==================== block 1
### Routing congestion, block 1

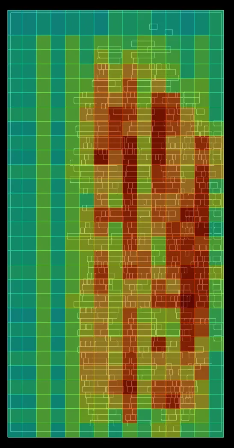

File: src/rtl/pc_stack_unit.sv
// Fetch-address generator: 13-bit PC, circular 8-entry call stack, redirect/flush to the ROM.
// Latency: a redirect strobe in cycle N sets pc_addr in N+1; pc_flush is combinational in cycle N.
// Backpressure: stall holds PC, pointer and stack and ignores ops; pc_rd_en drops while stalled.
// Optional build macro STACK_FLAGS_EN adds sticky overflow/underflow flags and stk_flag_clr.
module pc_stack_unit #(
  parameter int ADDR_WIDTH  = 13,
  parameter int STACK_DEPTH = 8,
  parameter int PTR_WIDTH   = 3
) (
  input  logic                  clk,
  input  logic                  rst,
  input  logic                  stall,
  input  logic                  op_goto,
  input  logic                  op_call,
  input  logic                  op_return,
  input  logic                  op_skip,
  input  logic                  pcl_we,
  input  logic [7:0]            pcl_wdata,
  input  logic [10:0]           k_addr,
  input  logic [4:0]            pclath,
`ifdef STACK_FLAGS_EN
  input  logic                  stk_flag_clr,
  output logic                  stk_ovf,
  output logic                  stk_unf,
`endif
  output logic [ADDR_WIDTH-1:0] pc_addr,
  output logic                  pc_rd_en,
  output logic                  pc_flush,
  output logic [7:0]            pcl_rdata
);

  localparam logic [PTR_WIDTH-1:0]  PTR_ONE  = {{(PTR_WIDTH-1){1'b0}}, 1'b1};
  localparam logic [ADDR_WIDTH-1:0] ADDR_ONE = {{(ADDR_WIDTH-1){1'b0}}, 1'b1};

  logic [ADDR_WIDTH-1:0] stack_mem [STACK_DEPTH];
  logic [PTR_WIDTH-1:0]  ptr;
  logic [PTR_WIDTH-1:0]  ptr_dec;
  logic                  do_pop;
  logic                  do_push;

  // Decode the effective stack operation; return wins over a same-cycle call.
  always_comb begin
    ptr_dec = ptr - PTR_ONE;
    do_pop  = ~stall & op_return;
    do_push = ~stall & ~op_return & op_call;
  end

  // Next-PC selection and stack update in fixed priority order.
  always_ff @(posedge clk) begin
    if (rst) begin
      pc_addr <= '0;
      ptr     <= '0;
      for (int i = 0; i < STACK_DEPTH; i++) begin
        stack_mem[i] <= '0;
      end
    end else if (!stall) begin
      if (op_return) begin
        ptr     <= ptr_dec;
        pc_addr <= stack_mem[ptr_dec];
      end else if (op_goto) begin
        pc_addr <= {pclath[4:3], k_addr};
      end else if (op_call) begin
        stack_mem[ptr] <= pc_addr;
        ptr            <= ptr + PTR_ONE;
        pc_addr        <= {pclath[4:3], k_addr};
      end else if (pcl_we) begin
        pc_addr <= {pclath, pcl_wdata};
      end else begin
        // Taken skip and plain fetch both advance by one; wraps at 2^13.
        pc_addr <= pc_addr + ADDR_ONE;
      end
    end
  end

  // Any accepted redirect NOPs the word the ROM is fetching this cycle.
  always_comb begin
    pc_flush  = ~rst & ~stall & (op_return | op_goto | op_call | pcl_we | op_skip);
    pc_rd_en  = ~stall;
    pcl_rdata = pc_addr[7:0];
  end

`ifdef STACK_FLAGS_EN
  logic [PTR_WIDTH:0] occ;
  logic               stk_full;
  logic               stk_empty;

  // Occupancy only feeds the flags; pointer wrap is unaffected by it.
  always_comb begin
    stk_full  = (occ == (PTR_WIDTH+1)'(STACK_DEPTH));
    stk_empty = (occ == '0);
  end

  // Saturating occupancy count plus sticky flags; a set beats a clear.
  always_ff @(posedge clk) begin
    if (rst) begin
      occ     <= '0;
      stk_ovf <= 1'b0;
      stk_unf <= 1'b0;
    end else begin
      if (do_push && !stk_full) begin
        occ <= occ + 1'b1;
      end else if (do_pop && !stk_empty) begin
        occ <= occ - 1'b1;
      end

      if (do_push && stk_full) begin
        stk_ovf <= 1'b1;
      end else if (stk_flag_clr) begin
        stk_ovf <= 1'b0;
      end

      if (do_pop && stk_empty) begin
        stk_unf <= 1'b1;
      end else if (stk_flag_clr) begin
        stk_unf <= 1'b0;
      end
    end
  end
`endif

endmodule

File: config.mk
export PLATFORM = sky130hd
export DESIGN_NAME = pc_stack_unit
export DESIGN_NICKNAME = d
export VERILOG_FILES = /design/src/rtl/pc_stack_unit.sv
export SDC_FILE = /design/constraint.sdc
export NUM_CORES = 1
export LEC_CHECK = 0
export CORE_ASPECT_RATIO = 2
export CORE_UTILIZATION = 29
export DETAILED_ROUTE_END_ITERATION = 8
export SYNTH_ARGS = -nofsm -noshare
export SYNTH_HDL_FRONTEND = slang
export SYNTH_SLANG_ARGS = --single-unit
File: constraint.sdc
create_clock -name clk -period 3.3 [get_ports clk]
set_input_delay 0.495 -clock clk [delete_from_list [all_inputs] [get_ports clk]]
set_output_delay 0.495 -clock clk [all_outputs]
set_load 0.05 [all_outputs]
==================== block 2
[src/rtl/rvfi_sched_pkg.sv]
// Shared types and helpers for the RVFI check scheduler: state encoding,
// counter sizing and default warm-up/timeout values.
package rvfi_sched_pkg;

  typedef enum logic [2:0] {
    IDLE  = 3'd0,
    HOLD  = 3'd1,
    WARM  = 3'd2,
    ARMED = 3'd3,
    FIN   = 3'd4
  } sched_state_t;

  localparam int SCHED_SKIP_DEFAULT    = 10;
  localparam int SCHED_TIMEOUT_DEFAULT = 64;

  // One counter serves every timed state, so size it for the longest window.
  function automatic int sched_cnt_w(input int a, input int b, input int c);
    int m;
    m = a;
    if (b > m) m = b;
    if (c > m) m = c;
    return (m < 1) ? 1 : $clog2(m + 1);
  endfunction

endpackage

[src/rtl/rvfi_sched_counter.sv]
// Loadable down-counter shared by the HOLD, WARM and ARMED timers.
module rvfi_sched_counter #(
  parameter int W = 4
) (
  input  logic         clock,
  input  logic         reset,
  input  logic         load,
  input  logic [W-1:0] load_val,
  input  logic         dec,
  output logic [W-1:0] value,
  output logic         zero
);

  logic [W-1:0] cnt_q, cnt_d;

  always_comb begin
    cnt_d = cnt_q;
    if (load)     cnt_d = load_val;
    else if (dec) cnt_d = cnt_q - W'(1);
  end

  always_ff @(posedge clock) begin
    if (reset) cnt_q <= '0;
    else       cnt_q <= cnt_d;
  end

  assign value = cnt_q;
  assign zero  = (cnt_q == '0);

endmodule

[src/rtl/rvfi_check_scheduler.sv]
// Drives reset/check of a single RVFI checker, rotating over all retire channels.
// Define RISCV_FORMAL_SCHED_AUTORESTART_EN to chain runs back-to-back after one start.
module rvfi_check_scheduler
  import rvfi_sched_pkg::*;
#(
  parameter int NRET           = 1,
  parameter int RESET_CYCLES   = 1,
  parameter int SKIP_CYCLES    = SCHED_SKIP_DEFAULT,
  parameter int TIMEOUT_CYCLES = SCHED_TIMEOUT_DEFAULT,
  parameter int CHW            = (NRET > 1) ? $clog2(NRET) : 1
) (
  input  logic            clock,
  input  logic            reset,
  input  logic            start,
  input  logic [NRET-1:0] rvfi_valid,
  output logic            chk_reset,
  output logic            check,
  output logic [CHW-1:0]  chk_channel,
  output logic            busy,
  output logic            done,
  output logic            timed_out
);

  localparam int CNTW = sched_cnt_w(RESET_CYCLES, SKIP_CYCLES, TIMEOUT_CYCLES);
  localparam logic [CNTW-1:0] RESET_LD = CNTW'(RESET_CYCLES - 1);
  localparam logic [CNTW-1:0] SKIP_LD  = CNTW'((SKIP_CYCLES == 0) ? 0 : SKIP_CYCLES - 1);
  localparam logic [CNTW-1:0] TO_LD    = CNTW'((TIMEOUT_CYCLES == 0) ? 0 : TIMEOUT_CYCLES - 1);

  sched_state_t    state_q, state_d;
  logic            chk_reset_q, chk_reset_d;
  logic            busy_q, busy_d;
  logic            done_q, done_d;
  logic            timed_out_q, timed_out_d;
  logic [CHW-1:0]  chk_channel_q, chk_channel_d;

  logic            cnt_load, cnt_dec, cnt_zero;
  logic [CNTW-1:0] cnt_ld_val, cnt_value;
  logic            valid_sel;

  rvfi_sched_counter #(.W(CNTW)) u_cnt (
    .clock    (clock),
    .reset    (reset),
    .load     (cnt_load),
    .load_val (cnt_ld_val),
    .dec      (cnt_dec & (|cnt_value)),
    .value    (cnt_value),
    .zero     (cnt_zero)
  );

  // Mux by comparison so a channel index wider than NRET never selects out of range.
  always_comb begin
    valid_sel = 1'b0;
    for (int i = 0; i < NRET; i++)
      if (chk_channel_q == CHW'(i)) valid_sel = rvfi_valid[i];
  end

  assign check = (state_q == ARMED) & valid_sel;

  always_comb begin
    state_d    = state_q;
    cnt_load   = 1'b0;
    cnt_ld_val = '0;
    cnt_dec    = 1'b0;
    case (state_q)
      IDLE: if (start) begin
        state_d    = HOLD;
        cnt_load   = 1'b1;
        cnt_ld_val = RESET_LD;
      end
      HOLD: if (cnt_zero) begin
        cnt_load = 1'b1;
        if (SKIP_CYCLES == 0) begin
          state_d    = ARMED;
          cnt_ld_val = TO_LD;
        end else begin
          state_d    = WARM;
          cnt_ld_val = SKIP_LD;
        end
      end else cnt_dec = 1'b1;
      WARM: if (cnt_zero) begin
        state_d    = ARMED;
        cnt_load   = 1'b1;
        cnt_ld_val = TO_LD;
      end else cnt_dec = 1'b1;
      // A retirement in the expiry cycle takes priority over the timeout.
      ARMED: if (check) begin
        state_d  = FIN;
        cnt_load = 1'b1;
      end else if (TIMEOUT_CYCLES != 0) begin
        if (cnt_zero) begin
          state_d  = FIN;
          cnt_load = 1'b1;
        end else cnt_dec = 1'b1;
      end
      FIN: begin
        cnt_load = 1'b1;
`ifdef RISCV_FORMAL_SCHED_AUTORESTART_EN
        state_d    = HOLD;
        cnt_ld_val = RESET_LD;
`else
        state_d    = IDLE;
`endif
      end
      default: state_d = IDLE;
    endcase
  end

  always_comb begin
    chk_reset_d   = (state_d == HOLD);
    busy_d        = (state_d != IDLE);
    done_d        = (state_q == ARMED) & check;
    timed_out_d   = (state_q == ARMED) & ~check & (state_d == FIN);
    chk_channel_d = chk_channel_q;
    if (state_q == FIN)
      chk_channel_d = (chk_channel_q == CHW'(NRET - 1)) ? '0 : chk_channel_q + CHW'(1);
  end

  always_ff @(posedge clock) begin
    if (reset) begin
      state_q       <= IDLE;
      chk_reset_q   <= 1'b0;
      busy_q        <= 1'b0;
      done_q        <= 1'b0;
      timed_out_q   <= 1'b0;
      chk_channel_q <= '0;
    end else begin
      state_q       <= state_d;
      chk_reset_q   <= chk_reset_d;
      busy_q        <= busy_d;
      done_q        <= done_d;
      timed_out_q   <= timed_out_d;
      chk_channel_q <= chk_channel_d;
    end
  end

  assign chk_reset   = chk_reset_q;
  assign busy        = busy_q;
  assign done        = done_q;
  assign timed_out   = timed_out_q;
  assign chk_channel = chk_channel_q;

endmodule
[config.mk]
export PLATFORM = sky130hd
export DESIGN_NAME = rvfi_check_scheduler
export DESIGN_NICKNAME = d
export VERILOG_FILES = /design/src/rtl/rvfi_sched_pkg.sv /design/src/rtl/rvfi_sched_counter.sv /design/src/rtl/rvfi_check_scheduler.sv
export SDC_FILE = /design/constraint.sdc
export NUM_CORES = 1
export LEC_CHECK = 0
export CORE_UTILIZATION = 53
export DETAILED_ROUTE_END_ITERATION = 7
export GPL_TIMING_DRIVEN = 0
export PLACE_DENSITY = 0.88
export SLEW_MARGIN = 20
export SYNTH_ARGS = -nofsm -noshare
export SYNTH_HDL_FRONTEND = slang
export SYNTH_SLANG_ARGS = --single-unit
export TNS_END_PERCENT = 10
[constraint.sdc]
create_clock -name clock -period 2.3 [get_ports clock]
set_input_delay 0.69 -clock clock [delete_from_list [all_inputs] [get_ports clock]]
set_output_delay 0.69 -clock clock [all_outputs]
set_load 0.05 [all_outputs]
==================== block 3
--- config.mk ---
export PLATFORM = sky130hd
export DESIGN_NAME = window_3x3_gen
export DESIGN_NICKNAME = d
export VERILOG_FILES = /design/src/rtl/window_3x3_gen.sv
export SDC_FILE = /design/constraint.sdc
export NUM_CORES = 1
export LEC_CHECK = 0
export CAP_MARGIN = 15
export CORE_UTILIZATION = 35
export DETAILED_ROUTE_END_ITERATION = 10
export PLACE_DENSITY = 0.66
export SLEW_MARGIN = 20
export SYNTH_ARGS = -nofsm -noshare
export SYNTH_HDL_FRONTEND = slang
export SYNTH_SLANG_ARGS = --single-unit
--- constraint.sdc ---
create_clock -name clk -period 7.6 [get_ports clk]
set_input_delay 1.14 -clock clk [delete_from_list [all_inputs] [get_ports clk]]
set_output_delay 1.14 -clock clk [all_outputs]
set_load 0.02 [all_outputs]
--- src/rtl/window_3x3_gen.sv ---
// 3x3 sliding-window former: shifts three vertically aligned row taps into a
// 3x3 register array and flags windows that lie entirely inside one image row.
module window_3x3_gen #(
  parameter int WIDTH      = 16,
  parameter int IMG_WIDTH  = 480,
  parameter int IMG_HEIGHT = 272
) (
  input  logic             clk,
  input  logic             rst,
  input  logic             clr,
  input  logic             valid_in,
  input  logic [WIDTH-1:0] row0,
  input  logic [WIDTH-1:0] row1,
  input  logic [WIDTH-1:0] row2,
  output logic [WIDTH-1:0] w00,
  output logic [WIDTH-1:0] w01,
  output logic [WIDTH-1:0] w02,
  output logic [WIDTH-1:0] w10,
  output logic [WIDTH-1:0] w11,
  output logic [WIDTH-1:0] w12,
  output logic [WIDTH-1:0] w20,
  output logic [WIDTH-1:0] w21,
  output logic [WIDTH-1:0] w22,
  output logic             valid_out,
  output logic             frame_done
);

  // Only IMG_HEIGHT-2 tap-rows exist: the first two image rows just fill the line buffers.
  localparam logic [8:0] COL_LAST = 9'(IMG_WIDTH - 1);
  localparam logic [8:0] ROW_LAST = 9'(IMG_HEIGHT - 3);

  logic [8:0]       col;
  logic [8:0]       row;
  logic             accept;
  logic             col_wrap;
  logic             frame_end;
  logic [WIDTH-1:0] taps [3];
  logic [WIDTH-1:0] win  [3][3];

  assign accept    = valid_in & ~clr;
  assign col_wrap  = (col == COL_LAST);
  assign frame_end = col_wrap && (row == ROW_LAST);

  assign taps[0] = row0;
  assign taps[1] = row1;
  assign taps[2] = row2;

  // Column and tap-row position of the next accepted column.
  always_ff @(posedge clk or posedge rst) begin
    if (rst) begin
      col <= '0;
      row <= '0;
    end else if (clr) begin
      col <= '0;
      row <= '0;
    end else if (accept) begin
      if (col_wrap) begin
        col <= '0;
        row <= frame_end ? '0 : row + 9'd1;
      end else begin
        col <= col + 9'd1;
      end
    end
  end

  // Window array: column 0 is the oldest, column 2 the newest.
  always_ff @(posedge clk or posedge rst) begin
    if (rst) begin
      for (int r = 0; r < 3; r++)
        for (int c = 0; c < 3; c++)
          win[r][c] <= '0;
    end else if (clr) begin
      for (int r = 0; r < 3; r++)
        for (int c = 0; c < 3; c++)
          win[r][c] <= '0;
    end else if (accept) begin
      for (int r = 0; r < 3; r++) begin
        win[r][0] <= win[r][1];
        win[r][1] <= win[r][2];
        win[r][2] <= taps[r];
      end
    end
  end

  // The col>=2 gate keeps windows from straddling two image rows.
  always_ff @(posedge clk or posedge rst) begin
    if (rst) begin
      valid_out  <= 1'b0;
      frame_done <= 1'b0;
    end else if (clr) begin
      valid_out  <= 1'b0;
      frame_done <= 1'b0;
    end else begin
      valid_out  <= accept && (col >= 9'd2);
      frame_done <= accept && frame_end;
    end
  end

  assign w00 = win[0][0];
  assign w01 = win[0][1];
  assign w02 = win[0][2];
  assign w10 = win[1][0];
  assign w11 = win[1][1];
  assign w12 = win[1][2];
  assign w20 = win[2][0];
  assign w21 = win[2][1];
  assign w22 = win[2][2];

endmodule


==> notes/layouts.md <==
Pictures saved along the way, in no particular order.

The metal 1 layer.
image #1
The bar under the picture is 10 um long. Supply wires on this layer in gray.
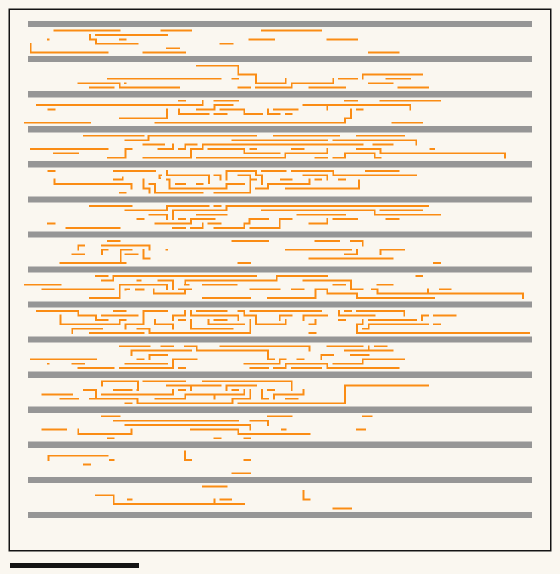
image #2
The bar under the picture is 20 um long. Supply wires on this layer in gray.
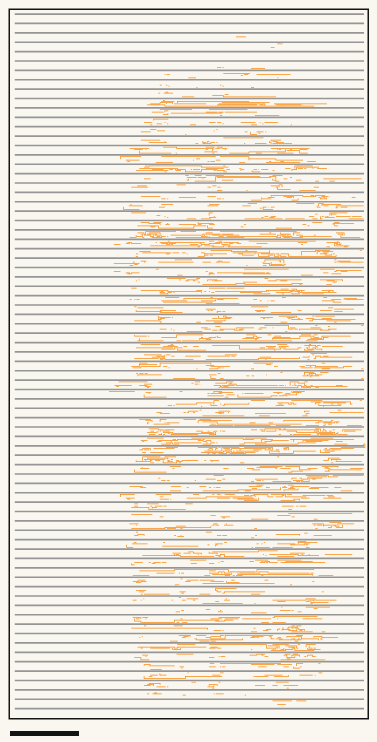
image #3
The bar under the picture is 50 um long. Supply wires on this layer in gray.
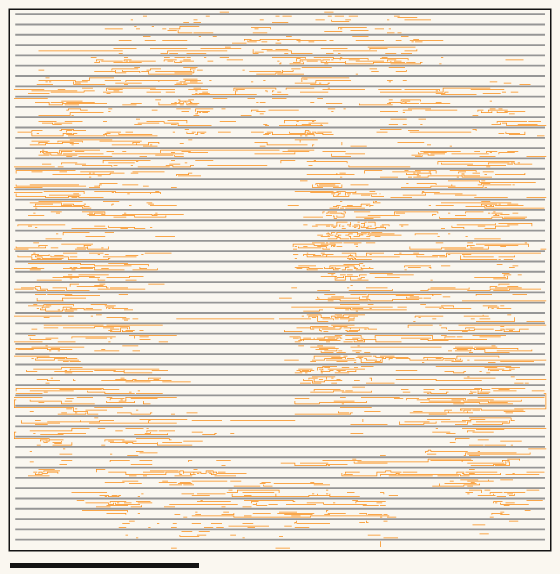
Block 1 is image #2.
Block 3 is image #3.
Block 2 is image #1.
- smallest die: image #1

Key to image #1:
nets with wire on the layer	111
share of all routed wire	43%

### Routing congestion, block 3

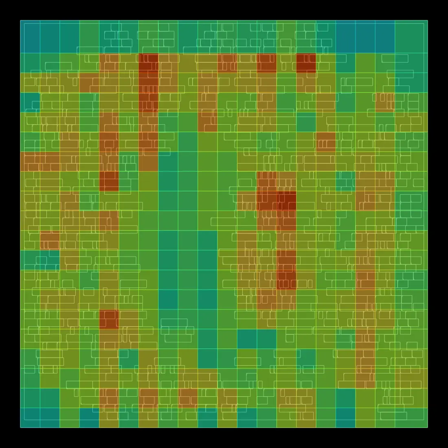
met1 Resource Use GR: 21.3%
Util after Layout: 49.8%
Routed WL per cell: 14.9 um
GRT met3 Usage: 4.58%

==> deck_impl_summary.md, block 3 <==
Flow Results at a Glance

Clocking
  • CTS root buf: clkbuf_16

Final layout
  • Logic share of the area: 27.1%
  • Clock Buffer Count: 20
  • Layout area overhead: 39.9%
  • Most numerous logic cell after layout: clkdlybuf4s50_1

Power
  • Seq. pwr: 925 uW
  • Total Power: between 2 and 2.5 mW

STA
  • Timing-limited maximum frequency: around 330 MHz
  • Pins Over Slew Limit: 0
  • Setup ws final: 4.61 ns
  • Slew HR: between 30% and 40%

Place
  • Post-Place Cells: 1,019

Critical path
  • Worst path bufs/invs: 2
  • WS Path Type: in -> reg
  • Critical Path Max Stage Delay: 0.89 ns

Min path
  • Min-Delay Endpoint: w00[6]$_DFFE_PP0P_

Synthesis
  • Dominant synthesized flop cell: dfrtp_1
  • Top post-synthesis cells by count: dfrtp_1, nor2_1, mux2i_1
  • Cell Area, Synth: between 0.006 and 0.007 mm2
  • Top-count cell post-synth: dfrtp_1
  • Ys flops: 164
  • Synth warn: 0

Floorplanning
  • Die H: 143 um

Run status
  • Status: completed

Global route
  • Vias in the first global route: 4,963
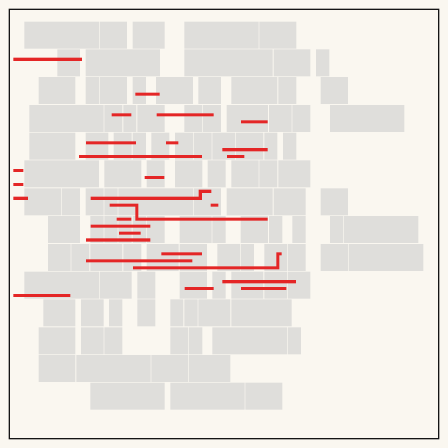
*The metal 3 layer, block 2*
main direction	horizontal
wire length on this layer	136 um
longest straight run	14.0 um
share of all routed wire	6.6%

==> deck_impl_summary.md, block 2 <==
Flow Results at a Glance

Final layout
  • Logic area: between 500 and 600 um2
  • Non-clock inverters: 8
  • Fraction of layout cells with a size suffix above 1: 14.3%
  • Reg area: 280 um2
  • Most numerous logic cell after layout: dfxtp_1
  • Seq area share: between 20% and 30%
  • Util after Layout: 64.9%

Run status
  • Status: completed

Critical path
  • Critical path's top delay family: flip-flops
  • Critical Path Sink: check

Global route
  • First-pass GRT wire length: 3370 um
  • Met2 Usage GRT: between 30 and 40%
  • GRT met3 Usage: 3.91%

Synthesis
  • Synth warn: 0
  • Cell Area, Synth: 843 um2
  • Yosys cell count: 101
  • Top-count cell post-synth: dfxtp_1
  • Dominant synthesized flop cell: dfxtp_1
  • Yosys aoi share: a little over a quarter
  • Yosys top cell by area: dfxtp_1

Power
  • Seq. pwr: 388 uW
  • Logic power comb: 755 uW

Route
  • Top Metal Used: met4
  • Vias: around 860
  • Final WL: 2070 um

STA
  • Tightest Pin Transition: 0.757 ns
  • Setup TNS: 0 ns

Clocking
  • Clock transition at the registers of the reported paths: 0.08 ns
  • Total CTS buffers: 3

Place
  • Final HPWL DP: 1480 um
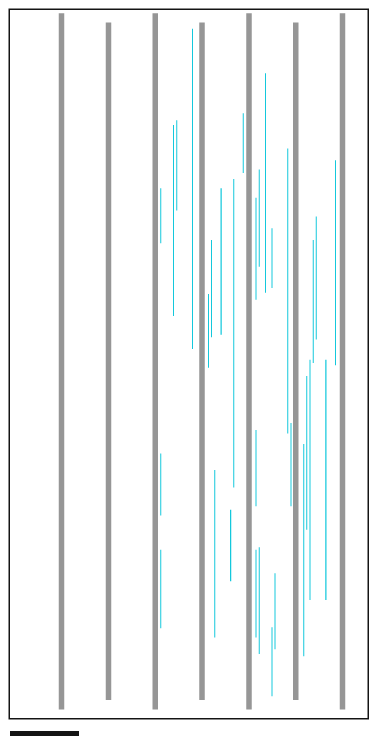
*M4 wires, block 1*
The bar under the picture is 20 um long. Supply wires on this layer in gray.
share of all routed wire	7.7%
wire length on this layer	1,230 um
main direction	vertical

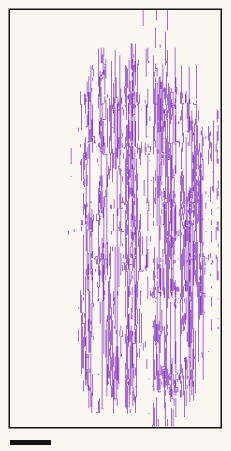
*M2 wires, block 1*
The bar under the picture is 20 um long.
share of all routed wire	57%
wire length on this layer	9,190 um
longest straight run	103 um

About 'Routing congestion' of block 1:
met1 Resource Use GR: 13.3%
Util after Layout: 36.6%
GRT met3 Usage: 2.63%
gr usage total: 15.7%

==> deck_impl_summary.md, block 1 <==
Flow Results at a Glance

Final layout
  • Most flops, register: stack_mem
  • Flop count: 120
  • Logic Gate Count: 280
  • Max FFs per register: ~100

Clocking
  • CTS Sinks: 120

Power
  • Total Power: 4.37 mW
  • Leakage: 2.55 nW

Critical path
  • R2R Path Start: ptr[1]$_SDFFE_PP0P_

Synthesis
  • Xor/xnor share: under 10%
  • Top-count cell post-synth: edfxtp_1
  • Mapped Cells: 463

Flow run
  • Max_cap viols: 0

Min path
  • HP Start: pc_addr[9]$_SDFFE_PP0N_

Run status
  • Status: completed

Route
  • DR WL met3: between 600 and 700 um

==================== block 4
### M4 wires, block 4

The bar under the picture is 50 um long. Supply wires on this layer in gray.
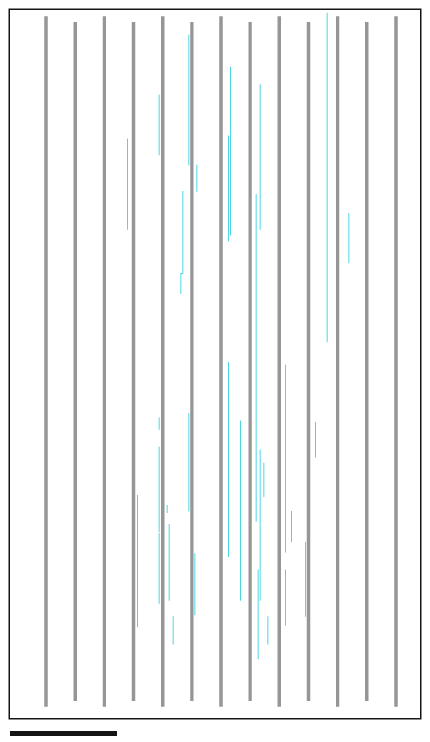

**config.mk**
```make
export PLATFORM = sky130hd
export DESIGN_NAME = cnn_pxl_feeder
export DESIGN_NICKNAME = d
export VERILOG_FILES = /design/src/rtl/cnn_pxl_feeder.sv
export SDC_FILE = /design/constraint.sdc
export NUM_CORES = 1
export LEC_CHECK = 0
export ABC_AREA = 1
export ABC_CLOCK_PERIOD_IN_PS = 4600
export CAP_MARGIN = 40
export CORE_ASPECT_RATIO = 1.75
export CORE_MARGIN = 3
export CORE_UTILIZATION = 30
export CTS_CLUSTER_DIAMETER = 80
export DETAILED_ROUTE_END_ITERATION = 12
export PLACE_DENSITY = 0.53
export SYNTH_ARGS = -nofsm -noshare
export SYNTH_HDL_FRONTEND = slang
export SYNTH_SLANG_ARGS = --single-unit
```
**constraint.sdc**
```tcl
create_clock -name clk -period 4.6 [get_ports clk]
set_input_delay 0.92 -clock clk [delete_from_list [all_inputs] [get_ports clk]]
set_output_delay 0.92 -clock clk [all_outputs]
set_load 0.02 [all_outputs]
```
**src/rtl/cnn_pxl_feeder.sv**
```systemverilog
// cnn_pxl_feeder
// Producer end of the conv layer-1 pixel interface. Packed 3-channel pixels
// are buffered in a small FIFO. After a start pulse, and once enough pixels
// are queued, one frame is streamed in raster order as three 8-bit channel
// pixels per clock. The block also drives the conv pipeline reset.
//
// Optional feature: define CNN_FEED_PAD_EN to wrap the frame in a one-pixel
// zero border. The output frame is then (IMG_W+2) x (IMG_H+2), and border
// positions never pop the FIFO.

module cnn_pxl_feeder #(
    parameter int IMG_W      = 28,
    parameter int IMG_H      = 28,
    parameter int FIFO_DEPTH = 16,
    parameter int START_LVL  = 8
) (
    input  logic        clk,
    input  logic        reset,
    input  logic [23:0] in_data,
    input  logic        in_valid,
    output logic        in_ready,
    input  logic        start,
    output logic [7:0]  pxl_0,
    output logic [7:0]  pxl_1,
    output logic [7:0]  pxl_2,
    output logic        pxl_valid,
    output logic        sof,
    output logic        eof,
    output logic        conv_reset,
    output logic        busy,
    output logic        underrun
);

    localparam int AW = $clog2(FIFO_DEPTH);

`ifdef CNN_FEED_PAD_EN
    localparam int OW = IMG_W + 2;
    localparam int OH = IMG_H + 2;
`else
    localparam int OW = IMG_W;
    localparam int OH = IMG_H;
`endif

    localparam int CW = $clog2(OW);
    localparam int RW = $clog2(OH);

    localparam logic [1:0] ST_IDLE   = 2'd0;
    localparam logic [1:0] ST_FILL   = 2'd1;
    localparam logic [1:0] ST_STREAM = 2'd2;

    logic [23:0]   fifo_mem [FIFO_DEPTH];
    logic [AW:0]   wr_ptr;
    logic [AW:0]   rd_ptr;
    logic [AW:0]   level;
    logic [AW:0]   level_next;
    logic [23:0]   rd_data;
    logic          fifo_empty;
    logic          push;
    logic          pop;

    logic [1:0]    state;
    logic [CW-1:0] col;
    logic [RW-1:0] row;
    logic          stream_issue;
    logic          data_pos;
    logic          first_pos;
    logic          last_pos;
    logic          col_last;
    logic          row_last;

    // Pointers carry one extra wrap bit, so their difference is the exact
    // fill level, including the full case.
    assign level      = wr_ptr - rd_ptr;
    assign fifo_empty = (level == '0);
    assign rd_data    = fifo_mem[rd_ptr[AW-1:0]];
    assign push       = in_valid & in_ready;
    assign level_next = level + (AW+1)'(push) - (AW+1)'(pop);

    // A position is issued in every STREAM cycle except the one in which eof
    // is on the outputs. That extra cycle keeps busy high while eof is shown.
    assign stream_issue = (state == ST_STREAM) && !eof;

    assign col_last  = (col == CW'(OW - 1));
    assign row_last  = (row == RW'(OH - 1));
    assign first_pos = (col == '0) && (row == '0);
    assign last_pos  = col_last && row_last;

`ifdef CNN_FEED_PAD_EN
    assign data_pos = !((row == '0) || row_last || (col == '0) || col_last);
`else
    assign data_pos = 1'b1;
`endif

    assign pop  = stream_issue && data_pos && !fifo_empty;
    assign busy = (state != ST_IDLE);

    // FIFO storage. It needs no reset, because flushing moves only the pointers.
    always_ff @(posedge clk) begin
        if (push) begin
            fifo_mem[wr_ptr[AW-1:0]] <= in_data;
        end
    end

    // FIFO pointers and the registered ready. Ready is computed from the level
    // after this cycle's push/pop, so a push can never land on a full FIFO.
    always_ff @(posedge clk or negedge reset) begin
        if (!reset) begin
            wr_ptr   <= '0;
            rd_ptr   <= '0;
            in_ready <= 1'b0;
        end else begin
            if (push) begin
                wr_ptr <= wr_ptr + 1'b1;
            end
            if (pop) begin
                rd_ptr <= rd_ptr + 1'b1;
            end
            in_ready <= (level_next != (AW+1)'(FIFO_DEPTH));
        end
    end

    // Frame sequencing: wait for start, wait for enough data, then stream.
    always_ff @(posedge clk or negedge reset) begin
        if (!reset) begin
            state <= ST_IDLE;
        end else begin
            case (state)
                ST_IDLE: begin
                    if (start) begin
                        state <= ST_FILL;
                    end
                end
                ST_FILL: begin
                    if (level >= (AW+1)'(START_LVL)) begin
                        state <= ST_STREAM;
                    end
                end
                ST_STREAM: begin
                    if (eof) begin
                        state <= ST_IDLE;
                    end
                end
                default: begin
                    state <= ST_IDLE;
                end
            endcase
        end
    end

    // Raster position counters. They are cleared while filling, and they advance
    // on every issued position whether or not data was available.
    always_ff @(posedge clk or negedge reset) begin
        if (!reset) begin
            col <= '0;
            row <= '0;
        end else if (state == ST_FILL) begin
            col <= '0;
            row <= '0;
        end else if (stream_issue) begin
            if (col_last) begin
                col <= '0;
                row <= row_last ? '0 : row + 1'b1;
            end else begin
                col <= col + 1'b1;
            end
        end
    end

    // Registered pixel outputs and frame markers. Border and starved positions
    // emit zeros but still count as valid frame pixels.
    always_ff @(posedge clk or negedge reset) begin
        if (!reset) begin
            pxl_0      <= '0;
            pxl_1      <= '0;
            pxl_2      <= '0;
            pxl_valid  <= 1'b0;
            sof        <= 1'b0;
            eof        <= 1'b0;
            conv_reset <= 1'b1;
        end else if (stream_issue) begin
            pxl_0      <= pop ? rd_data[7:0]   : 8'd0;
            pxl_1      <= pop ? rd_data[15:8]  : 8'd0;
            pxl_2      <= pop ? rd_data[23:16] : 8'd0;
            pxl_valid  <= 1'b1;
            sof        <= first_pos;
            eof        <= last_pos;
            conv_reset <= 1'b0;
        end else begin
            pxl_0      <= '0;
            pxl_1      <= '0;
            pxl_2      <= '0;
            pxl_valid  <= 1'b0;
            sof        <= 1'b0;
            eof        <= 1'b0;
            conv_reset <= 1'b1;
        end
    end

    // Sticky starvation flag. It is cleared only by an accepted start.
    always_ff @(posedge clk or negedge reset) begin
        if (!reset) begin
            underrun <= 1'b0;
        end else if ((state == ST_IDLE) && start) begin
            underrun <= 1'b0;
        end else if (stream_issue && data_pos && fifo_empty) begin
            underrun <= 1'b1;
        end
    end

endmodule

```
==================== block 5
File: src/rtl/logic_sweep_pkg.sv
// Shared types and constants for the 3-input gate self-test sequencer.
package logic_sweep_pkg;

    typedef enum logic [1:0] {
        IDLE  = 2'd0,
        APPLY = 2'd1,
        DONE  = 2'd2
    } sweep_state_t;

    localparam int         NUM_VEC = 8;
    localparam logic [7:0] GOLD_X  = 8'h95;  // x = (a&b) ^ ~c, indexed by {a,b,c}
    localparam logic [7:0] GOLD_Y  = 8'hC0;  // y1 = a&b

endpackage

File: src/rtl/logic_step_timer.sv
// Per-vector hold timer: down-counts from STEP_CYCLES-1, tc high on the last hold cycle.
// tc is visible the cycle the count reaches zero; no backpressure, count stalls at zero.
module logic_step_timer #(
    parameter int STEP_CYCLES = 4
) (
    input  logic clk,
    input  logic rst,
    input  logic clr,
    input  logic en,
    output logic tc
);

    localparam int            CW   = $clog2(STEP_CYCLES);
    localparam logic [CW-1:0] LOAD = CW'(STEP_CYCLES - 1);

    logic [CW-1:0] cnt;

    always_ff @(posedge clk) begin
        if (rst || clr) begin
            cnt <= LOAD;
        end else if (en && (cnt != '0)) begin
            cnt <= cnt - CW'(1);
        end
    end

    assign tc = (cnt == '0);

endmodule

File: src/rtl/logic_sweep_ctrl.sv
// Drives all 8 {a,b,c} vectors for STEP_CYCLES each, samples x/y1 on the last hold cycle.
// done rises 8*STEP_CYCLES+1 cycles after start; no backpressure, abort cancels at once.
module logic_sweep_ctrl
    import logic_sweep_pkg::*;
#(
    parameter int         STEP_CYCLES = 4,
    parameter logic [7:0] EXP_X       = GOLD_X,
    parameter logic [7:0] EXP_Y       = GOLD_Y
) (
    input  logic                 clk,
    input  logic                 rst,
    input  logic                 start,
    input  logic                 abort,
    input  logic                 x_i,
    input  logic                 y_i,
    output logic                 a_o,
    output logic                 b_o,
    output logic                 c_o,
    output logic [2:0]           vec_idx,
    output logic                 busy,
    output logic                 done,
    output logic                 pass,
    output logic [NUM_VEC-1:0]   fail_mask,
    output logic [3:0]           err_cnt
);

    localparam logic [2:0] LAST_VEC = 3'(NUM_VEC - 1);

    sweep_state_t state, state_nx;
    logic         go, clear, sample, tmr_en, tmr_clr, tc, mis;

    logic_step_timer #(
        .STEP_CYCLES (STEP_CYCLES)
    ) u_timer (
        .clk (clk),
        .rst (rst),
        .clr (tmr_clr),
        .en  (tmr_en),
        .tc  (tc)
    );

    assign mis = (x_i != EXP_X[vec_idx]) || (y_i != EXP_Y[vec_idx]);

    always_ff @(posedge clk) begin
        if (rst) begin
            state <= IDLE;
        end else begin
            state <= state_nx;
        end
    end

    // abort outranks both start and the end-of-step compare
    always_comb begin
        state_nx = state;
        go       = 1'b0;
        clear    = 1'b0;
        sample   = 1'b0;
        tmr_en   = 1'b0;
        case (state)
            IDLE: begin
                if (start && !abort) begin
                    state_nx = APPLY;
                    go       = 1'b1;
                end
            end
            APPLY: begin
                if (abort) begin
                    state_nx = IDLE;
                    clear    = 1'b1;
                end else begin
                    tmr_en = 1'b1;
                    if (tc) begin
                        sample = 1'b1;
                        if (vec_idx == LAST_VEC) begin
                            state_nx = DONE;
                        end
                    end
                end
            end
            DONE: begin
                if (abort) begin
                    state_nx = IDLE;
                    clear    = 1'b1;
                end else if (start) begin
                    state_nx = APPLY;
                    go       = 1'b1;
                end
            end
            default: begin
                state_nx = IDLE;
                clear    = 1'b1;
            end
        endcase
        tmr_clr = go || clear || (sample && (vec_idx != LAST_VEC));
    end

    always_ff @(posedge clk) begin
        if (rst || clear) begin
            vec_idx   <= '0;
            busy      <= 1'b0;
            done      <= 1'b0;
            pass      <= 1'b0;
            fail_mask <= '0;
            err_cnt   <= '0;
        end else if (go) begin
            vec_idx   <= '0;
            busy      <= 1'b1;
            done      <= 1'b0;
            pass      <= 1'b0;
            fail_mask <= '0;
            err_cnt   <= '0;
        end else if (sample) begin
            if (mis) begin
                fail_mask[vec_idx] <= 1'b1;
                err_cnt            <= err_cnt + 4'd1;
            end
            if (vec_idx == LAST_VEC) begin
                busy <= 1'b0;
                done <= 1'b1;
                pass <= (fail_mask == '0) && !mis;
            end else begin
                vec_idx <= vec_idx + 3'd1;
            end
        end
    end

    assign {a_o, b_o, c_o} = vec_idx;

endmodule

File: config.mk
export PLATFORM = sky130hd
export DESIGN_NAME = logic_sweep_ctrl
export DESIGN_NICKNAME = d
export VERILOG_FILES = /design/src/rtl/logic_sweep_pkg.sv /design/src/rtl/logic_step_timer.sv /design/src/rtl/logic_sweep_ctrl.sv
export SDC_FILE = /design/constraint.sdc
export NUM_CORES = 1
export LEC_CHECK = 0
export CELL_PAD_IN_SITES_DETAIL_PLACEMENT = 1
export CELL_PAD_IN_SITES_GLOBAL_PLACEMENT = 2
export CORE_MARGIN = 2
export CORE_UTILIZATION = 31
export DETAILED_ROUTE_END_ITERATION = 10
export PLACE_DENSITY_LB_ADDON = 0.12
export RECOVER_POWER = 25
export SLEW_MARGIN = 20
export SYNTH_ARGS = -nofsm -noshare
export SYNTH_HDL_FRONTEND = slang
export SYNTH_HIERARCHICAL = 1
export SYNTH_SLANG_ARGS = --single-unit
File: constraint.sdc
create_clock -name clk -period 5.31 [get_ports clk]
set_clock_uncertainty 0.2 [all_clocks]
set_input_delay 1.062 -clock clk [delete_from_list [all_inputs] [get_ports clk]]
set_output_delay 1.062 -clock clk [all_outputs]
set_load 0.02 [all_outputs]
### Clock network drawn from the DEF, block 5

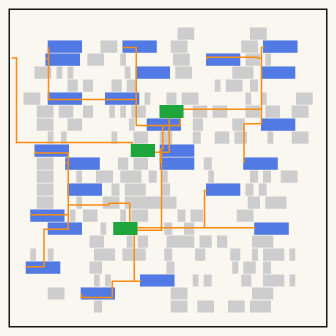
[blue] flip-flops | count: 24
[green] cells driving clock nets | count: 3
[orange] clock wires | length: 341 um
routed clock nets	4
flops lie	widely spread
latest clock arrival within the worst-skew pair: 0.27 ns
Clk pwr share: 38.9%

==> deck_impl_summary.md, block 5 <==
Flow Results at a Glance

Power
  • Power per standard cell area: roughly 270 mW/mm2
  • Sequential share of power: 45.0%

Synthesis
  • Distinct lib cells: 35
  • Top area contributor share: around 40%
  • Cell Area, Synth: 0.00120 mm2
  • YS chip area: ~0.0012 mm2
  • Dominant synthesized flop cell: dfxtp_1
  • Top-count cell post-synth: dfxtp_1
  • Biggest area cells: dfxtp_1, ha_1, nor2_1

STA
  • Setup TNS: 0 ns
  • Final hold violation count: 0
  • Finish-stage setup viols: 0
  • Setup ws final: between 2 and 2.5 ns
  • Final Critical Period: around 3.0 ns
  • RSZ-0062 raised after global routing: no

Run status
  • Status: completed

Route
  • Routed WL per cell: 13.1 um
  • Post-DRT Antenna Nets: 0
  • Top Metal Used: met4

Critical path
  • Critical path's top delay family: simple AND/OR/NAND/NOR gates
  • Critical path launch point type: input pin
  • Depth of the worst register-to-register path: 6
  • Crit. Startpoint: abort

Floorplanning
  • Die Size: around 0.0044 mm2
  • Core ar.: ~0.0037 mm2

Final layout
  • Logic share of the area: 41.9%
  • Non-clock buffer share: between 10% and 20%
  • Reg area: between 400 and 500 um2

Clocking
  • TritonCTS clock tree: yes

Global route
  • First-pass GRT wire length: between 4000 and 5000 um
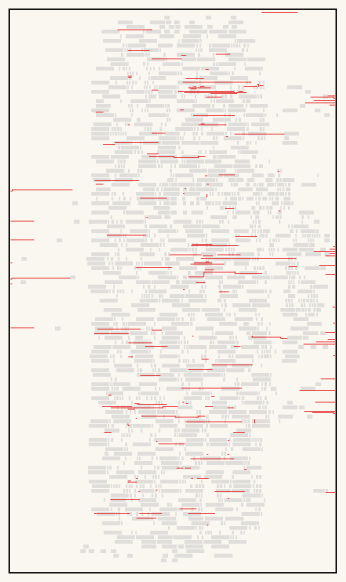
*The metal 3 layer, block 4*
longest straight run	55.7 um
main direction	horizontal

## Picture notes: 'M4 wires' of block 4
main direction	vertical
longest straight run	153 um

==> deck_impl_summary.md, block 4 <==
Flow Results at a Glance

Route
  • Vias: 11,300
  • Post-DRT Antenna Nets: 0
  • Final WL: 44,600 um

Power
  • Power per standard cell area: 641 mW/mm2
  • Net Sw Frac: 37.8%
  • Psw: a little over 5 mW
  • Clock-net power: 3.29 mW
  • Cell Int Power: 8.31 mW

Synthesis
  • Post-synth EDFFs: 384
  • Cell Area, Synth: 0.0179 mm2
  • Distinct lib cells: 27

Final layout
  • Final non-filler cell total: 2,425
  • Logic area: approximately 0.0045 mm2
  • Non-clock inverters: 65
  • Cell area after layout: 0.0209 mm2
  • Non-clk bufs: 89

Critical path
  • R2R Setup Slk: 0.97 ns
  • Crit. Startpoint: rd_ptr[1]$_DFFE_PN0N_
  • CP endpoint kind: flop
  • Worst path bufs/invs: 4

STA
  • Final Critical Period: roughly 3.6 ns

Flow run
  • Max_cap viols: 0

Global route
  • Met2 Usage GRT: 25.9%

Run status
  • Status: completed

Floorplanning
  • Core ar.: 0.0592 mm2

Clocking
  • Hold Buf Count CTS: 0

==> screenshots <==
The metal 1 layer.
(a)
The bar under the picture is 20 um long. Supply wires on this layer in gray.
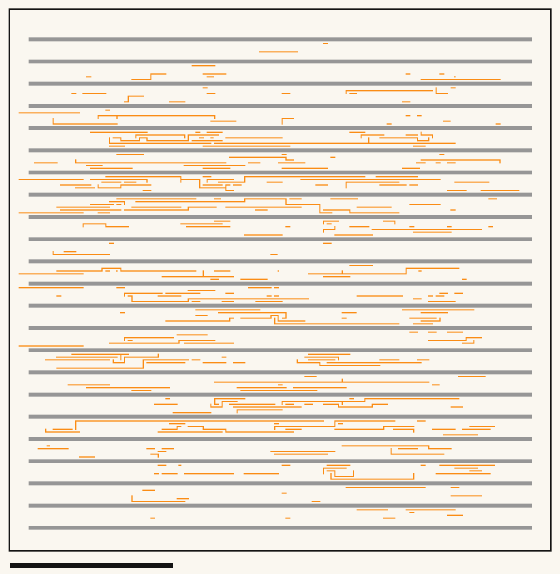
(b)
The bar under the picture is 50 um long. Supply wires on this layer in gray.
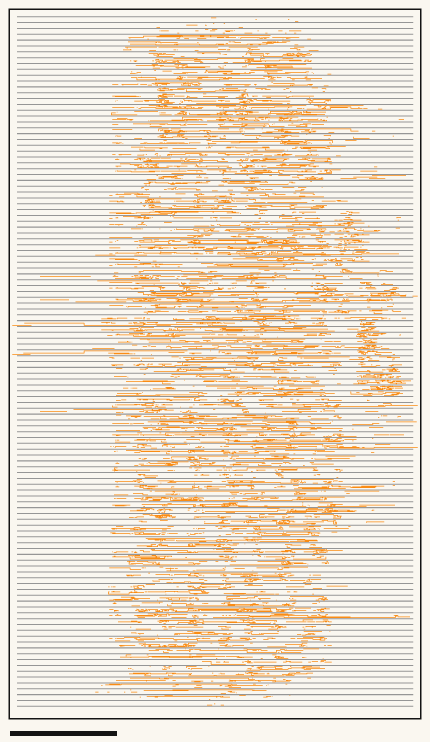
- block 5 = (a)
- block 4 = (b)
Of these, largest die: (b)

Key to (a):
nets with wire on the layer	150
main direction	horizontal


==================== block 6
**config.mk**
```make
export PLATFORM = sky130hd
export DESIGN_NAME = bp_resolve
export DESIGN_NICKNAME = d
export VERILOG_FILES = /design/src/rtl/bp_resolve.sv
export SDC_FILE = /design/constraint.sdc
export NUM_CORES = 1
export LEC_CHECK = 0
export CAP_MARGIN = 20
export CELL_PAD_IN_SITES_DETAIL_PLACEMENT = 1
export CELL_PAD_IN_SITES_GLOBAL_PLACEMENT = 2
export CORE_MARGIN = 10
export CORE_UTILIZATION = 39
export CTS_BUF_LIST = sky130_fd_sc_hd__clkbuf_8
export DETAILED_ROUTE_END_ITERATION = 6
export HOLD_SLACK_MARGIN = 0.05
export PLACE_DENSITY_LB_ADDON = 0.1
export SLEW_MARGIN = 25
export SYNTH_ARGS = -nofsm -noshare
export SYNTH_HDL_FRONTEND = slang
export SYNTH_SLANG_ARGS = --single-unit
```
**constraint.sdc**
```tcl
create_clock -name clk -period 6 [get_ports clk]
set_input_delay 1.2 -clock clk [delete_from_list [all_inputs] [get_ports clk]]
set_output_delay 1.2 -clock clk [all_outputs]
set_load 0.02 [all_outputs]
```
**src/rtl/bp_resolve.sv**
```systemverilog
// Branch-prediction resolver: queues fetch-stage predictions, compares them against
// exe-stage outcomes, and raises a one-cycle redirect/flush plus predictor training pulses.
//
// state  | meaning
// NORMAL | queue accepts pushes, exe results resolved against the queue head
// FLUSH  | redirect/flush asserted for one cycle, queue held empty
module bp_resolve #(
   parameter int DEPTH = 8
) (
   input  logic        clk,
   input  logic        resetn,
   input  logic        pred_valid,
   input  logic [31:0] pred_pc,
   input  logic        pred_taken,
   input  logic [31:0] pred_target,
   output logic        pred_ready,
   input  logic        exe_valid,
   input  logic [31:0] exe_pc,
   input  logic [2:0]  exe_kind,
   input  logic        exe_taken,
   input  logic [31:0] exe_target,
   input  logic        stall,
   output logic        redirect,
   output logic [31:0] redirect_pc,
   output logic        flush,
   output logic        upd_branch,
   output logic        upd_j,
   output logic        upd_jal,
   output logic        upd_jalr,
   output logic        upd_jr_ra,
   output logic        upd_jr_not_ra,
   output logic [31:0] upd_pc,
   output logic [31:0] upd_dest,
   output logic [31:0] upd_ret,
   output logic        upd_taken,
   output logic [31:0] mispred_cnt
);

   localparam int AW = $clog2(DEPTH);
   localparam logic [AW:0] FULL = (AW+1)'(DEPTH);

   typedef enum logic {NORMAL, FLUSH} state_t;

   state_t          state;
   logic [31:0]     q_pc     [DEPTH];
   logic            q_taken  [DEPTH];
   logic [31:0]     q_target [DEPTH];
   logic [AW-1:0]   rd_ptr, wr_ptr;
   logic [AW:0]     count;

   logic            exe_acc, hit, push, pop, mispred;
   logic            eff_taken;
   logic [31:0]     eff_target, fall_pc;

   assign pred_ready = (count != FULL);
   assign fall_pc    = exe_pc + 32'd8;
   assign exe_acc    = exe_valid && !stall && (state == NORMAL) && (exe_kind <= 3'd5);
   assign hit        = (count != '0) && (q_pc[rd_ptr] == exe_pc);
   assign push       = pred_valid && pred_ready && (state == NORMAL);
   assign pop        = exe_acc && hit;

   // An unmatched or empty head resolves as a not-taken prediction.
   assign eff_taken  = hit ? q_taken[rd_ptr]  : 1'b0;
   assign eff_target = hit ? q_target[rd_ptr] : fall_pc;
   assign mispred    = (exe_taken != eff_taken) ||
                       (exe_taken && eff_taken && (exe_target != eff_target));

   always_ff @(posedge clk) begin
      if (push) begin
         q_pc[wr_ptr]     <= pred_pc;
         q_taken[wr_ptr]  <= pred_taken;
         q_target[wr_ptr] <= pred_target;
      end
   end

   always_ff @(posedge clk or negedge resetn) begin
      if (!resetn) begin
         state         <= NORMAL;
         rd_ptr        <= '0;
         wr_ptr        <= '0;
         count         <= '0;
         redirect      <= 1'b0;
         flush         <= 1'b0;
         redirect_pc   <= '0;
         upd_branch    <= 1'b0;
         upd_j         <= 1'b0;
         upd_jal       <= 1'b0;
         upd_jalr      <= 1'b0;
         upd_jr_ra     <= 1'b0;
         upd_jr_not_ra <= 1'b0;
         upd_pc        <= '0;
         upd_dest      <= '0;
         upd_ret       <= '0;
         upd_taken     <= 1'b0;
         mispred_cnt   <= '0;
      end else begin
         upd_branch    <= exe_acc && (exe_kind == 3'd0);
         upd_j         <= exe_acc && (exe_kind == 3'd1);
         upd_jal       <= exe_acc && (exe_kind == 3'd2);
         upd_jalr      <= exe_acc && (exe_kind == 3'd3);
         upd_jr_ra     <= exe_acc && (exe_kind == 3'd4);
         upd_jr_not_ra <= exe_acc && (exe_kind == 3'd5);
         if (exe_acc) begin
            upd_pc    <= exe_pc;
            upd_dest  <= exe_target;
            upd_ret   <= fall_pc;
            upd_taken <= (exe_kind == 3'd0) ? exe_taken : 1'b1;
         end

         case (state)
            NORMAL: begin
               if (exe_acc && mispred) begin
                  // Wrong-path records are discarded together with the redirect.
                  state       <= FLUSH;
                  redirect    <= 1'b1;
                  flush       <= 1'b1;
                  redirect_pc <= exe_taken ? exe_target : fall_pc;
                  rd_ptr      <= '0;
                  wr_ptr      <= '0;
                  count       <= '0;
                  if (mispred_cnt != 32'hFFFF_FFFF)
                     mispred_cnt <= mispred_cnt + 32'd1;
               end else begin
                  if (push) wr_ptr <= wr_ptr + AW'(1);
                  if (pop)  rd_ptr <= rd_ptr + AW'(1);
                  case ({push, pop})
                     2'b10:   count <= count + (AW+1)'(1);
                     2'b01:   count <= count - (AW+1)'(1);
                     default: count <= count;
                  endcase
               end
            end
            FLUSH: begin
               state    <= NORMAL;
               redirect <= 1'b0;
               flush    <= 1'b0;
               rd_ptr   <= '0;
               wr_ptr   <= '0;
               count    <= '0;
            end
            default: state <= NORMAL;
         endcase
      end
   end

endmodule

```
==================== block 7
$ cat config.mk
export PLATFORM = sky130hd
export DESIGN_NAME = digit_split_scheduler
export DESIGN_NICKNAME = d
export VERILOG_FILES = /design/src/rtl/digit_split_scheduler_pkg.sv /design/src/rtl/digit_split_scheduler_div10.sv /design/src/rtl/digit_split_scheduler.sv
export SDC_FILE = /design/constraint.sdc
export NUM_CORES = 1
export LEC_CHECK = 0
export ABC_AREA = 0
export CORE_ASPECT_RATIO = 0.8
export CORE_MARGIN = 10
export CORE_UTILIZATION = 45
export DETAILED_ROUTE_END_ITERATION = 7
export HOLD_SLACK_MARGIN = 0.06
export MAX_ROUTING_LAYER = met4
export PLACE_DENSITY = 0.73
export SLEW_MARGIN = 20
export SYNTH_ARGS = -nofsm -noshare
export SYNTH_HDL_FRONTEND = slang
export SYNTH_SLANG_ARGS = --single-unit
$ cat constraint.sdc
create_clock -name clk -period 2.6 [get_ports clk]
set_clock_uncertainty 0.05 [all_clocks]
set_input_delay 0.78 -clock clk [delete_from_list [all_inputs] [get_ports clk]]
set_output_delay 0.78 -clock clk [all_outputs]
set_load 0.005 [all_outputs]
$ cat src/rtl/digit_split_scheduler_pkg.sv
// Shared definitions for the digit split scheduler.
//  - TEN      : divisor used by the iterative subtract engine
//  - DIGIT_W  : width of one BCD digit
//  - state_e  : scheduler FSM encoding (IDLE / CALC / DONE)
//  - bcd_pack : packs a tens/units pair into one display byte
package digit_split_scheduler_pkg;

  localparam int DIGIT_W = 4;
  localparam logic [DIGIT_W-1:0] TEN = 4'd10;

  typedef enum logic [1:0] {
    IDLE = 2'd0,
    CALC = 2'd1,
    DONE = 2'd2
  } state_e;

  function automatic logic [2*DIGIT_W-1:0] bcd_pack(input logic [DIGIT_W-1:0] tens,
                                                    input logic [DIGIT_W-1:0] units);
    return {tens, units};
  endfunction

endpackage

$ cat src/rtl/digit_split_scheduler_div10.sv
// Sequential divide/mod-by-10 engine shared by all counter channels.
// Ports:
//  clk, rst_n  clock and asynchronous active-low reset
//  start       load value into the remainder and clear tens
//  value       W-bit operand, captured on start
//  busy        step enable: subtract 10 once per cycle while rem >= 10
//  ready       remainder is below 10, tens/units are final
//  tens        quotient (4 bits is enough for any W up to 7)
//  units       remainder low 4 bits
module div10_seq_core
  import digit_split_scheduler_pkg::*;
#(
  parameter int W = 6
) (
  input  logic               clk,
  input  logic               rst_n,
  input  logic               start,
  input  logic [W-1:0]       value,
  input  logic               busy,
  output logic               ready,
  output logic [DIGIT_W-1:0] tens,
  output logic [DIGIT_W-1:0] units
);

  localparam logic [W-1:0] TEN_W = W'(TEN);

  logic [W-1:0]       rem_r;
  logic [DIGIT_W-1:0] tens_r;

  // Remainder/quotient registers: load on start, then one subtract-10 per stepping cycle.
  always_ff @(posedge clk or negedge rst_n) begin
    if (!rst_n) begin
      rem_r  <= {W{1'b0}};
      tens_r <= 4'd0;
    end else if (start) begin
      rem_r  <= value;
      tens_r <= 4'd0;
    end else if (busy && (rem_r >= TEN_W)) begin
      rem_r  <= rem_r - TEN_W;
      tens_r <= tens_r + 4'd1;
    end else begin
      rem_r  <= rem_r;
      tens_r <= tens_r;
    end
  end

  assign ready = (rem_r < TEN_W);
  assign tens  = tens_r;
  assign units = rem_r[DIGIT_W-1:0];

endmodule

$ cat src/rtl/digit_split_scheduler.sv
// Round-robin scheduler that time-shares one div10 engine among N_CH counters
// and keeps a held bank of tens/units BCD digits per channel.
// Ports:
//  clk, rst_n   clock and asynchronous active-low reset
//  req          per-channel 1-cycle pulse: value changed, recompute digits
//  value_flat   channel i value at [i*W +: W], sampled when the channel is granted
//  digits_flat  channel i {tens,units} at [i*8 +: 8], held until rewritten
//  busy         engine is working on a channel (CALC or DONE)
//  done         1-cycle pulse, channel done_ch has just been written
//  done_ch      index of the channel written, meaningful only with done
module digit_split_scheduler
  import digit_split_scheduler_pkg::*;
#(
  parameter int N_CH = 4,
  parameter int W    = 6
) (
  input  logic              clk,
  input  logic              rst_n,
  input  logic [N_CH-1:0]   req,
  input  logic [N_CH*W-1:0] value_flat,
  output logic [N_CH*8-1:0] digits_flat,
  output logic              busy,
  output logic              done,
  output logic [2:0]        done_ch
);

  state_e              state_r;
  state_e              state_nxt_s;
  logic [N_CH-1:0]     pending_r;
  logic [N_CH-1:0]     pending_nxt_s;
  logic [N_CH-1:0]     grant_mask_s;
  logic [2:0]          rr_ptr_r;
  logic [2:0]          ch_r;
  logic [2:0]          pick_idx_s;
  logic [2:0]          pick_cand_s;
  logic                pick_found_s;
  logic                grant_s;
  logic [W-1:0]        core_value_s;
  logic                core_ready_s;
  logic [DIGIT_W-1:0]  core_tens_s;
  logic [DIGIT_W-1:0]  core_units_s;
  logic [N_CH*8-1:0]   digits_r;
  logic                done_r;
  logic [2:0]          done_ch_r;

  // Round-robin picker: first pending channel at or after rr_ptr, wrapping around.
  always_comb begin
    pick_idx_s   = 3'd0;
    pick_found_s = 1'b0;
    pick_cand_s  = 3'd0;
    for (int off = 0; off < N_CH; off++) begin
      pick_cand_s = 3'((int'(rr_ptr_r) + off) % N_CH);
      for (int i = 0; i < N_CH; i++) begin
        if (!pick_found_s && (pick_cand_s == 3'(i)) && pending_r[i]) begin
          pick_found_s = 1'b1;
          pick_idx_s   = pick_cand_s;
        end else begin
          pick_found_s = pick_found_s;
        end
      end
    end
  end

  // Operand mux: the granted channel's current value goes to the engine.
  always_comb begin
    core_value_s = {W{1'b0}};
    for (int i = 0; i < N_CH; i++) begin
      if (pick_idx_s == 3'(i)) begin
        core_value_s = value_flat[i*W +: W];
      end else begin
        core_value_s = core_value_s;
      end
    end
  end

  // Next-state logic plus grant generation.
  always_comb begin
    state_nxt_s  = state_r;
    grant_s      = 1'b0;
    case (state_r)
      IDLE: begin
        if (pick_found_s) begin
          grant_s     = 1'b1;
          state_nxt_s = CALC;
        end else begin
          state_nxt_s = IDLE;
        end
      end
      CALC: begin
        if (core_ready_s) begin
          state_nxt_s = DONE;
        end else begin
          state_nxt_s = CALC;
        end
      end
      DONE:    state_nxt_s = IDLE;
      default: state_nxt_s = IDLE;
    endcase
  end

  // Pending update: a req in the grant cycle wins over the clear, so the channel is recomputed again.
  always_comb begin
    grant_mask_s = {N_CH{1'b0}};
    for (int i = 0; i < N_CH; i++) begin
      grant_mask_s[i] = grant_s && (pick_idx_s == 3'(i));
    end
    pending_nxt_s = (pending_r & ~grant_mask_s) | req;
  end

  // FSM state register.
  always_ff @(posedge clk or negedge rst_n) begin
    if (!rst_n) begin
      state_r <= IDLE;
    end else begin
      state_r <= state_nxt_s;
    end
  end

  // Scheduler bookkeeping, digit bank and the done pulse.
  always_ff @(posedge clk or negedge rst_n) begin
    if (!rst_n) begin
      pending_r <= {N_CH{1'b0}};
      rr_ptr_r  <= 3'd0;
      ch_r      <= 3'd0;
      digits_r  <= {(N_CH*8){1'b0}};
      done_r    <= 1'b0;
      done_ch_r <= 3'd0;
    end else begin
      pending_r <= pending_nxt_s;
      done_r    <= (state_r == DONE);
      if (grant_s) begin
        ch_r <= pick_idx_s;
      end
      if (state_r == DONE) begin
        rr_ptr_r  <= 3'((int'(ch_r) + 1) % N_CH);
        done_ch_r <= ch_r;
        for (int i = 0; i < N_CH; i++) begin
          if (ch_r == 3'(i)) begin
            digits_r[i*8 +: 8] <= bcd_pack(core_tens_s, core_units_s);
          end
        end
      end
    end
  end

  div10_seq_core #(.W(W)) u_core (
    .clk   (clk),
    .rst_n (rst_n),
    .start (grant_s),
    .value (core_value_s),
    .busy  (state_r == CALC),
    .ready (core_ready_s),
    .tens  (core_tens_s),
    .units (core_units_s)
  );

  assign digits_flat = digits_r;
  assign busy        = (state_r != IDLE);
  assign done        = done_r;
  assign done_ch     = done_ch_r;

endmodule

==================== block 8
$ cat config.mk
export PLATFORM = sky130hd
export DESIGN_NAME = udp_receiver
export DESIGN_NICKNAME = d
export VERILOG_FILES = /design/src/rtl/udp_pkg.sv /design/src/rtl/udp_rx_hdr_check.sv /design/src/rtl/udp_receiver.sv
export SDC_FILE = /design/constraint.sdc
export NUM_CORES = 1
export LEC_CHECK = 0
export CORE_ASPECT_RATIO = 1.4
export CORE_UTILIZATION = 57
export CTS_BUF_LIST = sky130_fd_sc_hd__clkbuf_8
export DETAILED_ROUTE_END_ITERATION = 6
export HOLD_SLACK_MARGIN = 0.15
export PLACE_DENSITY = 0.95
export SLEW_MARGIN = 30
export SYNTH_ARGS = -nofsm -noshare
export SYNTH_HDL_FRONTEND = slang
export SYNTH_SLANG_ARGS = --single-unit
$ cat constraint.sdc
create_clock -name clk -period 8.52 [get_ports clk]
set_input_delay 2.556 -clock clk [delete_from_list [all_inputs] [get_ports clk]]
set_output_delay 2.556 -clock clk [all_outputs]
set_load 0.05 [all_outputs]
$ cat src/rtl/udp_pkg.sv
// ============================================================================
// Module      : udp_pkg
// Description : Shared constants and state type for the UDP receive path.
// Revision    : 1.0 - initial release
// ============================================================================
`default_nettype none

package udp_pkg;

    localparam logic [15:0] ETH_TYPE_IPV4 = 16'h0800;
    localparam logic [7:0]  IP_VER_IHL    = 8'h45;
    localparam logic [7:0]  IP_PROTO_UDP  = 8'h11;
    localparam int          HDR_WORDS     = 12;
    localparam logic [15:0] UDP_OVERHEAD  = 16'd14;
    localparam logic [15:0] UDP_MIN_LEN   = 16'd18;

    typedef enum logic [2:0] {
        ST_IDLE = 3'd0,
        ST_HDR  = 3'd1,
        ST_PAY  = 3'd2,
        ST_DROP = 3'd3,
        ST_DONE = 3'd4
    } rx_state_t;

endpackage

`default_nettype wire

$ cat src/rtl/udp_rx_hdr_check.sv
// ============================================================================
// Module      : udp_rx_hdr_check
// Description : Combinational compare of one header word against local
//               MAC / IP / port, selected by header word index.
// Revision    : 1.0 - initial release
// ============================================================================
`default_nettype none

module udp_rx_hdr_check #(
    parameter bit ACCEPT_BCAST = 1'b1
) (
    input  logic [3:0]  hw,
    input  logic [31:0] rx_data,
    input  logic [47:0] mac,
    input  logic [31:0] ip_local,
    input  logic [15:0] port_local,
    output logic        match_ok,
    output logic        L_valid
);
    import udp_pkg::*;

    logic [31:0] w_mac_lo;
    logic [15:0] w_mac_hi;

    assign w_mac_lo = {mac[7:0], mac[15:8], mac[23:16], mac[31:24]};
    assign w_mac_hi = {mac[39:32], mac[47:40]};

    always_comb begin
        match_ok = 1'b1;
        case (hw)
            4'd0:    match_ok = (rx_data == w_mac_lo) ||
                                (ACCEPT_BCAST && (rx_data == 32'hFFFF_FFFF));
            4'd1:    match_ok = (rx_data[31:16] == w_mac_hi) ||
                                (ACCEPT_BCAST && (rx_data[31:16] == 16'hFFFF));
            4'd3:    match_ok = (rx_data == {ETH_TYPE_IPV4, IP_VER_IHL, 8'h00});
            4'd5:    match_ok = (rx_data[7:0] == IP_PROTO_UDP);
            4'd7:    match_ok = (rx_data[15:0] == ip_local[31:16]);
            4'd8:    match_ok = (rx_data[31:16] == ip_local[15:0]);
            4'd9:    match_ok = (rx_data[31:16] == port_local);
            default: match_ok = 1'b1;
        endcase
    end

    assign L_valid = (rx_data[15:0] >= UDP_MIN_LEN);

endmodule

`default_nettype wire

$ cat src/rtl/udp_receiver.sv
// ============================================================================
// Module      : udp_receiver
// Description : Parses Ethernet/IPv4/UDP frames from the MAC RX stream,
//               filters by address/port and stores the payload in the buffer.
// Revision    : 1.0 - initial release
// ============================================================================
`default_nettype none

module udp_receiver #(
    parameter int ADDR_W       = 11,
    parameter int MAX_WORDS    = 2048,
    parameter bit ACCEPT_BCAST = 1'b1
) (
    input  logic              clk,
    input  logic              rst_n,
    input  logic              en,
    input  logic [31:0]       rx_data,
    input  logic              rx_sop,
    input  logic              rx_eop,
    input  logic [1:0]        rx_mod,
    input  logic              rx_dval,
    input  logic              rx_err,
    output logic              rx_rdy,
    input  logic [47:0]       mac,
    input  logic [31:0]       ip_local,
    input  logic [15:0]       port_local,
    output logic              mem_wr_en,
    output logic [ADDR_W-1:0] mem_adr_wr,
    output logic [31:0]       mem_wr_data,
    output logic [15:0]       rx_length,
    output logic [7:0]        rx_channel,
    output logic [31:0]       rx_time,
    output logic [31:0]       rx_crc,
    output logic [31:0]       rx_ip_source,
    output logic [15:0]       rx_port_source,
    output logic              END_RX,
    output logic              DROP_RX
);
    import udp_pkg::*;

    localparam logic [ADDR_W:0] c_MAX_WORDS = (ADDR_W+1)'(MAX_WORDS);
    localparam logic [3:0]      c_LAST_HW   = 4'(HDR_WORDS - 1);

    rx_state_t         r_state;
    logic [3:0]        r_hw;
    logic [ADDR_W:0]   r_cnt;
    logic              r_ovf;
    logic [15:0]       r_len_udp;
    logic [31:0]       r_ip_src;
    logic [15:0]       r_port_src;
    logic [7:0]        r_chan;
    logic [31:0]       r_time;
    logic              r_rdy;
    logic              r_wr_en;
    logic [ADDR_W-1:0] r_adr;
    logic [31:0]       r_wr_data;
    logic [15:0]       r_length;
    logic [7:0]        r_channel;
    logic [31:0]       r_time_out;
    logic [31:0]       r_crc;
    logic [31:0]       r_ip_out;
    logic [15:0]       r_port_out;
    logic              r_end;
    logic              r_drop;

    logic              w_acc;
    logic              w_active;
    logic [3:0]        w_chk_hw;
    logic              w_match_ok;
    logic              w_len_valid;
    logic              w_hdr_ok;
    logic [ADDR_W+2:0] w_bytes;
    logic [15:0]       w_pay_len;
    logic              w_room;
    logic              w_eop_ok;

    assign w_acc    = rx_dval & r_rdy & en;
    assign w_active = (r_state == ST_HDR) || (r_state == ST_PAY) || (r_state == ST_DROP);
    // A sop word always restarts parsing at header word 0
    assign w_chk_hw = rx_sop ? 4'd0 : r_hw;

    udp_rx_hdr_check #(
        .ACCEPT_BCAST (ACCEPT_BCAST)
    ) u_hdr_check (
        .hw         (w_chk_hw),
        .rx_data    (rx_data),
        .mac        (mac),
        .ip_local   (ip_local),
        .port_local (port_local),
        .match_ok   (w_match_ok),
        .L_valid    (w_len_valid)
    );

    assign w_hdr_ok  = w_match_ok & ((w_chk_hw != 4'd9) | w_len_valid);
    // Bytes carried by the written words plus the eop word, less its pad bytes
    assign w_bytes   = {r_cnt, 2'b00} + (ADDR_W+3)'(4) - (ADDR_W+3)'(rx_mod);
    assign w_pay_len = r_len_udp - UDP_OVERHEAD;
    assign w_room    = (r_cnt < c_MAX_WORDS);
    assign w_eop_ok  = !rx_err && !r_ovf && (32'(w_bytes) == 32'(w_pay_len));

    always_ff @(posedge clk or negedge rst_n) begin
        if (!rst_n) begin
            r_state    <= ST_IDLE;
            r_hw       <= '0;
            r_cnt      <= '0;
            r_ovf      <= 1'b0;
            r_len_udp  <= '0;
            r_ip_src   <= '0;
            r_port_src <= '0;
            r_chan     <= '0;
            r_time     <= '0;
            r_rdy      <= 1'b0;
            r_wr_en    <= 1'b0;
            r_adr      <= '0;
            r_wr_data  <= '0;
            r_length   <= '0;
            r_channel  <= '0;
            r_time_out <= '0;
            r_crc      <= '0;
            r_ip_out   <= '0;
            r_port_out <= '0;
            r_end      <= 1'b0;
            r_drop     <= 1'b0;
        end else begin
            r_rdy   <= en;
            r_wr_en <= 1'b0;
            r_end   <= 1'b0;
            r_drop  <= 1'b0;
            if (!en && w_active) begin
                r_state <= ST_IDLE;
                r_drop  <= 1'b1;
            end else if (r_state == ST_DONE) begin
                r_state <= ST_IDLE;
            end else if (w_acc && rx_sop) begin
                // Aborts any frame in progress; sop+eop is a runt
                r_drop <= w_active | rx_eop;
                r_hw   <= 4'd1;
                if (rx_eop)
                    r_state <= ST_IDLE;
                else if (w_hdr_ok)
                    r_state <= ST_HDR;
                else
                    r_state <= ST_DROP;
            end else if (w_acc) begin
                case (r_state)
                    ST_HDR: begin
                        if (rx_eop) begin
                            r_state <= ST_IDLE;
                            r_drop  <= 1'b1;
                        end else if (!w_hdr_ok) begin
                            r_state <= ST_DROP;
                        end else begin
                            case (r_hw)
                                4'd6:    r_ip_src[31:16] <= rx_data[15:0];
                                4'd7:    r_ip_src[15:0]  <= rx_data[31:16];
                                4'd8:    r_port_src      <= rx_data[15:0];
                                4'd9:    r_len_udp       <= rx_data[15:0];
                                4'd10:   r_chan          <= rx_data[7:0];
                                4'd11:   r_time          <= rx_data;
                                default: ;
                            endcase
                            r_hw <= r_hw + 4'd1;
                            if (r_hw == c_LAST_HW) begin
                                r_state <= ST_PAY;
                                r_cnt   <= '0;
                                r_ovf   <= 1'b0;
                            end
                        end
                    end
                    ST_PAY: begin
                        if (rx_eop) begin
                            if (w_eop_ok) begin
                                r_state    <= ST_DONE;
                                r_end      <= 1'b1;
                                r_rdy      <= 1'b0;
                                r_length   <= w_pay_len;
                                r_crc      <= rx_data;
                                r_channel  <= r_chan;
                                r_time_out <= r_time;
                                r_ip_out   <= r_ip_src;
                                r_port_out <= r_port_src;
                            end else begin
                                r_state <= ST_IDLE;
                                r_drop  <= 1'b1;
                            end
                        end else if (w_room) begin
                            r_wr_en   <= 1'b1;
                            r_wr_data <= rx_data;
                            r_adr     <= r_cnt[ADDR_W-1:0];
                            r_cnt     <= r_cnt + (ADDR_W+1)'(1);
                        end else begin
                            r_ovf <= 1'b1;
                        end
                    end
                    ST_DROP: begin
                        if (rx_eop) begin
                            r_state <= ST_IDLE;
                            r_drop  <= 1'b1;
                        end
                    end
                    default: ;
                endcase
            end
        end
    end

    assign rx_rdy         = r_rdy;
    assign mem_wr_en      = r_wr_en;
    assign mem_adr_wr     = r_adr;
    assign mem_wr_data    = r_wr_data;
    assign rx_length      = r_length;
    assign rx_channel     = r_channel;
    assign rx_time        = r_time_out;
    assign rx_crc         = r_crc;
    assign rx_ip_source   = r_ip_out;
    assign rx_port_source = r_port_out;
    assign END_RX         = r_end;
    assign DROP_RX        = r_drop;

endmodule

`default_nettype wire

==================== block 9
File: config.mk
export PLATFORM = sky130hd
export DESIGN_NAME = lbm_relax_stage
export DESIGN_NICKNAME = d
export VERILOG_FILES = /design/src/rtl/lbm_relax_stage.sv
export SDC_FILE = /design/constraint.sdc
export NUM_CORES = 2
export LEC_CHECK = 0
export CORE_ASPECT_RATIO = 0.5
export CORE_UTILIZATION = 25
export CTS_CLUSTER_DIAMETER = 200
export DETAILED_ROUTE_END_ITERATION = 10
export HOLD_SLACK_MARGIN = 0.02
export RECOVER_POWER = 100
export SLEW_MARGIN = 0
export SYNTH_ARGS = -nofsm -noshare
export SYNTH_HDL_FRONTEND = slang
export SYNTH_SLANG_ARGS = --single-unit
File: constraint.sdc
create_clock -name clk -period 7.3 [get_ports clk]
set_input_delay 1.46 -clock clk [delete_from_list [all_inputs] [get_ports clk]]
set_output_delay 1.46 -clock clk [all_outputs]
set_load 0.01 [all_outputs]
File: src/rtl/lbm_relax_stage.sv
// BGK relaxation of one LBM distribution value, f_out = f + omega*(feq - f),
// as a 3-stage lock-step valid/ready pipeline with a saturating output.
module lbm_relax_stage #(
  parameter int DATA_WIDTH = 32,
  parameter int FRAC_BITS  = 16,
  parameter int CNT_WIDTH  = 16
) (
  input  logic                  clk,
  input  logic                  rst_n,
  input  logic                  in_valid,
  output logic                  in_ready,
  input  logic [DATA_WIDTH-1:0] f_in,
  input  logic [DATA_WIDTH-1:0] feq_in,
  input  logic [FRAC_BITS:0]    omega,
  output logic                  out_valid,
  input  logic                  out_ready,
  output logic [DATA_WIDTH-1:0] f_out,
  output logic                  sat_flag,
  output logic [CNT_WIDTH-1:0]  sample_cnt
);

  // Handshake: a word moves across a port on a rising edge where valid && ready.
  // valid never waits on ready; while valid && !ready the word is held unchanged.
  // in_ready is combinational from out_valid/out_ready (no internal skid buffer).

  localparam int DW = DATA_WIDTH;
  localparam int FB = FRAC_BITS;
  localparam int PW = DW + FB + 2;   // product width, signed
  localparam int RW = DW + 2;        // rounded product width after dropping FB bits
  localparam int SW = DW + 3;        // sum width, cannot overflow

  localparam logic [PW-1:0]        RND     = {{(PW-FB){1'b0}}, 1'b1, {(FB-1){1'b0}}};
  localparam logic [DW-1:0]        MAX_POS = {1'b0, {(DW-1){1'b1}}};
  localparam logic [DW-1:0]        MIN_NEG = {1'b1, {(DW-1){1'b0}}};
  localparam logic [CNT_WIDTH-1:0] CNT_ONE = 1;

  // Pipeline advance: the whole pipe moves as one, so a stall anywhere freezes all stages.
  logic adv;
  logic out_fire;

  assign adv      = !out_valid || out_ready;
  assign in_ready = adv;
  assign out_fire = out_valid && out_ready;

  // ---------------------------------------------------------------------------
  // Stage 1: capture f and omega, form feq - f one bit wider than the data.
  // ---------------------------------------------------------------------------
  logic          s1_valid;
  logic [DW-1:0] s1_f;
  logic [FB:0]   s1_omega;
  logic [DW:0]   s1_diff;
  logic [DW:0]   diff_c;

  assign diff_c = {feq_in[DW-1], feq_in} - {f_in[DW-1], f_in};

  always_ff @(posedge clk or negedge rst_n) begin
    if (!rst_n) begin
      s1_valid <= 1'b0;
      s1_f     <= '0;
      s1_omega <= '0;
      s1_diff  <= '0;
    end else if (adv) begin
      s1_valid <= in_valid;
      if (in_valid) begin
        s1_f     <= f_in;
        s1_omega <= omega;
        s1_diff  <= diff_c;
      end
    end
  end

  // ---------------------------------------------------------------------------
  // Stage 2: diff * omega, round half toward +inf, drop the fractional bits.
  // ---------------------------------------------------------------------------
  logic          s2_valid;
  logic [DW-1:0] s2_f;
  logic [RW-1:0] s2_prod;
  logic [PW-1:0] diff_x;
  logic [PW-1:0] omega_x;
  logic [PW-1:0] prod_c;
  logic [PW-1:0] rnd_c;
  logic          unused_rnd_bits;

  // diff is sign-extended, omega is unsigned so it is zero-extended; the low PW
  // bits of the product are exact because the true product fits in PW bits.
  assign diff_x  = {{(PW-DW-1){s1_diff[DW]}}, s1_diff};
  assign omega_x = {{(PW-FB-1){1'b0}}, s1_omega};
  assign prod_c  = diff_x * omega_x;
  assign rnd_c   = prod_c + RND;
  assign unused_rnd_bits = ^rnd_c[FB-1:0];

  always_ff @(posedge clk or negedge rst_n) begin
    if (!rst_n) begin
      s2_valid <= 1'b0;
      s2_f     <= '0;
      s2_prod  <= '0;
    end else if (adv) begin
      s2_valid <= s1_valid;
      if (s1_valid) begin
        s2_f    <= s1_f;
        s2_prod <= rnd_c[PW-1:FB];
      end
    end
  end

  // ---------------------------------------------------------------------------
  // Stage 3: f + prod, clamp to the representable range.
  // ---------------------------------------------------------------------------
  logic [SW-1:0] sum_c;
  logic          ovf_c;
  logic [DW-1:0] sat_c;

  assign sum_c = {{(SW-DW){s2_f[DW-1]}}, s2_f} + {{(SW-RW){s2_prod[RW-1]}}, s2_prod};

  // Out of range whenever the bits above the result's sign bit disagree with the true sign.
  assign ovf_c = (sum_c[SW-1:DW-1] != {(SW-DW+1){sum_c[SW-1]}});

  always_comb begin
    sat_c = sum_c[DW-1:0];
    if (ovf_c) begin
      sat_c = sum_c[SW-1] ? MIN_NEG : MAX_POS;
    end
  end

  always_ff @(posedge clk or negedge rst_n) begin
    if (!rst_n) begin
      out_valid <= 1'b0;
      f_out     <= '0;
    end else if (adv) begin
      out_valid <= s2_valid;
      if (s2_valid) begin
        f_out <= sat_c;
      end
    end
  end

  // ---------------------------------------------------------------------------
  // Status: sticky saturation flag and free-running transfer counter.
  // ---------------------------------------------------------------------------
  always_ff @(posedge clk or negedge rst_n) begin
    if (!rst_n) begin
      sat_flag <= 1'b0;
    end else if (adv && s2_valid && ovf_c) begin
      sat_flag <= 1'b1;
    end
  end

  always_ff @(posedge clk or negedge rst_n) begin
    if (!rst_n) begin
      sample_cnt <= '0;
    end else if (out_fire) begin
      sample_cnt <= sample_cnt + CNT_ONE;
    end
  end

endmodule
### The metal 3 layer, block 8

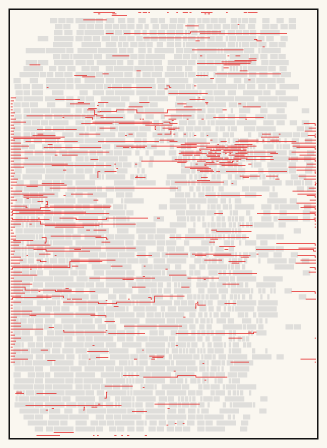
longest straight run	57.7 um
wire length on this layer	3,670 um

==> deck_impl_summary.md, block 8 <==
Flow Results at a Glance

STA
  • Setup ws final: 1.83 ns
  • Tightest Pin Transition: 0.966 ns
  • Final worst-path cycle share: 78.5%
  • Slew HR: around 35%
  • RSZ-0062 raised after global routing: no

Critical path
  • Critical path launch point type: input pin
  • Worst path bufs/invs: 1

Final layout
  • Reg area: 0.00768 mm2
  • Non-clk bufs: 335
  • Largest class: registers
  • Top Layout Cells: clkdlybuf4s50_1, dfrtp_1, mux2_2, nand2_1, xnor2_1
  • Most numerous logic cell after layout: clkdlybuf4s50_1
  • Util after Layout: 75.2%
  • Fraction of layout cells with a size suffix above 1: 19.9%
  • Seq area share: 39.8%

Clocking
  • CTS Sinks: 307
  • Total CTS buffers: ~46
  • # Post-CTS Setup Buffers: 0
  • Clock transition at the registers of the reported paths: 0.07 ns

Route
  • # DRC: 31
  • Drt pass-1 iters: 7
  • Met2 WL: 23,600 um
  • Top Metal Used: met4

Synthesis
  • Dominant synthesized flop cell: dfrtp_1
  • Post-synthesis adder-cell area fraction: 2.25%
  • Distinct lib cells: about 74
  • Biggest area cells: dfrtp_1, mux2_2, mux2_4
  • Ys flops: 307
  • Cell Area, Synth: 0.0150 mm2
  • Top area contributor share: 51.3%
  • Asr flop ratio synth: 100%

Place
  • PortBufs: about 320

Run status
  • Failing checks: design-rule violations
  • Status: finished with violations

Global route
  • Gr usage total: 35.3%
  • Met2 Usage GRT: 59.1%

Min path
  • Worst Hold Class: reg -> reg
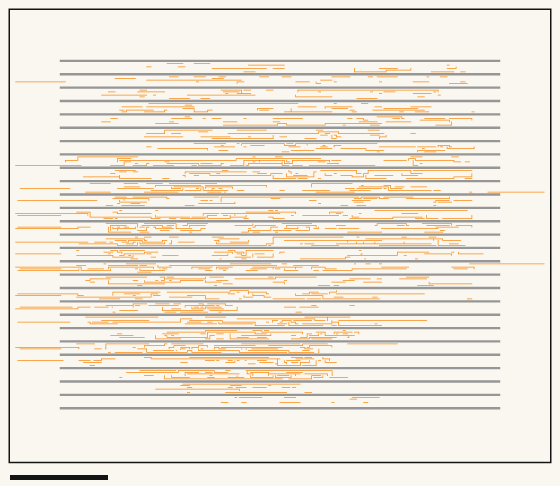
*The metal 1 layer, block 7*
The bar under the picture is 20 um long. Supply wires on this layer in gray.
longest straight run	30.4 um
share of all routed wire	49%
nets with wire on the layer	343
vias: 2,327
met1 Resource Use GR: 20.7%
final WL: 7250 um

==> deck_impl_summary.md, block 7 <==
Flow Results at a Glance

Final layout
  • Non-clk bufs: 78

Route
  • Met2 WL: ~3200 um
  • Drt pass-1 iters: 4
  • M1 WL: roughly 3500 um

Min path
  • Hold Path Depth: 1

Floorplanning
  • Rows: 26

Global route
  • Grt ovf: 0
  • Gr usage total: 14.8%

Synthesis
  • Asr flop ratio synth: 100%
  • Top-count cell post-synth: dfrtp_1

STA
  • Pins Over Slew Limit: 0
  • Setup TNS: 0 ns
  • Setup ws final: 0.156 ns

Critical path
  • Crit-path cells: inv_1 > ha_2 > a22o_2 > o211ai_2 > o41ai_4 > a32oi_2 > buf_12 > o31ai_1 > a2bb2oi_1

Clocking
  • Total CTS buffers: 5
  • Post_cts resized: 0
  • CTS Sinks: between 50 and 60
  • Hold Buf Count CTS: 0

Run status
  • Status: completed

Flow run
  • Number of OpenROAD warnings: 32
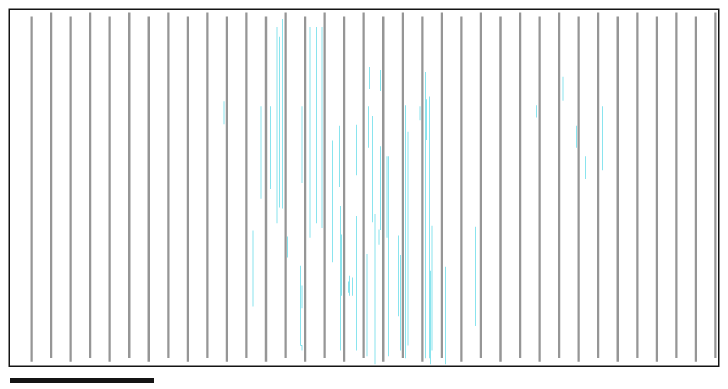
*M4 wires, block 9*
The bar under the picture is 100 um long. Supply wires on this layer in gray.
main direction	vertical
nets with wire on the layer	47
share of all routed wire	4.2%
longest straight run	199 um
wire length on this layer	3,390 um
final WL: 80,600 um
vias: 21,600

==> deck_impl_summary.md, block 9 <==
Flow Results at a Glance

Run status
  • Status: finished with violations
  • Failing checks: max-capacitance violations, max-slew violations

Global route
  • Busiest grt layer: met2
  • Vias in the first global route: 23,100
  • First-pass GRT wire length: 129,000 um
  • Gr usage total: 13.6%

STA
  • Pins Over Slew Limit: about 250
  • Slew HR: -151%
  • Finish-stage setup viols: 0

Route
  • Initial DRC Count: 1,159
  • Via-to-Cell Ratio: 4.42
  • M1 WL: 33,300 um

Synthesis
  • Top-count cell post-synth: inv_1
  • Post-synth EDFFs: 0
  • Dominant synthesized flop cell: dfrtp_1
  • YS chip area: roughly 0.030 mm2
  • Part of the Yosys area used for sequential elements: between 10% and 20%
  • Mapped Cells: 3,175
  • Synthesized area per cell: about 9.4 um2
  • Cell Area, Synth: 0.0300 mm2
  • Simple share: 16.2%

Critical path
  • Depth of the worst register-to-register path: 27
  • WP data arrival: between 7 and 8 ns
  • Worst path most repeated cell: fa_1

Clocking
  • H-tree levels: 4
  • Post_cts resized: 3
  • Clock buffer depth: 2
  • Hold Buf Count CTS: 0

Min path
  • Hold Path Depth: 1
  • Min-Delay Endpoint: sample_cnt[15]$_DFFE_PN0P_

Final layout
  • Reg area: 0.00503 mm2
  • Non-clock inverters: between 500 and 600
  • Top Layout Cells: inv_1, fa_1, and2_1, nand2_1, ha_1
  • Top Registers: s2_prod x34, s1_diff x33
  • Non-clock buffer share: under 10%

Flow run
  • Number of OpenROAD warnings: 29
  • Max_cap viols: 5
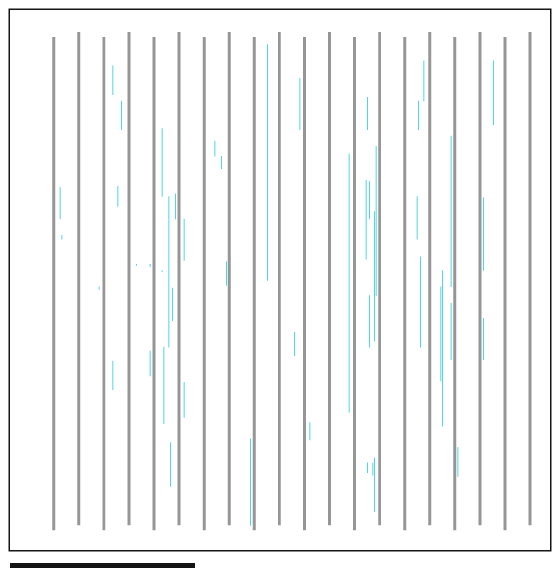
*M4 wires, block 6*
The bar under the picture is 100 um long. Supply wires on this layer in gray.
main direction	vertical
wire length on this layer	1,510 um
nets with wire on the layer	23
share of all routed wire	1.7%
vias: 17,300
final WL: 90,700 um

==> deck_impl_summary.md, block 6 <==
Flow Results at a Glance

Run status
  • Status: completed

Synthesis
  • Synthesized area per cell: 15.9 um2
  • Xor/xnor share: 3.63%
  • Simple share: 8.19%
  • Cell Area, Synth: 0.0289 mm2

Global route
  • Pin count of the biggest net entering global routing: 109

Final layout
  • Cell area after layout: 0.0358 mm2
  • Diodes inserted: 4
  • Filler cell count: 7,181
  • Seq area share: between 50% and 60%
  • Final non-filler cell total: 3,287
  • Clock Buffer Count: 131
  • Fraction of layout cells with a size suffix above 1: between 10% and 20%

Critical path
  • WS Path Type: reg -> reg
  • Largest fanout on the critical path: 54
  • FF-to-FF End: redirect_pc[31]$_DFFE_PN0P_

Min path
  • HP Start: upd_dest[8]$_DFFE_PN0P_
  • Hold Path Depth: 2

Place
  • PortBufs: 307

STA
  • Slew HR: between 30% and 40%
  • Pins Over Slew Limit: 0
  • Timing-limited maximum frequency: 181 MHz

Clocking
  • Clock transition at the registers of the reported paths: 0.06 ns
  • CTS root buf: clkbuf_8
  • Total CTS buffers: 115

Floorplanning
  • Die Size: around 0.085 mm2

==================== block 10
**src/rtl/lock_entry_ctrl.sv**
```systemverilog
// lock_entry_ctrl
//   Keypad-side sequencer for the combination-lock checker. Buffers digit
//   keys, handles clear/enter, discards stale partial entries, and on a
//   complete entry drives the checker with one enter pulse followed by one
//   BCD digit per cycle. It then waits for the grant/deny/lock verdict and
//   reports it upstream.
//
// Ports
//   clk         in   system clock, rising edge
//   rst_n       in   synchronous active-low reset
//   key_valid   in   one-cycle strobe qualifying key_code
//   key_code    in   [3:0] 0-9 digit, A clear, B enter, C-F ignored
//   chk_grant   in   checker grant
//   chk_deny    in   checker deny
//   chk_lock    in   checker lock
//   chk_enter   out  checker enter_button, one-cycle pulse
//   chk_digit   out  [3:0] checker ip_pass
//   busy        out  high in ISSUE, WAIT_RES, LOCKED
//   digit_cnt   out  [2:0] digits buffered, 0-4
//   entry_ok    out  one-cycle pulse on grant
//   entry_fail  out  one-cycle pulse on deny
//   entry_err   out  one-cycle pulse on protocol/timeout error
//   locked_out  out  high while LOCKED
module lock_entry_ctrl #(
  parameter int unsigned DIGITS         = 4,
  parameter int unsigned KEY_TIMEOUT    = 50000000,
  parameter int unsigned RESULT_TIMEOUT = 16
) (
  input  logic       clk,
  input  logic       rst_n,
  input  logic       key_valid,
  input  logic [3:0] key_code,
  input  logic       chk_grant,
  input  logic       chk_deny,
  input  logic       chk_lock,
  output logic       chk_enter,
  output logic [3:0] chk_digit,
  output logic       busy,
  output logic [2:0] digit_cnt,
  output logic       entry_ok,
  output logic       entry_fail,
  output logic       entry_err,
  output logic       locked_out
);

  localparam int unsigned KT_W = (KEY_TIMEOUT > 2) ? $clog2(KEY_TIMEOUT) : 1;
  localparam int unsigned RT_W = (RESULT_TIMEOUT > 2) ? $clog2(RESULT_TIMEOUT) : 1;
  localparam logic [KT_W-1:0] KT_LAST = KT_W'(KEY_TIMEOUT - 1);
  localparam logic [RT_W-1:0] RT_LAST = RT_W'(RESULT_TIMEOUT - 1);
  localparam logic [2:0]      CNT_FULL = 3'(DIGITS);

  typedef enum logic [1:0] {
    COLLECT  = 2'd0,
    ISSUE    = 2'd1,
    WAIT_RES = 2'd2,
    LOCKED   = 2'd3
  } state_t;

  state_t                 state_q, state_d;
  logic [DIGITS-1:0][3:0] buf_q, buf_d;
  logic [2:0]             cnt_q, cnt_d;
  logic [KT_W-1:0]        ktmr_q, ktmr_d;
  logic [RT_W-1:0]        rtmr_q, rtmr_d;
  logic [1:0]             idx_q, idx_d;
  logic                   deny_seen_q, deny_seen_d;

  logic       enter_q, enter_d;
  logic [3:0] digit_q, digit_d;
  logic       busy_q, ok_q, ok_d, fail_q, fail_d, err_q, err_d, locked_q;

  logic key_digit, key_clear, key_enter;

  assign key_digit = key_valid && (key_code <= 4'd9);
  assign key_clear = key_valid && (key_code == 4'hA);
  assign key_enter = key_valid && (key_code == 4'hB);

  always_comb begin
    state_d     = state_q;
    buf_d       = buf_q;
    cnt_d       = cnt_q;
    ktmr_d      = ktmr_q;
    rtmr_d      = rtmr_q;
    idx_d       = idx_q;
    deny_seen_d = deny_seen_q;
    enter_d     = 1'b0;
    digit_d     = '0;
    ok_d        = 1'b0;
    fail_d      = 1'b0;
    err_d       = 1'b0;

    unique case (state_q)
      COLLECT: begin
        // Timeout is checked before any key so a coincident key is lost.
        if ((cnt_q != 3'd0) && (ktmr_q == KT_LAST)) begin
          buf_d  = '0;
          cnt_d  = '0;
          ktmr_d = '0;
          err_d  = 1'b1;
        end else if (key_digit) begin
          ktmr_d = '0;
          if (cnt_q < CNT_FULL) begin
            buf_d[cnt_q[1:0]] = key_code;
            cnt_d             = cnt_q + 3'd1;
          end else begin
            err_d = 1'b1;
          end
        end else if (key_clear) begin
          buf_d  = '0;
          cnt_d  = '0;
          ktmr_d = '0;
        end else if (key_enter) begin
          ktmr_d = '0;
          if (cnt_q == CNT_FULL) begin
            state_d = ISSUE;
            enter_d = 1'b1;
            idx_d   = '0;
          end else begin
            buf_d = '0;
            cnt_d = '0;
            err_d = 1'b1;
          end
        end else if (cnt_q != 3'd0) begin
          // Ignored codes C-F fall through here and keep the timer running.
          ktmr_d = ktmr_q + KT_W'(1);
        end
      end

      ISSUE: begin
        digit_d = buf_q[idx_q];
        idx_d   = idx_q + 2'd1;
        if (idx_q == 2'(DIGITS - 1)) begin
          state_d     = WAIT_RES;
          rtmr_d      = '0;
          deny_seen_d = 1'b0;
        end
      end

      WAIT_RES: begin
        if (deny_seen_q) begin
          // Extra cycle after a deny exists only to sample the lock verdict.
          deny_seen_d = 1'b0;
          state_d     = chk_lock ? LOCKED : COLLECT;
        end else if (chk_deny) begin
          fail_d      = 1'b1;
          buf_d       = '0;
          cnt_d       = '0;
          deny_seen_d = 1'b1;
        end else if (chk_grant) begin
          ok_d    = 1'b1;
          buf_d   = '0;
          cnt_d   = '0;
          state_d = COLLECT;
        end else if (chk_lock) begin
          buf_d   = '0;
          cnt_d   = '0;
          state_d = LOCKED;
        end else if (rtmr_q == RT_LAST) begin
          err_d   = 1'b1;
          buf_d   = '0;
          cnt_d   = '0;
          state_d = COLLECT;
        end else begin
          rtmr_d = rtmr_q + RT_W'(1);
        end
      end

      LOCKED: begin
        if (!chk_lock) begin
          state_d = COLLECT;
        end
      end

      default: state_d = COLLECT;
    endcase
  end

  always_ff @(posedge clk) begin
    if (!rst_n) begin
      state_q     <= COLLECT;
      buf_q       <= '0;
      cnt_q       <= '0;
      ktmr_q      <= '0;
      rtmr_q      <= '0;
      idx_q       <= '0;
      deny_seen_q <= 1'b0;
      enter_q     <= 1'b0;
      digit_q     <= '0;
      busy_q      <= 1'b0;
      ok_q        <= 1'b0;
      fail_q      <= 1'b0;
      err_q       <= 1'b0;
      locked_q    <= 1'b0;
    end else begin
      state_q     <= state_d;
      buf_q       <= buf_d;
      cnt_q       <= cnt_d;
      ktmr_q      <= ktmr_d;
      rtmr_q      <= rtmr_d;
      idx_q       <= idx_d;
      deny_seen_q <= deny_seen_d;
      enter_q     <= enter_d;
      digit_q     <= digit_d;
      busy_q      <= (state_d != COLLECT);
      ok_q        <= ok_d;
      fail_q      <= fail_d;
      err_q       <= err_d;
      locked_q    <= (state_d == LOCKED);
    end
  end

  assign chk_enter  = enter_q;
  assign chk_digit  = digit_q;
  assign busy       = busy_q;
  assign digit_cnt  = cnt_q;
  assign entry_ok   = ok_q;
  assign entry_fail = fail_q;
  assign entry_err  = err_q;
  assign locked_out = locked_q;

endmodule

```
**config.mk**
```make
export PLATFORM = sky130hd
export DESIGN_NAME = lock_entry_ctrl
export DESIGN_NICKNAME = d
export VERILOG_FILES = /design/src/rtl/lock_entry_ctrl.sv
export SDC_FILE = /design/constraint.sdc
export NUM_CORES = 1
export LEC_CHECK = 0
export CAP_MARGIN = 20
export CORE_MARGIN = 3
export CORE_UTILIZATION = 62
export CTS_CLUSTER_DIAMETER = 30
export DETAILED_ROUTE_END_ITERATION = 7
export GPL_TIMING_DRIVEN = 1
export PLACE_DENSITY = 0.91
export RECOVER_POWER = 100
export SYNTH_ARGS = -nofsm -noshare
export SYNTH_HDL_FRONTEND = slang
export SYNTH_SLANG_ARGS = --single-unit
```
**constraint.sdc**
```tcl
create_clock -name clk -period 5.5 [get_ports clk]
set_input_delay 0.55 -clock clk [delete_from_list [all_inputs] [get_ports clk]]
set_output_delay 0.55 -clock clk [all_outputs]
set_load 0.1 [all_outputs]
```
==================== block 11
--- src/rtl/bfp_pkg.sv ---
// Shared types and helpers for the R2FFT block-floating-point width detector.
package bfp_pkg;

  typedef enum logic [1:0] {
    BFP_IDLE = 2'd0,
    BFP_ACC  = 2'd1,
    BFP_EVAL = 2'd2
  } bfp_det_state_t;

  localparam int BFP_FFT_N_DEF    = 10;
  localparam int BFP_PASS_LEN_DEF = 1 << BFP_FFT_N_DEF;

  // One's-complement magnitude of a sign-extended sample; callers truncate to W-1 bits.
  function automatic logic [31:0] bfp_mag1c(input logic [31:0] x);
    return x ^ {32{x[31]}};
  endfunction

endpackage

--- src/rtl/bfp_lead_one.sv ---
// Priority encoder: index of the highest set bit plus one, zero for an all-zero input.
module bfp_lead_one #(
  parameter int IW = 16,
  parameter int OW = 5
) (
  input  logic [IW-1:0] din,
  output logic [OW-1:0] raw
);

  always_comb begin
    raw = '0;
    for (int i = 0; i < IW; i++) begin
      if (din[i]) begin
        raw = OW'(i + 1);
      end
    end
  end

endmodule

--- src/rtl/bfp_bitwidth_detect.sv ---
// Per-pass BFP width detector feeding the bit-width accumulator's init/update ports.
// Optional sticky clamp flag `ovf` is built when BFP_BWDET_OVF_EN is defined.
module bfp_bitwidth_detect
  import bfp_pkg::*;
#(
  parameter int FFT_DW    = 16,
  parameter int FFT_BFPDW = 5,
  parameter int FFT_N     = BFP_FFT_N_DEF,
  parameter int GROWTH    = 1
) (
  input  logic                        clk,
  input  logic                        rst,
  input  logic                        start,
  input  logic                        first,
  input  logic                        din_valid,
  input  logic signed [FFT_DW+GROWTH-1:0] din_re,
  input  logic signed [FFT_DW+GROWTH-1:0] din_im,
  output logic                        init,
  output logic [FFT_BFPDW-1:0]        bw_init,
  output logic                        update,
  output logic [FFT_BFPDW-1:0]        bw_new,
  output logic                        busy
`ifdef BFP_BWDET_OVF_EN
  ,
  output logic                        ovf
`endif
);

  localparam int W = FFT_DW + GROWTH;
  localparam logic [FFT_N-1:0] LAST_IDX = FFT_N'((1 << FFT_N) - 1);
  localparam logic [FFT_BFPDW-1:0] BW_MAX = FFT_BFPDW'(FFT_DW);

  bfp_det_state_t       r_state;
  logic [FFT_N-1:0]     r_cnt;
  logic [W-2:0]         r_acc;
  logic [W-2:0]         w_mag_re;
  logic [W-2:0]         w_mag_im;
  logic [FFT_BFPDW-1:0] w_raw;
  logic [FFT_BFPDW-1:0] w_bw;
  logic [FFT_BFPDW-1:0] r_bw;
  logic                 r_first;
  logic                 r_init;
  logic                 r_update;
  logic                 r_busy;
`ifdef BFP_BWDET_OVF_EN
  logic                 r_ovf;
`endif

  // The magnitude sign bit is always zero, so only W-1 bits are kept.
  assign w_mag_re = (W-1)'(bfp_mag1c(32'(din_re)));
  assign w_mag_im = (W-1)'(bfp_mag1c(32'(din_im)));

  bfp_lead_one #(
    .IW(W - 1),
    .OW(FFT_BFPDW)
  ) u_lead_one (
    .din(r_acc),
    .raw(w_raw)
  );

  assign w_bw = (w_raw > BW_MAX) ? BW_MAX : w_raw;

  always_ff @(posedge clk) begin
    if (rst) begin
      r_state  <= BFP_IDLE;
      r_cnt    <= '0;
      r_acc    <= '0;
      r_bw     <= '0;
      r_first  <= 1'b0;
      r_init   <= 1'b0;
      r_update <= 1'b0;
      r_busy   <= 1'b0;
`ifdef BFP_BWDET_OVF_EN
      r_ovf    <= 1'b0;
`endif
    end else begin
      r_init   <= 1'b0;
      r_update <= 1'b0;
      // start wins over everything: aborts any pass, including one in EVAL.
      if (start) begin
        r_state <= BFP_ACC;
        r_cnt   <= '0;
        r_acc   <= '0;
        r_first <= first;
        r_busy  <= 1'b1;
`ifdef BFP_BWDET_OVF_EN
        if (first) begin
          r_ovf <= 1'b0;
        end
`endif
      end else begin
        case (r_state)
          BFP_IDLE: begin
            r_busy <= 1'b0;
          end
          BFP_ACC: begin
            if (din_valid) begin
              r_acc <= r_acc | w_mag_re | w_mag_im;
              r_cnt <= r_cnt + FFT_N'(1);
              if (r_cnt == LAST_IDX) begin
                r_state <= BFP_EVAL;
              end
            end
          end
          BFP_EVAL: begin
            r_bw     <= w_bw;
            r_init   <= r_first;
            r_update <= ~r_first;
            r_busy   <= 1'b0;
            r_state  <= BFP_IDLE;
`ifdef BFP_BWDET_OVF_EN
            if (w_raw > BW_MAX) begin
              r_ovf <= 1'b1;
            end
`endif
          end
          default: begin
            r_state <= BFP_IDLE;
            r_busy  <= 1'b0;
          end
        endcase
      end
    end
  end

  assign init    = r_init;
  assign update  = r_update;
  assign bw_init = r_bw;
  assign bw_new  = r_bw;
  assign busy    = r_busy;
`ifdef BFP_BWDET_OVF_EN
  assign ovf     = r_ovf;
`endif

endmodule

--- config.mk ---
export PLATFORM = sky130hd
export DESIGN_NAME = bfp_bitwidth_detect
export DESIGN_NICKNAME = d
export VERILOG_FILES = /design/src/rtl/bfp_pkg.sv /design/src/rtl/bfp_lead_one.sv /design/src/rtl/bfp_bitwidth_detect.sv
export SDC_FILE = /design/constraint.sdc
export NUM_CORES = 1
export LEC_CHECK = 0
export ABC_AREA = 1
export CORE_UTILIZATION = 48
export DETAILED_ROUTE_END_ITERATION = 8
export GPL_TIMING_DRIVEN = 0
export MAX_ROUTING_LAYER = met4
export PLACE_DENSITY = 0.8
export SKIP_CTS_REPAIR_TIMING = 1
export SYNTH_ARGS = -nofsm -noshare
export SYNTH_HDL_FRONTEND = slang
export SYNTH_SLANG_ARGS = --single-unit
--- constraint.sdc ---
create_clock -name clk -period 1.8 [get_ports clk]
set_input_delay 0.45 -clock clk [delete_from_list [all_inputs] [get_ports clk]]
set_output_delay 0.45 -clock clk [all_outputs]
set_load 0.02 [all_outputs]
==================== block 12
[src/rtl/toggle_event_receiver.sv]
// Receiving end of a two-phase request/acknowledge link: synchronises the
// request toggle, captures the payload, offers it on valid/ready and acks by toggle.
module toggle_event_receiver #(
  parameter int SYNC_STAGES = 2,
  parameter int DATA_WIDTH  = 8,
  parameter int COUNT_WIDTH = 8
) (
  input  logic                   clock,
  input  logic                   reset,
  input  logic                   req_toggle,
  input  logic [DATA_WIDTH-1:0]  data_in,
  output logic                   event_valid,
  output logic [DATA_WIDTH-1:0]  event_data,
  input  logic                   event_ready,
  output logic                   ack_toggle,
  output logic [COUNT_WIDTH-1:0] event_count,
  output logic                   overrun
);

  typedef enum logic [1:0] {
    IDLE    = 2'd0,
    CAPTURE = 2'd1,
    HOLD    = 2'd2
  } state_t;

  state_t                 state_reg, state_next;
  logic [SYNC_STAGES-1:0] sync_reg;
  logic                   prev_level_reg;
  logic                   saved_level_reg, saved_level_next;
  logic                   event_valid_reg, event_valid_next;
  logic [DATA_WIDTH-1:0]  event_data_reg, event_data_next;
  logic                   ack_toggle_reg, ack_toggle_next;
  logic [COUNT_WIDTH-1:0] event_count_reg, event_count_next;
  logic                   overrun_reg, overrun_next;

  logic sync_req;
  logic req_edge;

  assign sync_req = sync_reg[SYNC_STAGES-1];
  // prev_level follows sync_req unconditionally, so a dropped flip never reappears later
  assign req_edge = sync_req ^ prev_level_reg;

  always_ff @(posedge clock or posedge reset) begin
    if (reset) begin
      state_reg       <= IDLE;
      sync_reg        <= '0;
      prev_level_reg  <= 1'b0;
      saved_level_reg <= 1'b0;
      event_valid_reg <= 1'b0;
      event_data_reg  <= '0;
      ack_toggle_reg  <= 1'b0;
      event_count_reg <= '0;
      overrun_reg     <= 1'b0;
    end else begin
      state_reg       <= state_next;
      sync_reg        <= {sync_reg[SYNC_STAGES-2:0], req_toggle};
      prev_level_reg  <= sync_req;
      saved_level_reg <= saved_level_next;
      event_valid_reg <= event_valid_next;
      event_data_reg  <= event_data_next;
      ack_toggle_reg  <= ack_toggle_next;
      event_count_reg <= event_count_next;
      overrun_reg     <= overrun_next;
    end
  end

  always_comb begin
    state_next       = state_reg;
    saved_level_next = saved_level_reg;
    event_valid_next = event_valid_reg;
    event_data_next  = event_data_reg;
    ack_toggle_next  = ack_toggle_reg;
    event_count_next = event_count_reg;
    overrun_next     = overrun_reg;

    case (state_reg)
      IDLE: begin
        if (req_edge) begin
          saved_level_next = sync_req;
          state_next       = CAPTURE;
        end
      end
      CAPTURE: begin
        if (req_edge) overrun_next = 1'b1;
        event_data_next  = data_in;
        event_valid_next = 1'b1;
        state_next       = HOLD;
      end
      HOLD: begin
        if (req_edge) overrun_next = 1'b1;
        if (event_ready) begin
          event_valid_next = 1'b0;
          // ack reflects the level that started this event, not the live request
          ack_toggle_next  = saved_level_reg;
          event_count_next = event_count_reg + COUNT_WIDTH'(1);
          state_next       = IDLE;
        end
      end
      default: state_next = IDLE;
    endcase
  end

  assign event_valid = event_valid_reg;
  assign event_data  = event_data_reg;
  assign ack_toggle  = ack_toggle_reg;
  assign event_count = event_count_reg;
  assign overrun     = overrun_reg;

endmodule

[config.mk]
export PLATFORM = sky130hd
export DESIGN_NAME = toggle_event_receiver
export DESIGN_NICKNAME = d
export VERILOG_FILES = /design/src/rtl/toggle_event_receiver.sv
export SDC_FILE = /design/constraint.sdc
export NUM_CORES = 1
export LEC_CHECK = 0
export ABC_AREA = 1
export CORE_MARGIN = 5
export CORE_UTILIZATION = 35
export CTS_CLUSTER_DIAMETER = 40
export DETAILED_ROUTE_END_ITERATION = 8
export GPL_TIMING_DRIVEN = 0
export PLACE_DENSITY = 0.59
export REMOVE_ABC_BUFFERS = 1
export SETUP_SLACK_MARGIN = 0.3
export SKIP_LAST_GASP = 1
export SLEW_MARGIN = 15
export SYNTH_ARGS = -nofsm -noshare
export SYNTH_HDL_FRONTEND = slang
export SYNTH_SLANG_ARGS = --single-unit
export TNS_END_PERCENT = 20
[constraint.sdc]
create_clock -name clock -period 1.81 [get_ports clock]
set_clock_uncertainty 0.05 [all_clocks]
set_input_delay 0.543 -clock clock [delete_from_list [all_inputs] [get_ports clock]]
set_output_delay 0.543 -clock clock [all_outputs]
set_load 0.01 [all_outputs]
### The metal 3 layer, block 10

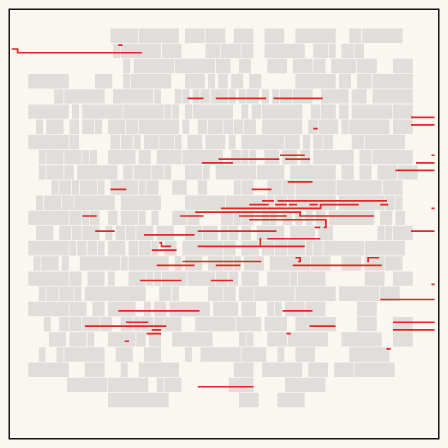
wire length on this layer	414 um
share of all routed wire	5.8%
longest straight run	22.1 um
nets with wire on the layer	47
main direction	horizontal
GRT met3 Usage: 4.93%
final WL: 7110 um

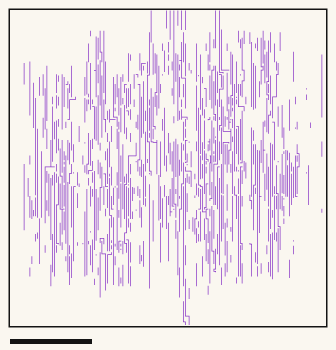
*M2 wires, block 10*
The bar under the picture is 20 um long.
wire length on this layer	3,480 um
main direction	vertical

==> deck_impl_summary.md, block 10 <==
Flow Results at a Glance

Place
  • PortBufs: 22
  • Placed standard-cell area: 0.00333 mm2

STA
  • Pins Over Slew Limit: 25
  • Clock skew: 0.00764 ns
  • Worst hold slack: around 0.47 ns

Min path
  • Min-Delay Endpoint: buf_q[12]$_SDFFE_PN0P_

Run status
  • Status: finished with violations
  • Failing checks: max-capacitance violations, max-slew violations

Synthesis
  • Synthesized area per cell: 9.06 um2

Final layout
  • Seq area share: 36.3%
  • Reg area: 0.00128 mm2

Route
  • DR WL met3: 413 um
  • Top Metal Used: met4

Critical path
  • Critical Path Sink: ktmr_q[23]$_SDFFE_PN0P_

Flow run
  • Max_cap viols: 1
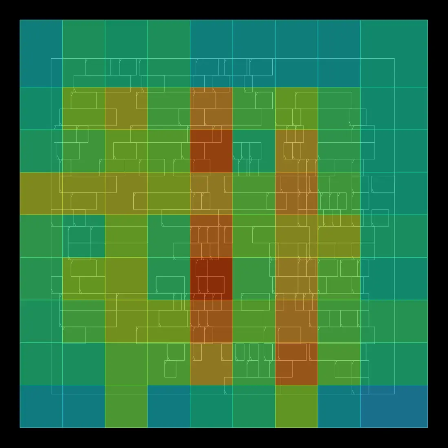
*Routing congestion, block 12*
GRT met3 Usage: 3.57%
busiest grt layer: met2
gr usage total: 11.1%

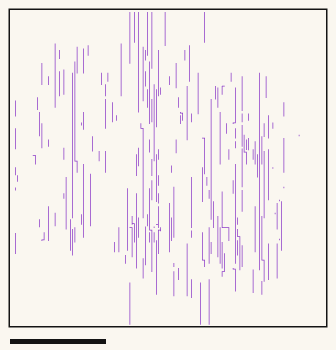
*M2 wires, block 12*
The bar under the picture is 20 um long.
longest straight run	41.1 um
wire length on this layer	1,080 um
main direction	vertical
share of all routed wire	51%
nets with wire on the layer	142

==> deck_impl_summary.md, block 12 <==
Flow Results at a Glance

Run status
  • Status: completed

Critical path
  • WS Path Type: reg -> out
  • CP endpoint kind: output port
  • Worst path bufs/invs: 1
  • WP data arrival: 0.95 ns
  • WP data required: 1.22 ns
  • R2R Path Start: state_reg[1]$_DFFE_PP0P_

STA
  • Timing-limited maximum frequency: about 650 MHz
  • Slew HR: between 30% and 40%
  • Worst hold slack: 0.316 ns

Clocking
  • CTS root buf: clkbuf_4
  • Hold Buf Count CTS: 0
  • Clock transition at the registers of the reported paths: 0.13 ns
  • H-tree levels: 1
  • Clock buffer depth: 2

Place
  • Final HPWL DP: 1540 um

Final layout
  • Fraction of layout cells with a size suffix above 1: between 20% and 30%
  • Logic area: 414 um2

Route
  • DR WL met3: 162 um
  • Vias: 846
  • Routed WL per cell: 10.7 um
  • # DRC: 0

Synthesis
  • Simple share: between 10% and 20%
  • Dominant synthesized flop cell: dfrtp_1

Min path
  • Worst Hold Class: reg -> reg

Power
  • Total Power: 2.08 mW
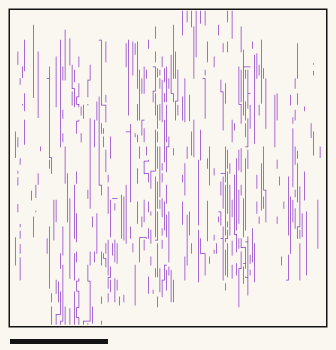
*M2 wires, block 11*
The bar under the picture is 20 um long.
main direction	vertical
longest straight run	21.8 um
nets with wire on the layer	262
wire length on this layer	1,730 um
share of all routed wire	48%

==> deck_impl_summary.md, block 11 <==
Flow Results at a Glance

Final layout
  • Fraction of layout cells with a size suffix above 1: 11.1%
  • Seq area share: between 20% and 30%
  • Logic area: 957 um2
  • Max FFs per register: 16
  • Nets@finish: 336
  • Most flops, register: r_acc
  • Largest class: multi-input combinational cells
  • Reg area: 741 um2

Global route
  • Grt ovf: 0
  • Met2 Usage GRT: 32.6%
  • Antenna violations before repair: 0
  • Pin count of the biggest net entering global routing: 13

Critical path
  • Slowest CP cell: clkdlybuf4s50_1
  • CP endpoint kind: output port
  • Crit-path cells: clkdlybuf4s50_1
  • R2R Path Start: r_state[0]$_SDFFE_PP0P_

STA
  • Final Critical Period: 1.73 ns

Run status
  • Status: completed

Flow run
  • Number of OpenROAD warnings: 26

Route
  • # DRC: 0
  • Final WL: 3570 um
  • Routed WL per cell: 10.3 um

Power
  • Psw: 410 uW
  • Logic power comb: 247 uW
  • Total Power: 1.83 mW
  • Clk pwr share: between 40% and 50%

Floorplanning
  • Die H: 64.5 um
  • Tap Cells: 48

Synthesis
  • Yosys cell count: 240
  • Mux share: 0%
  • Distinct lib cells: 28
  • Synth warn: 0

Clocking
  • Clock buffer depth: 2
  • CTS root buf: clkbuf_8
  • Total CTS buffers: 5

Place
  • Post-Place Cells: 337
  • PortBufs: 49


==> notes/layouts.md <==
Pictures saved along the way, in no particular order.

Clock network drawn from the DEF.
Plate I
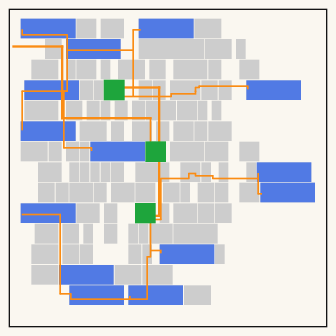
Plate II
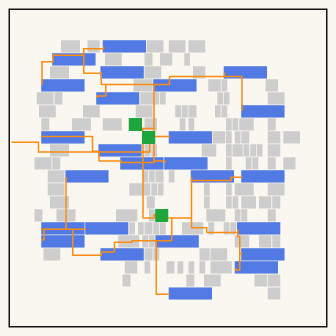
Plate III
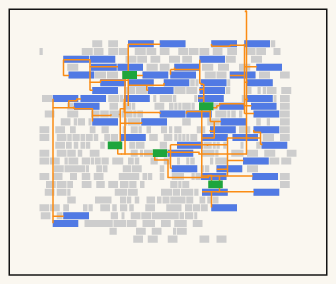
Plate IV
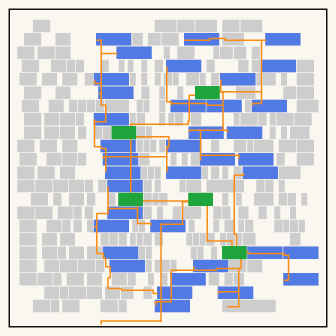
Plate III -> block 7
Plate IV -> block 11
Plate I -> block 2
Plate II -> block 12
- most sequential cells: Plate III

Key to Plate I:
[blue] flip-flops | count: 14
[green] cells driving clock nets | count: 3
[orange] clock wires | length: 199 um
routed clock nets	4
flops lie	widely spread


==> layout pictures side by side <==
The metal 1 layer.
shot_01.png
The bar under the picture is 100 um long. Supply wires on this layer in gray.
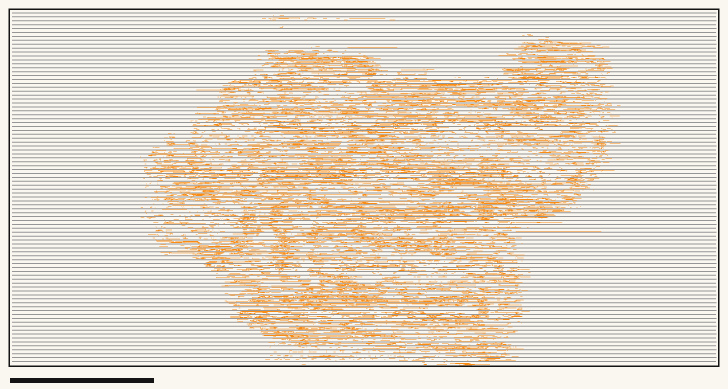
shot_02.png
The bar under the picture is 50 um long. Supply wires on this layer in gray.
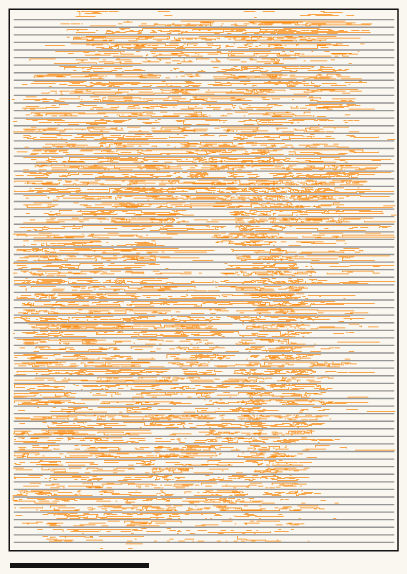
shot_03.png
The bar under the picture is 20 um long. Supply wires on this layer in gray.
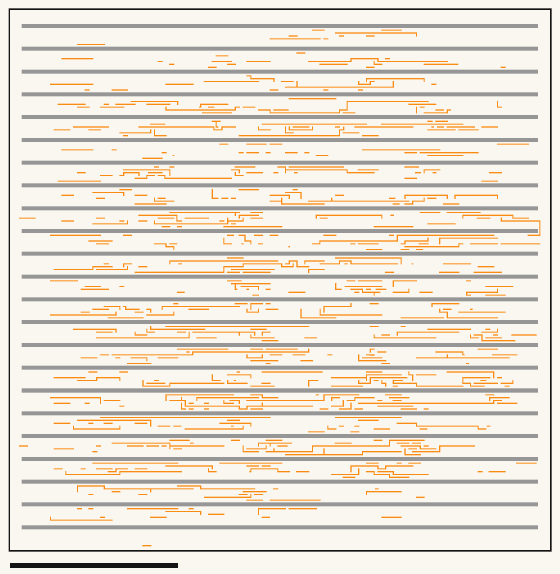
shot_04.png
The bar under the picture is 100 um long. Supply wires on this layer in gray.
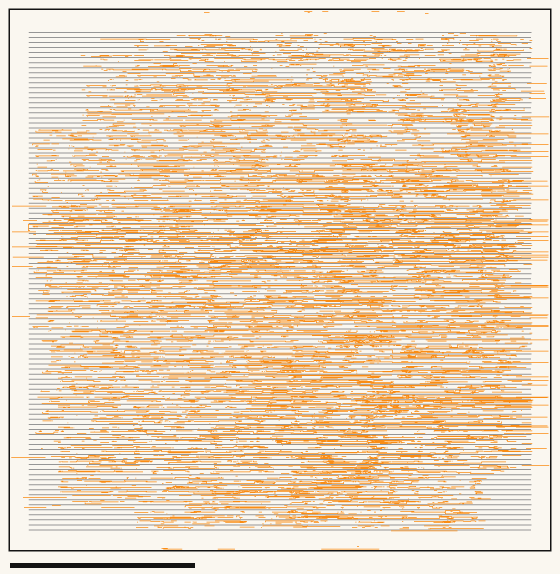
shot_05.png
The bar under the picture is 20 um long. Supply wires on this layer in gray.
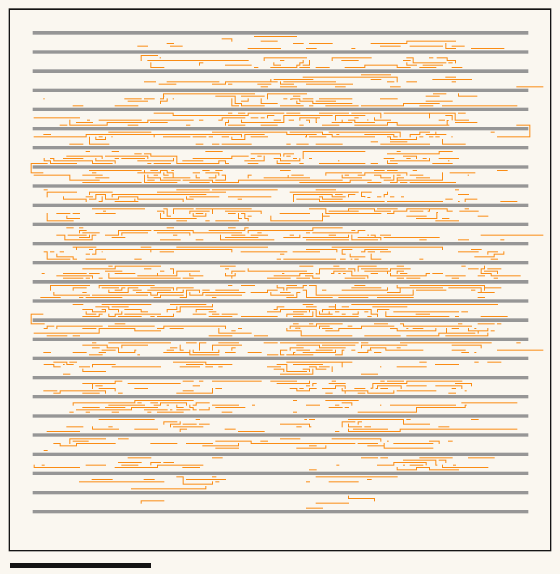
shot_06.png
The bar under the picture is 20 um long. Supply wires on this layer in gray.
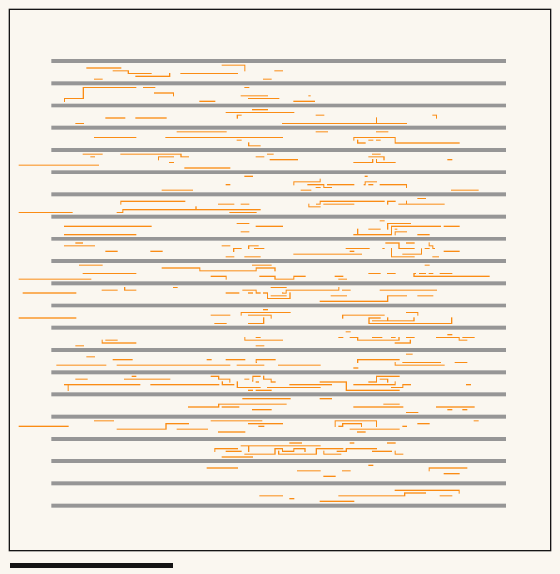
block 12: shot_06.png
block 8: shot_02.png
block 10: shot_05.png
block 6: shot_04.png
block 9: shot_01.png
block 11: shot_03.png

Key to shot_03.png:
longest straight run	20.2 um
nets with wire on the layer	289

No activity file was given, so power comes from the tool's default toggle rates.
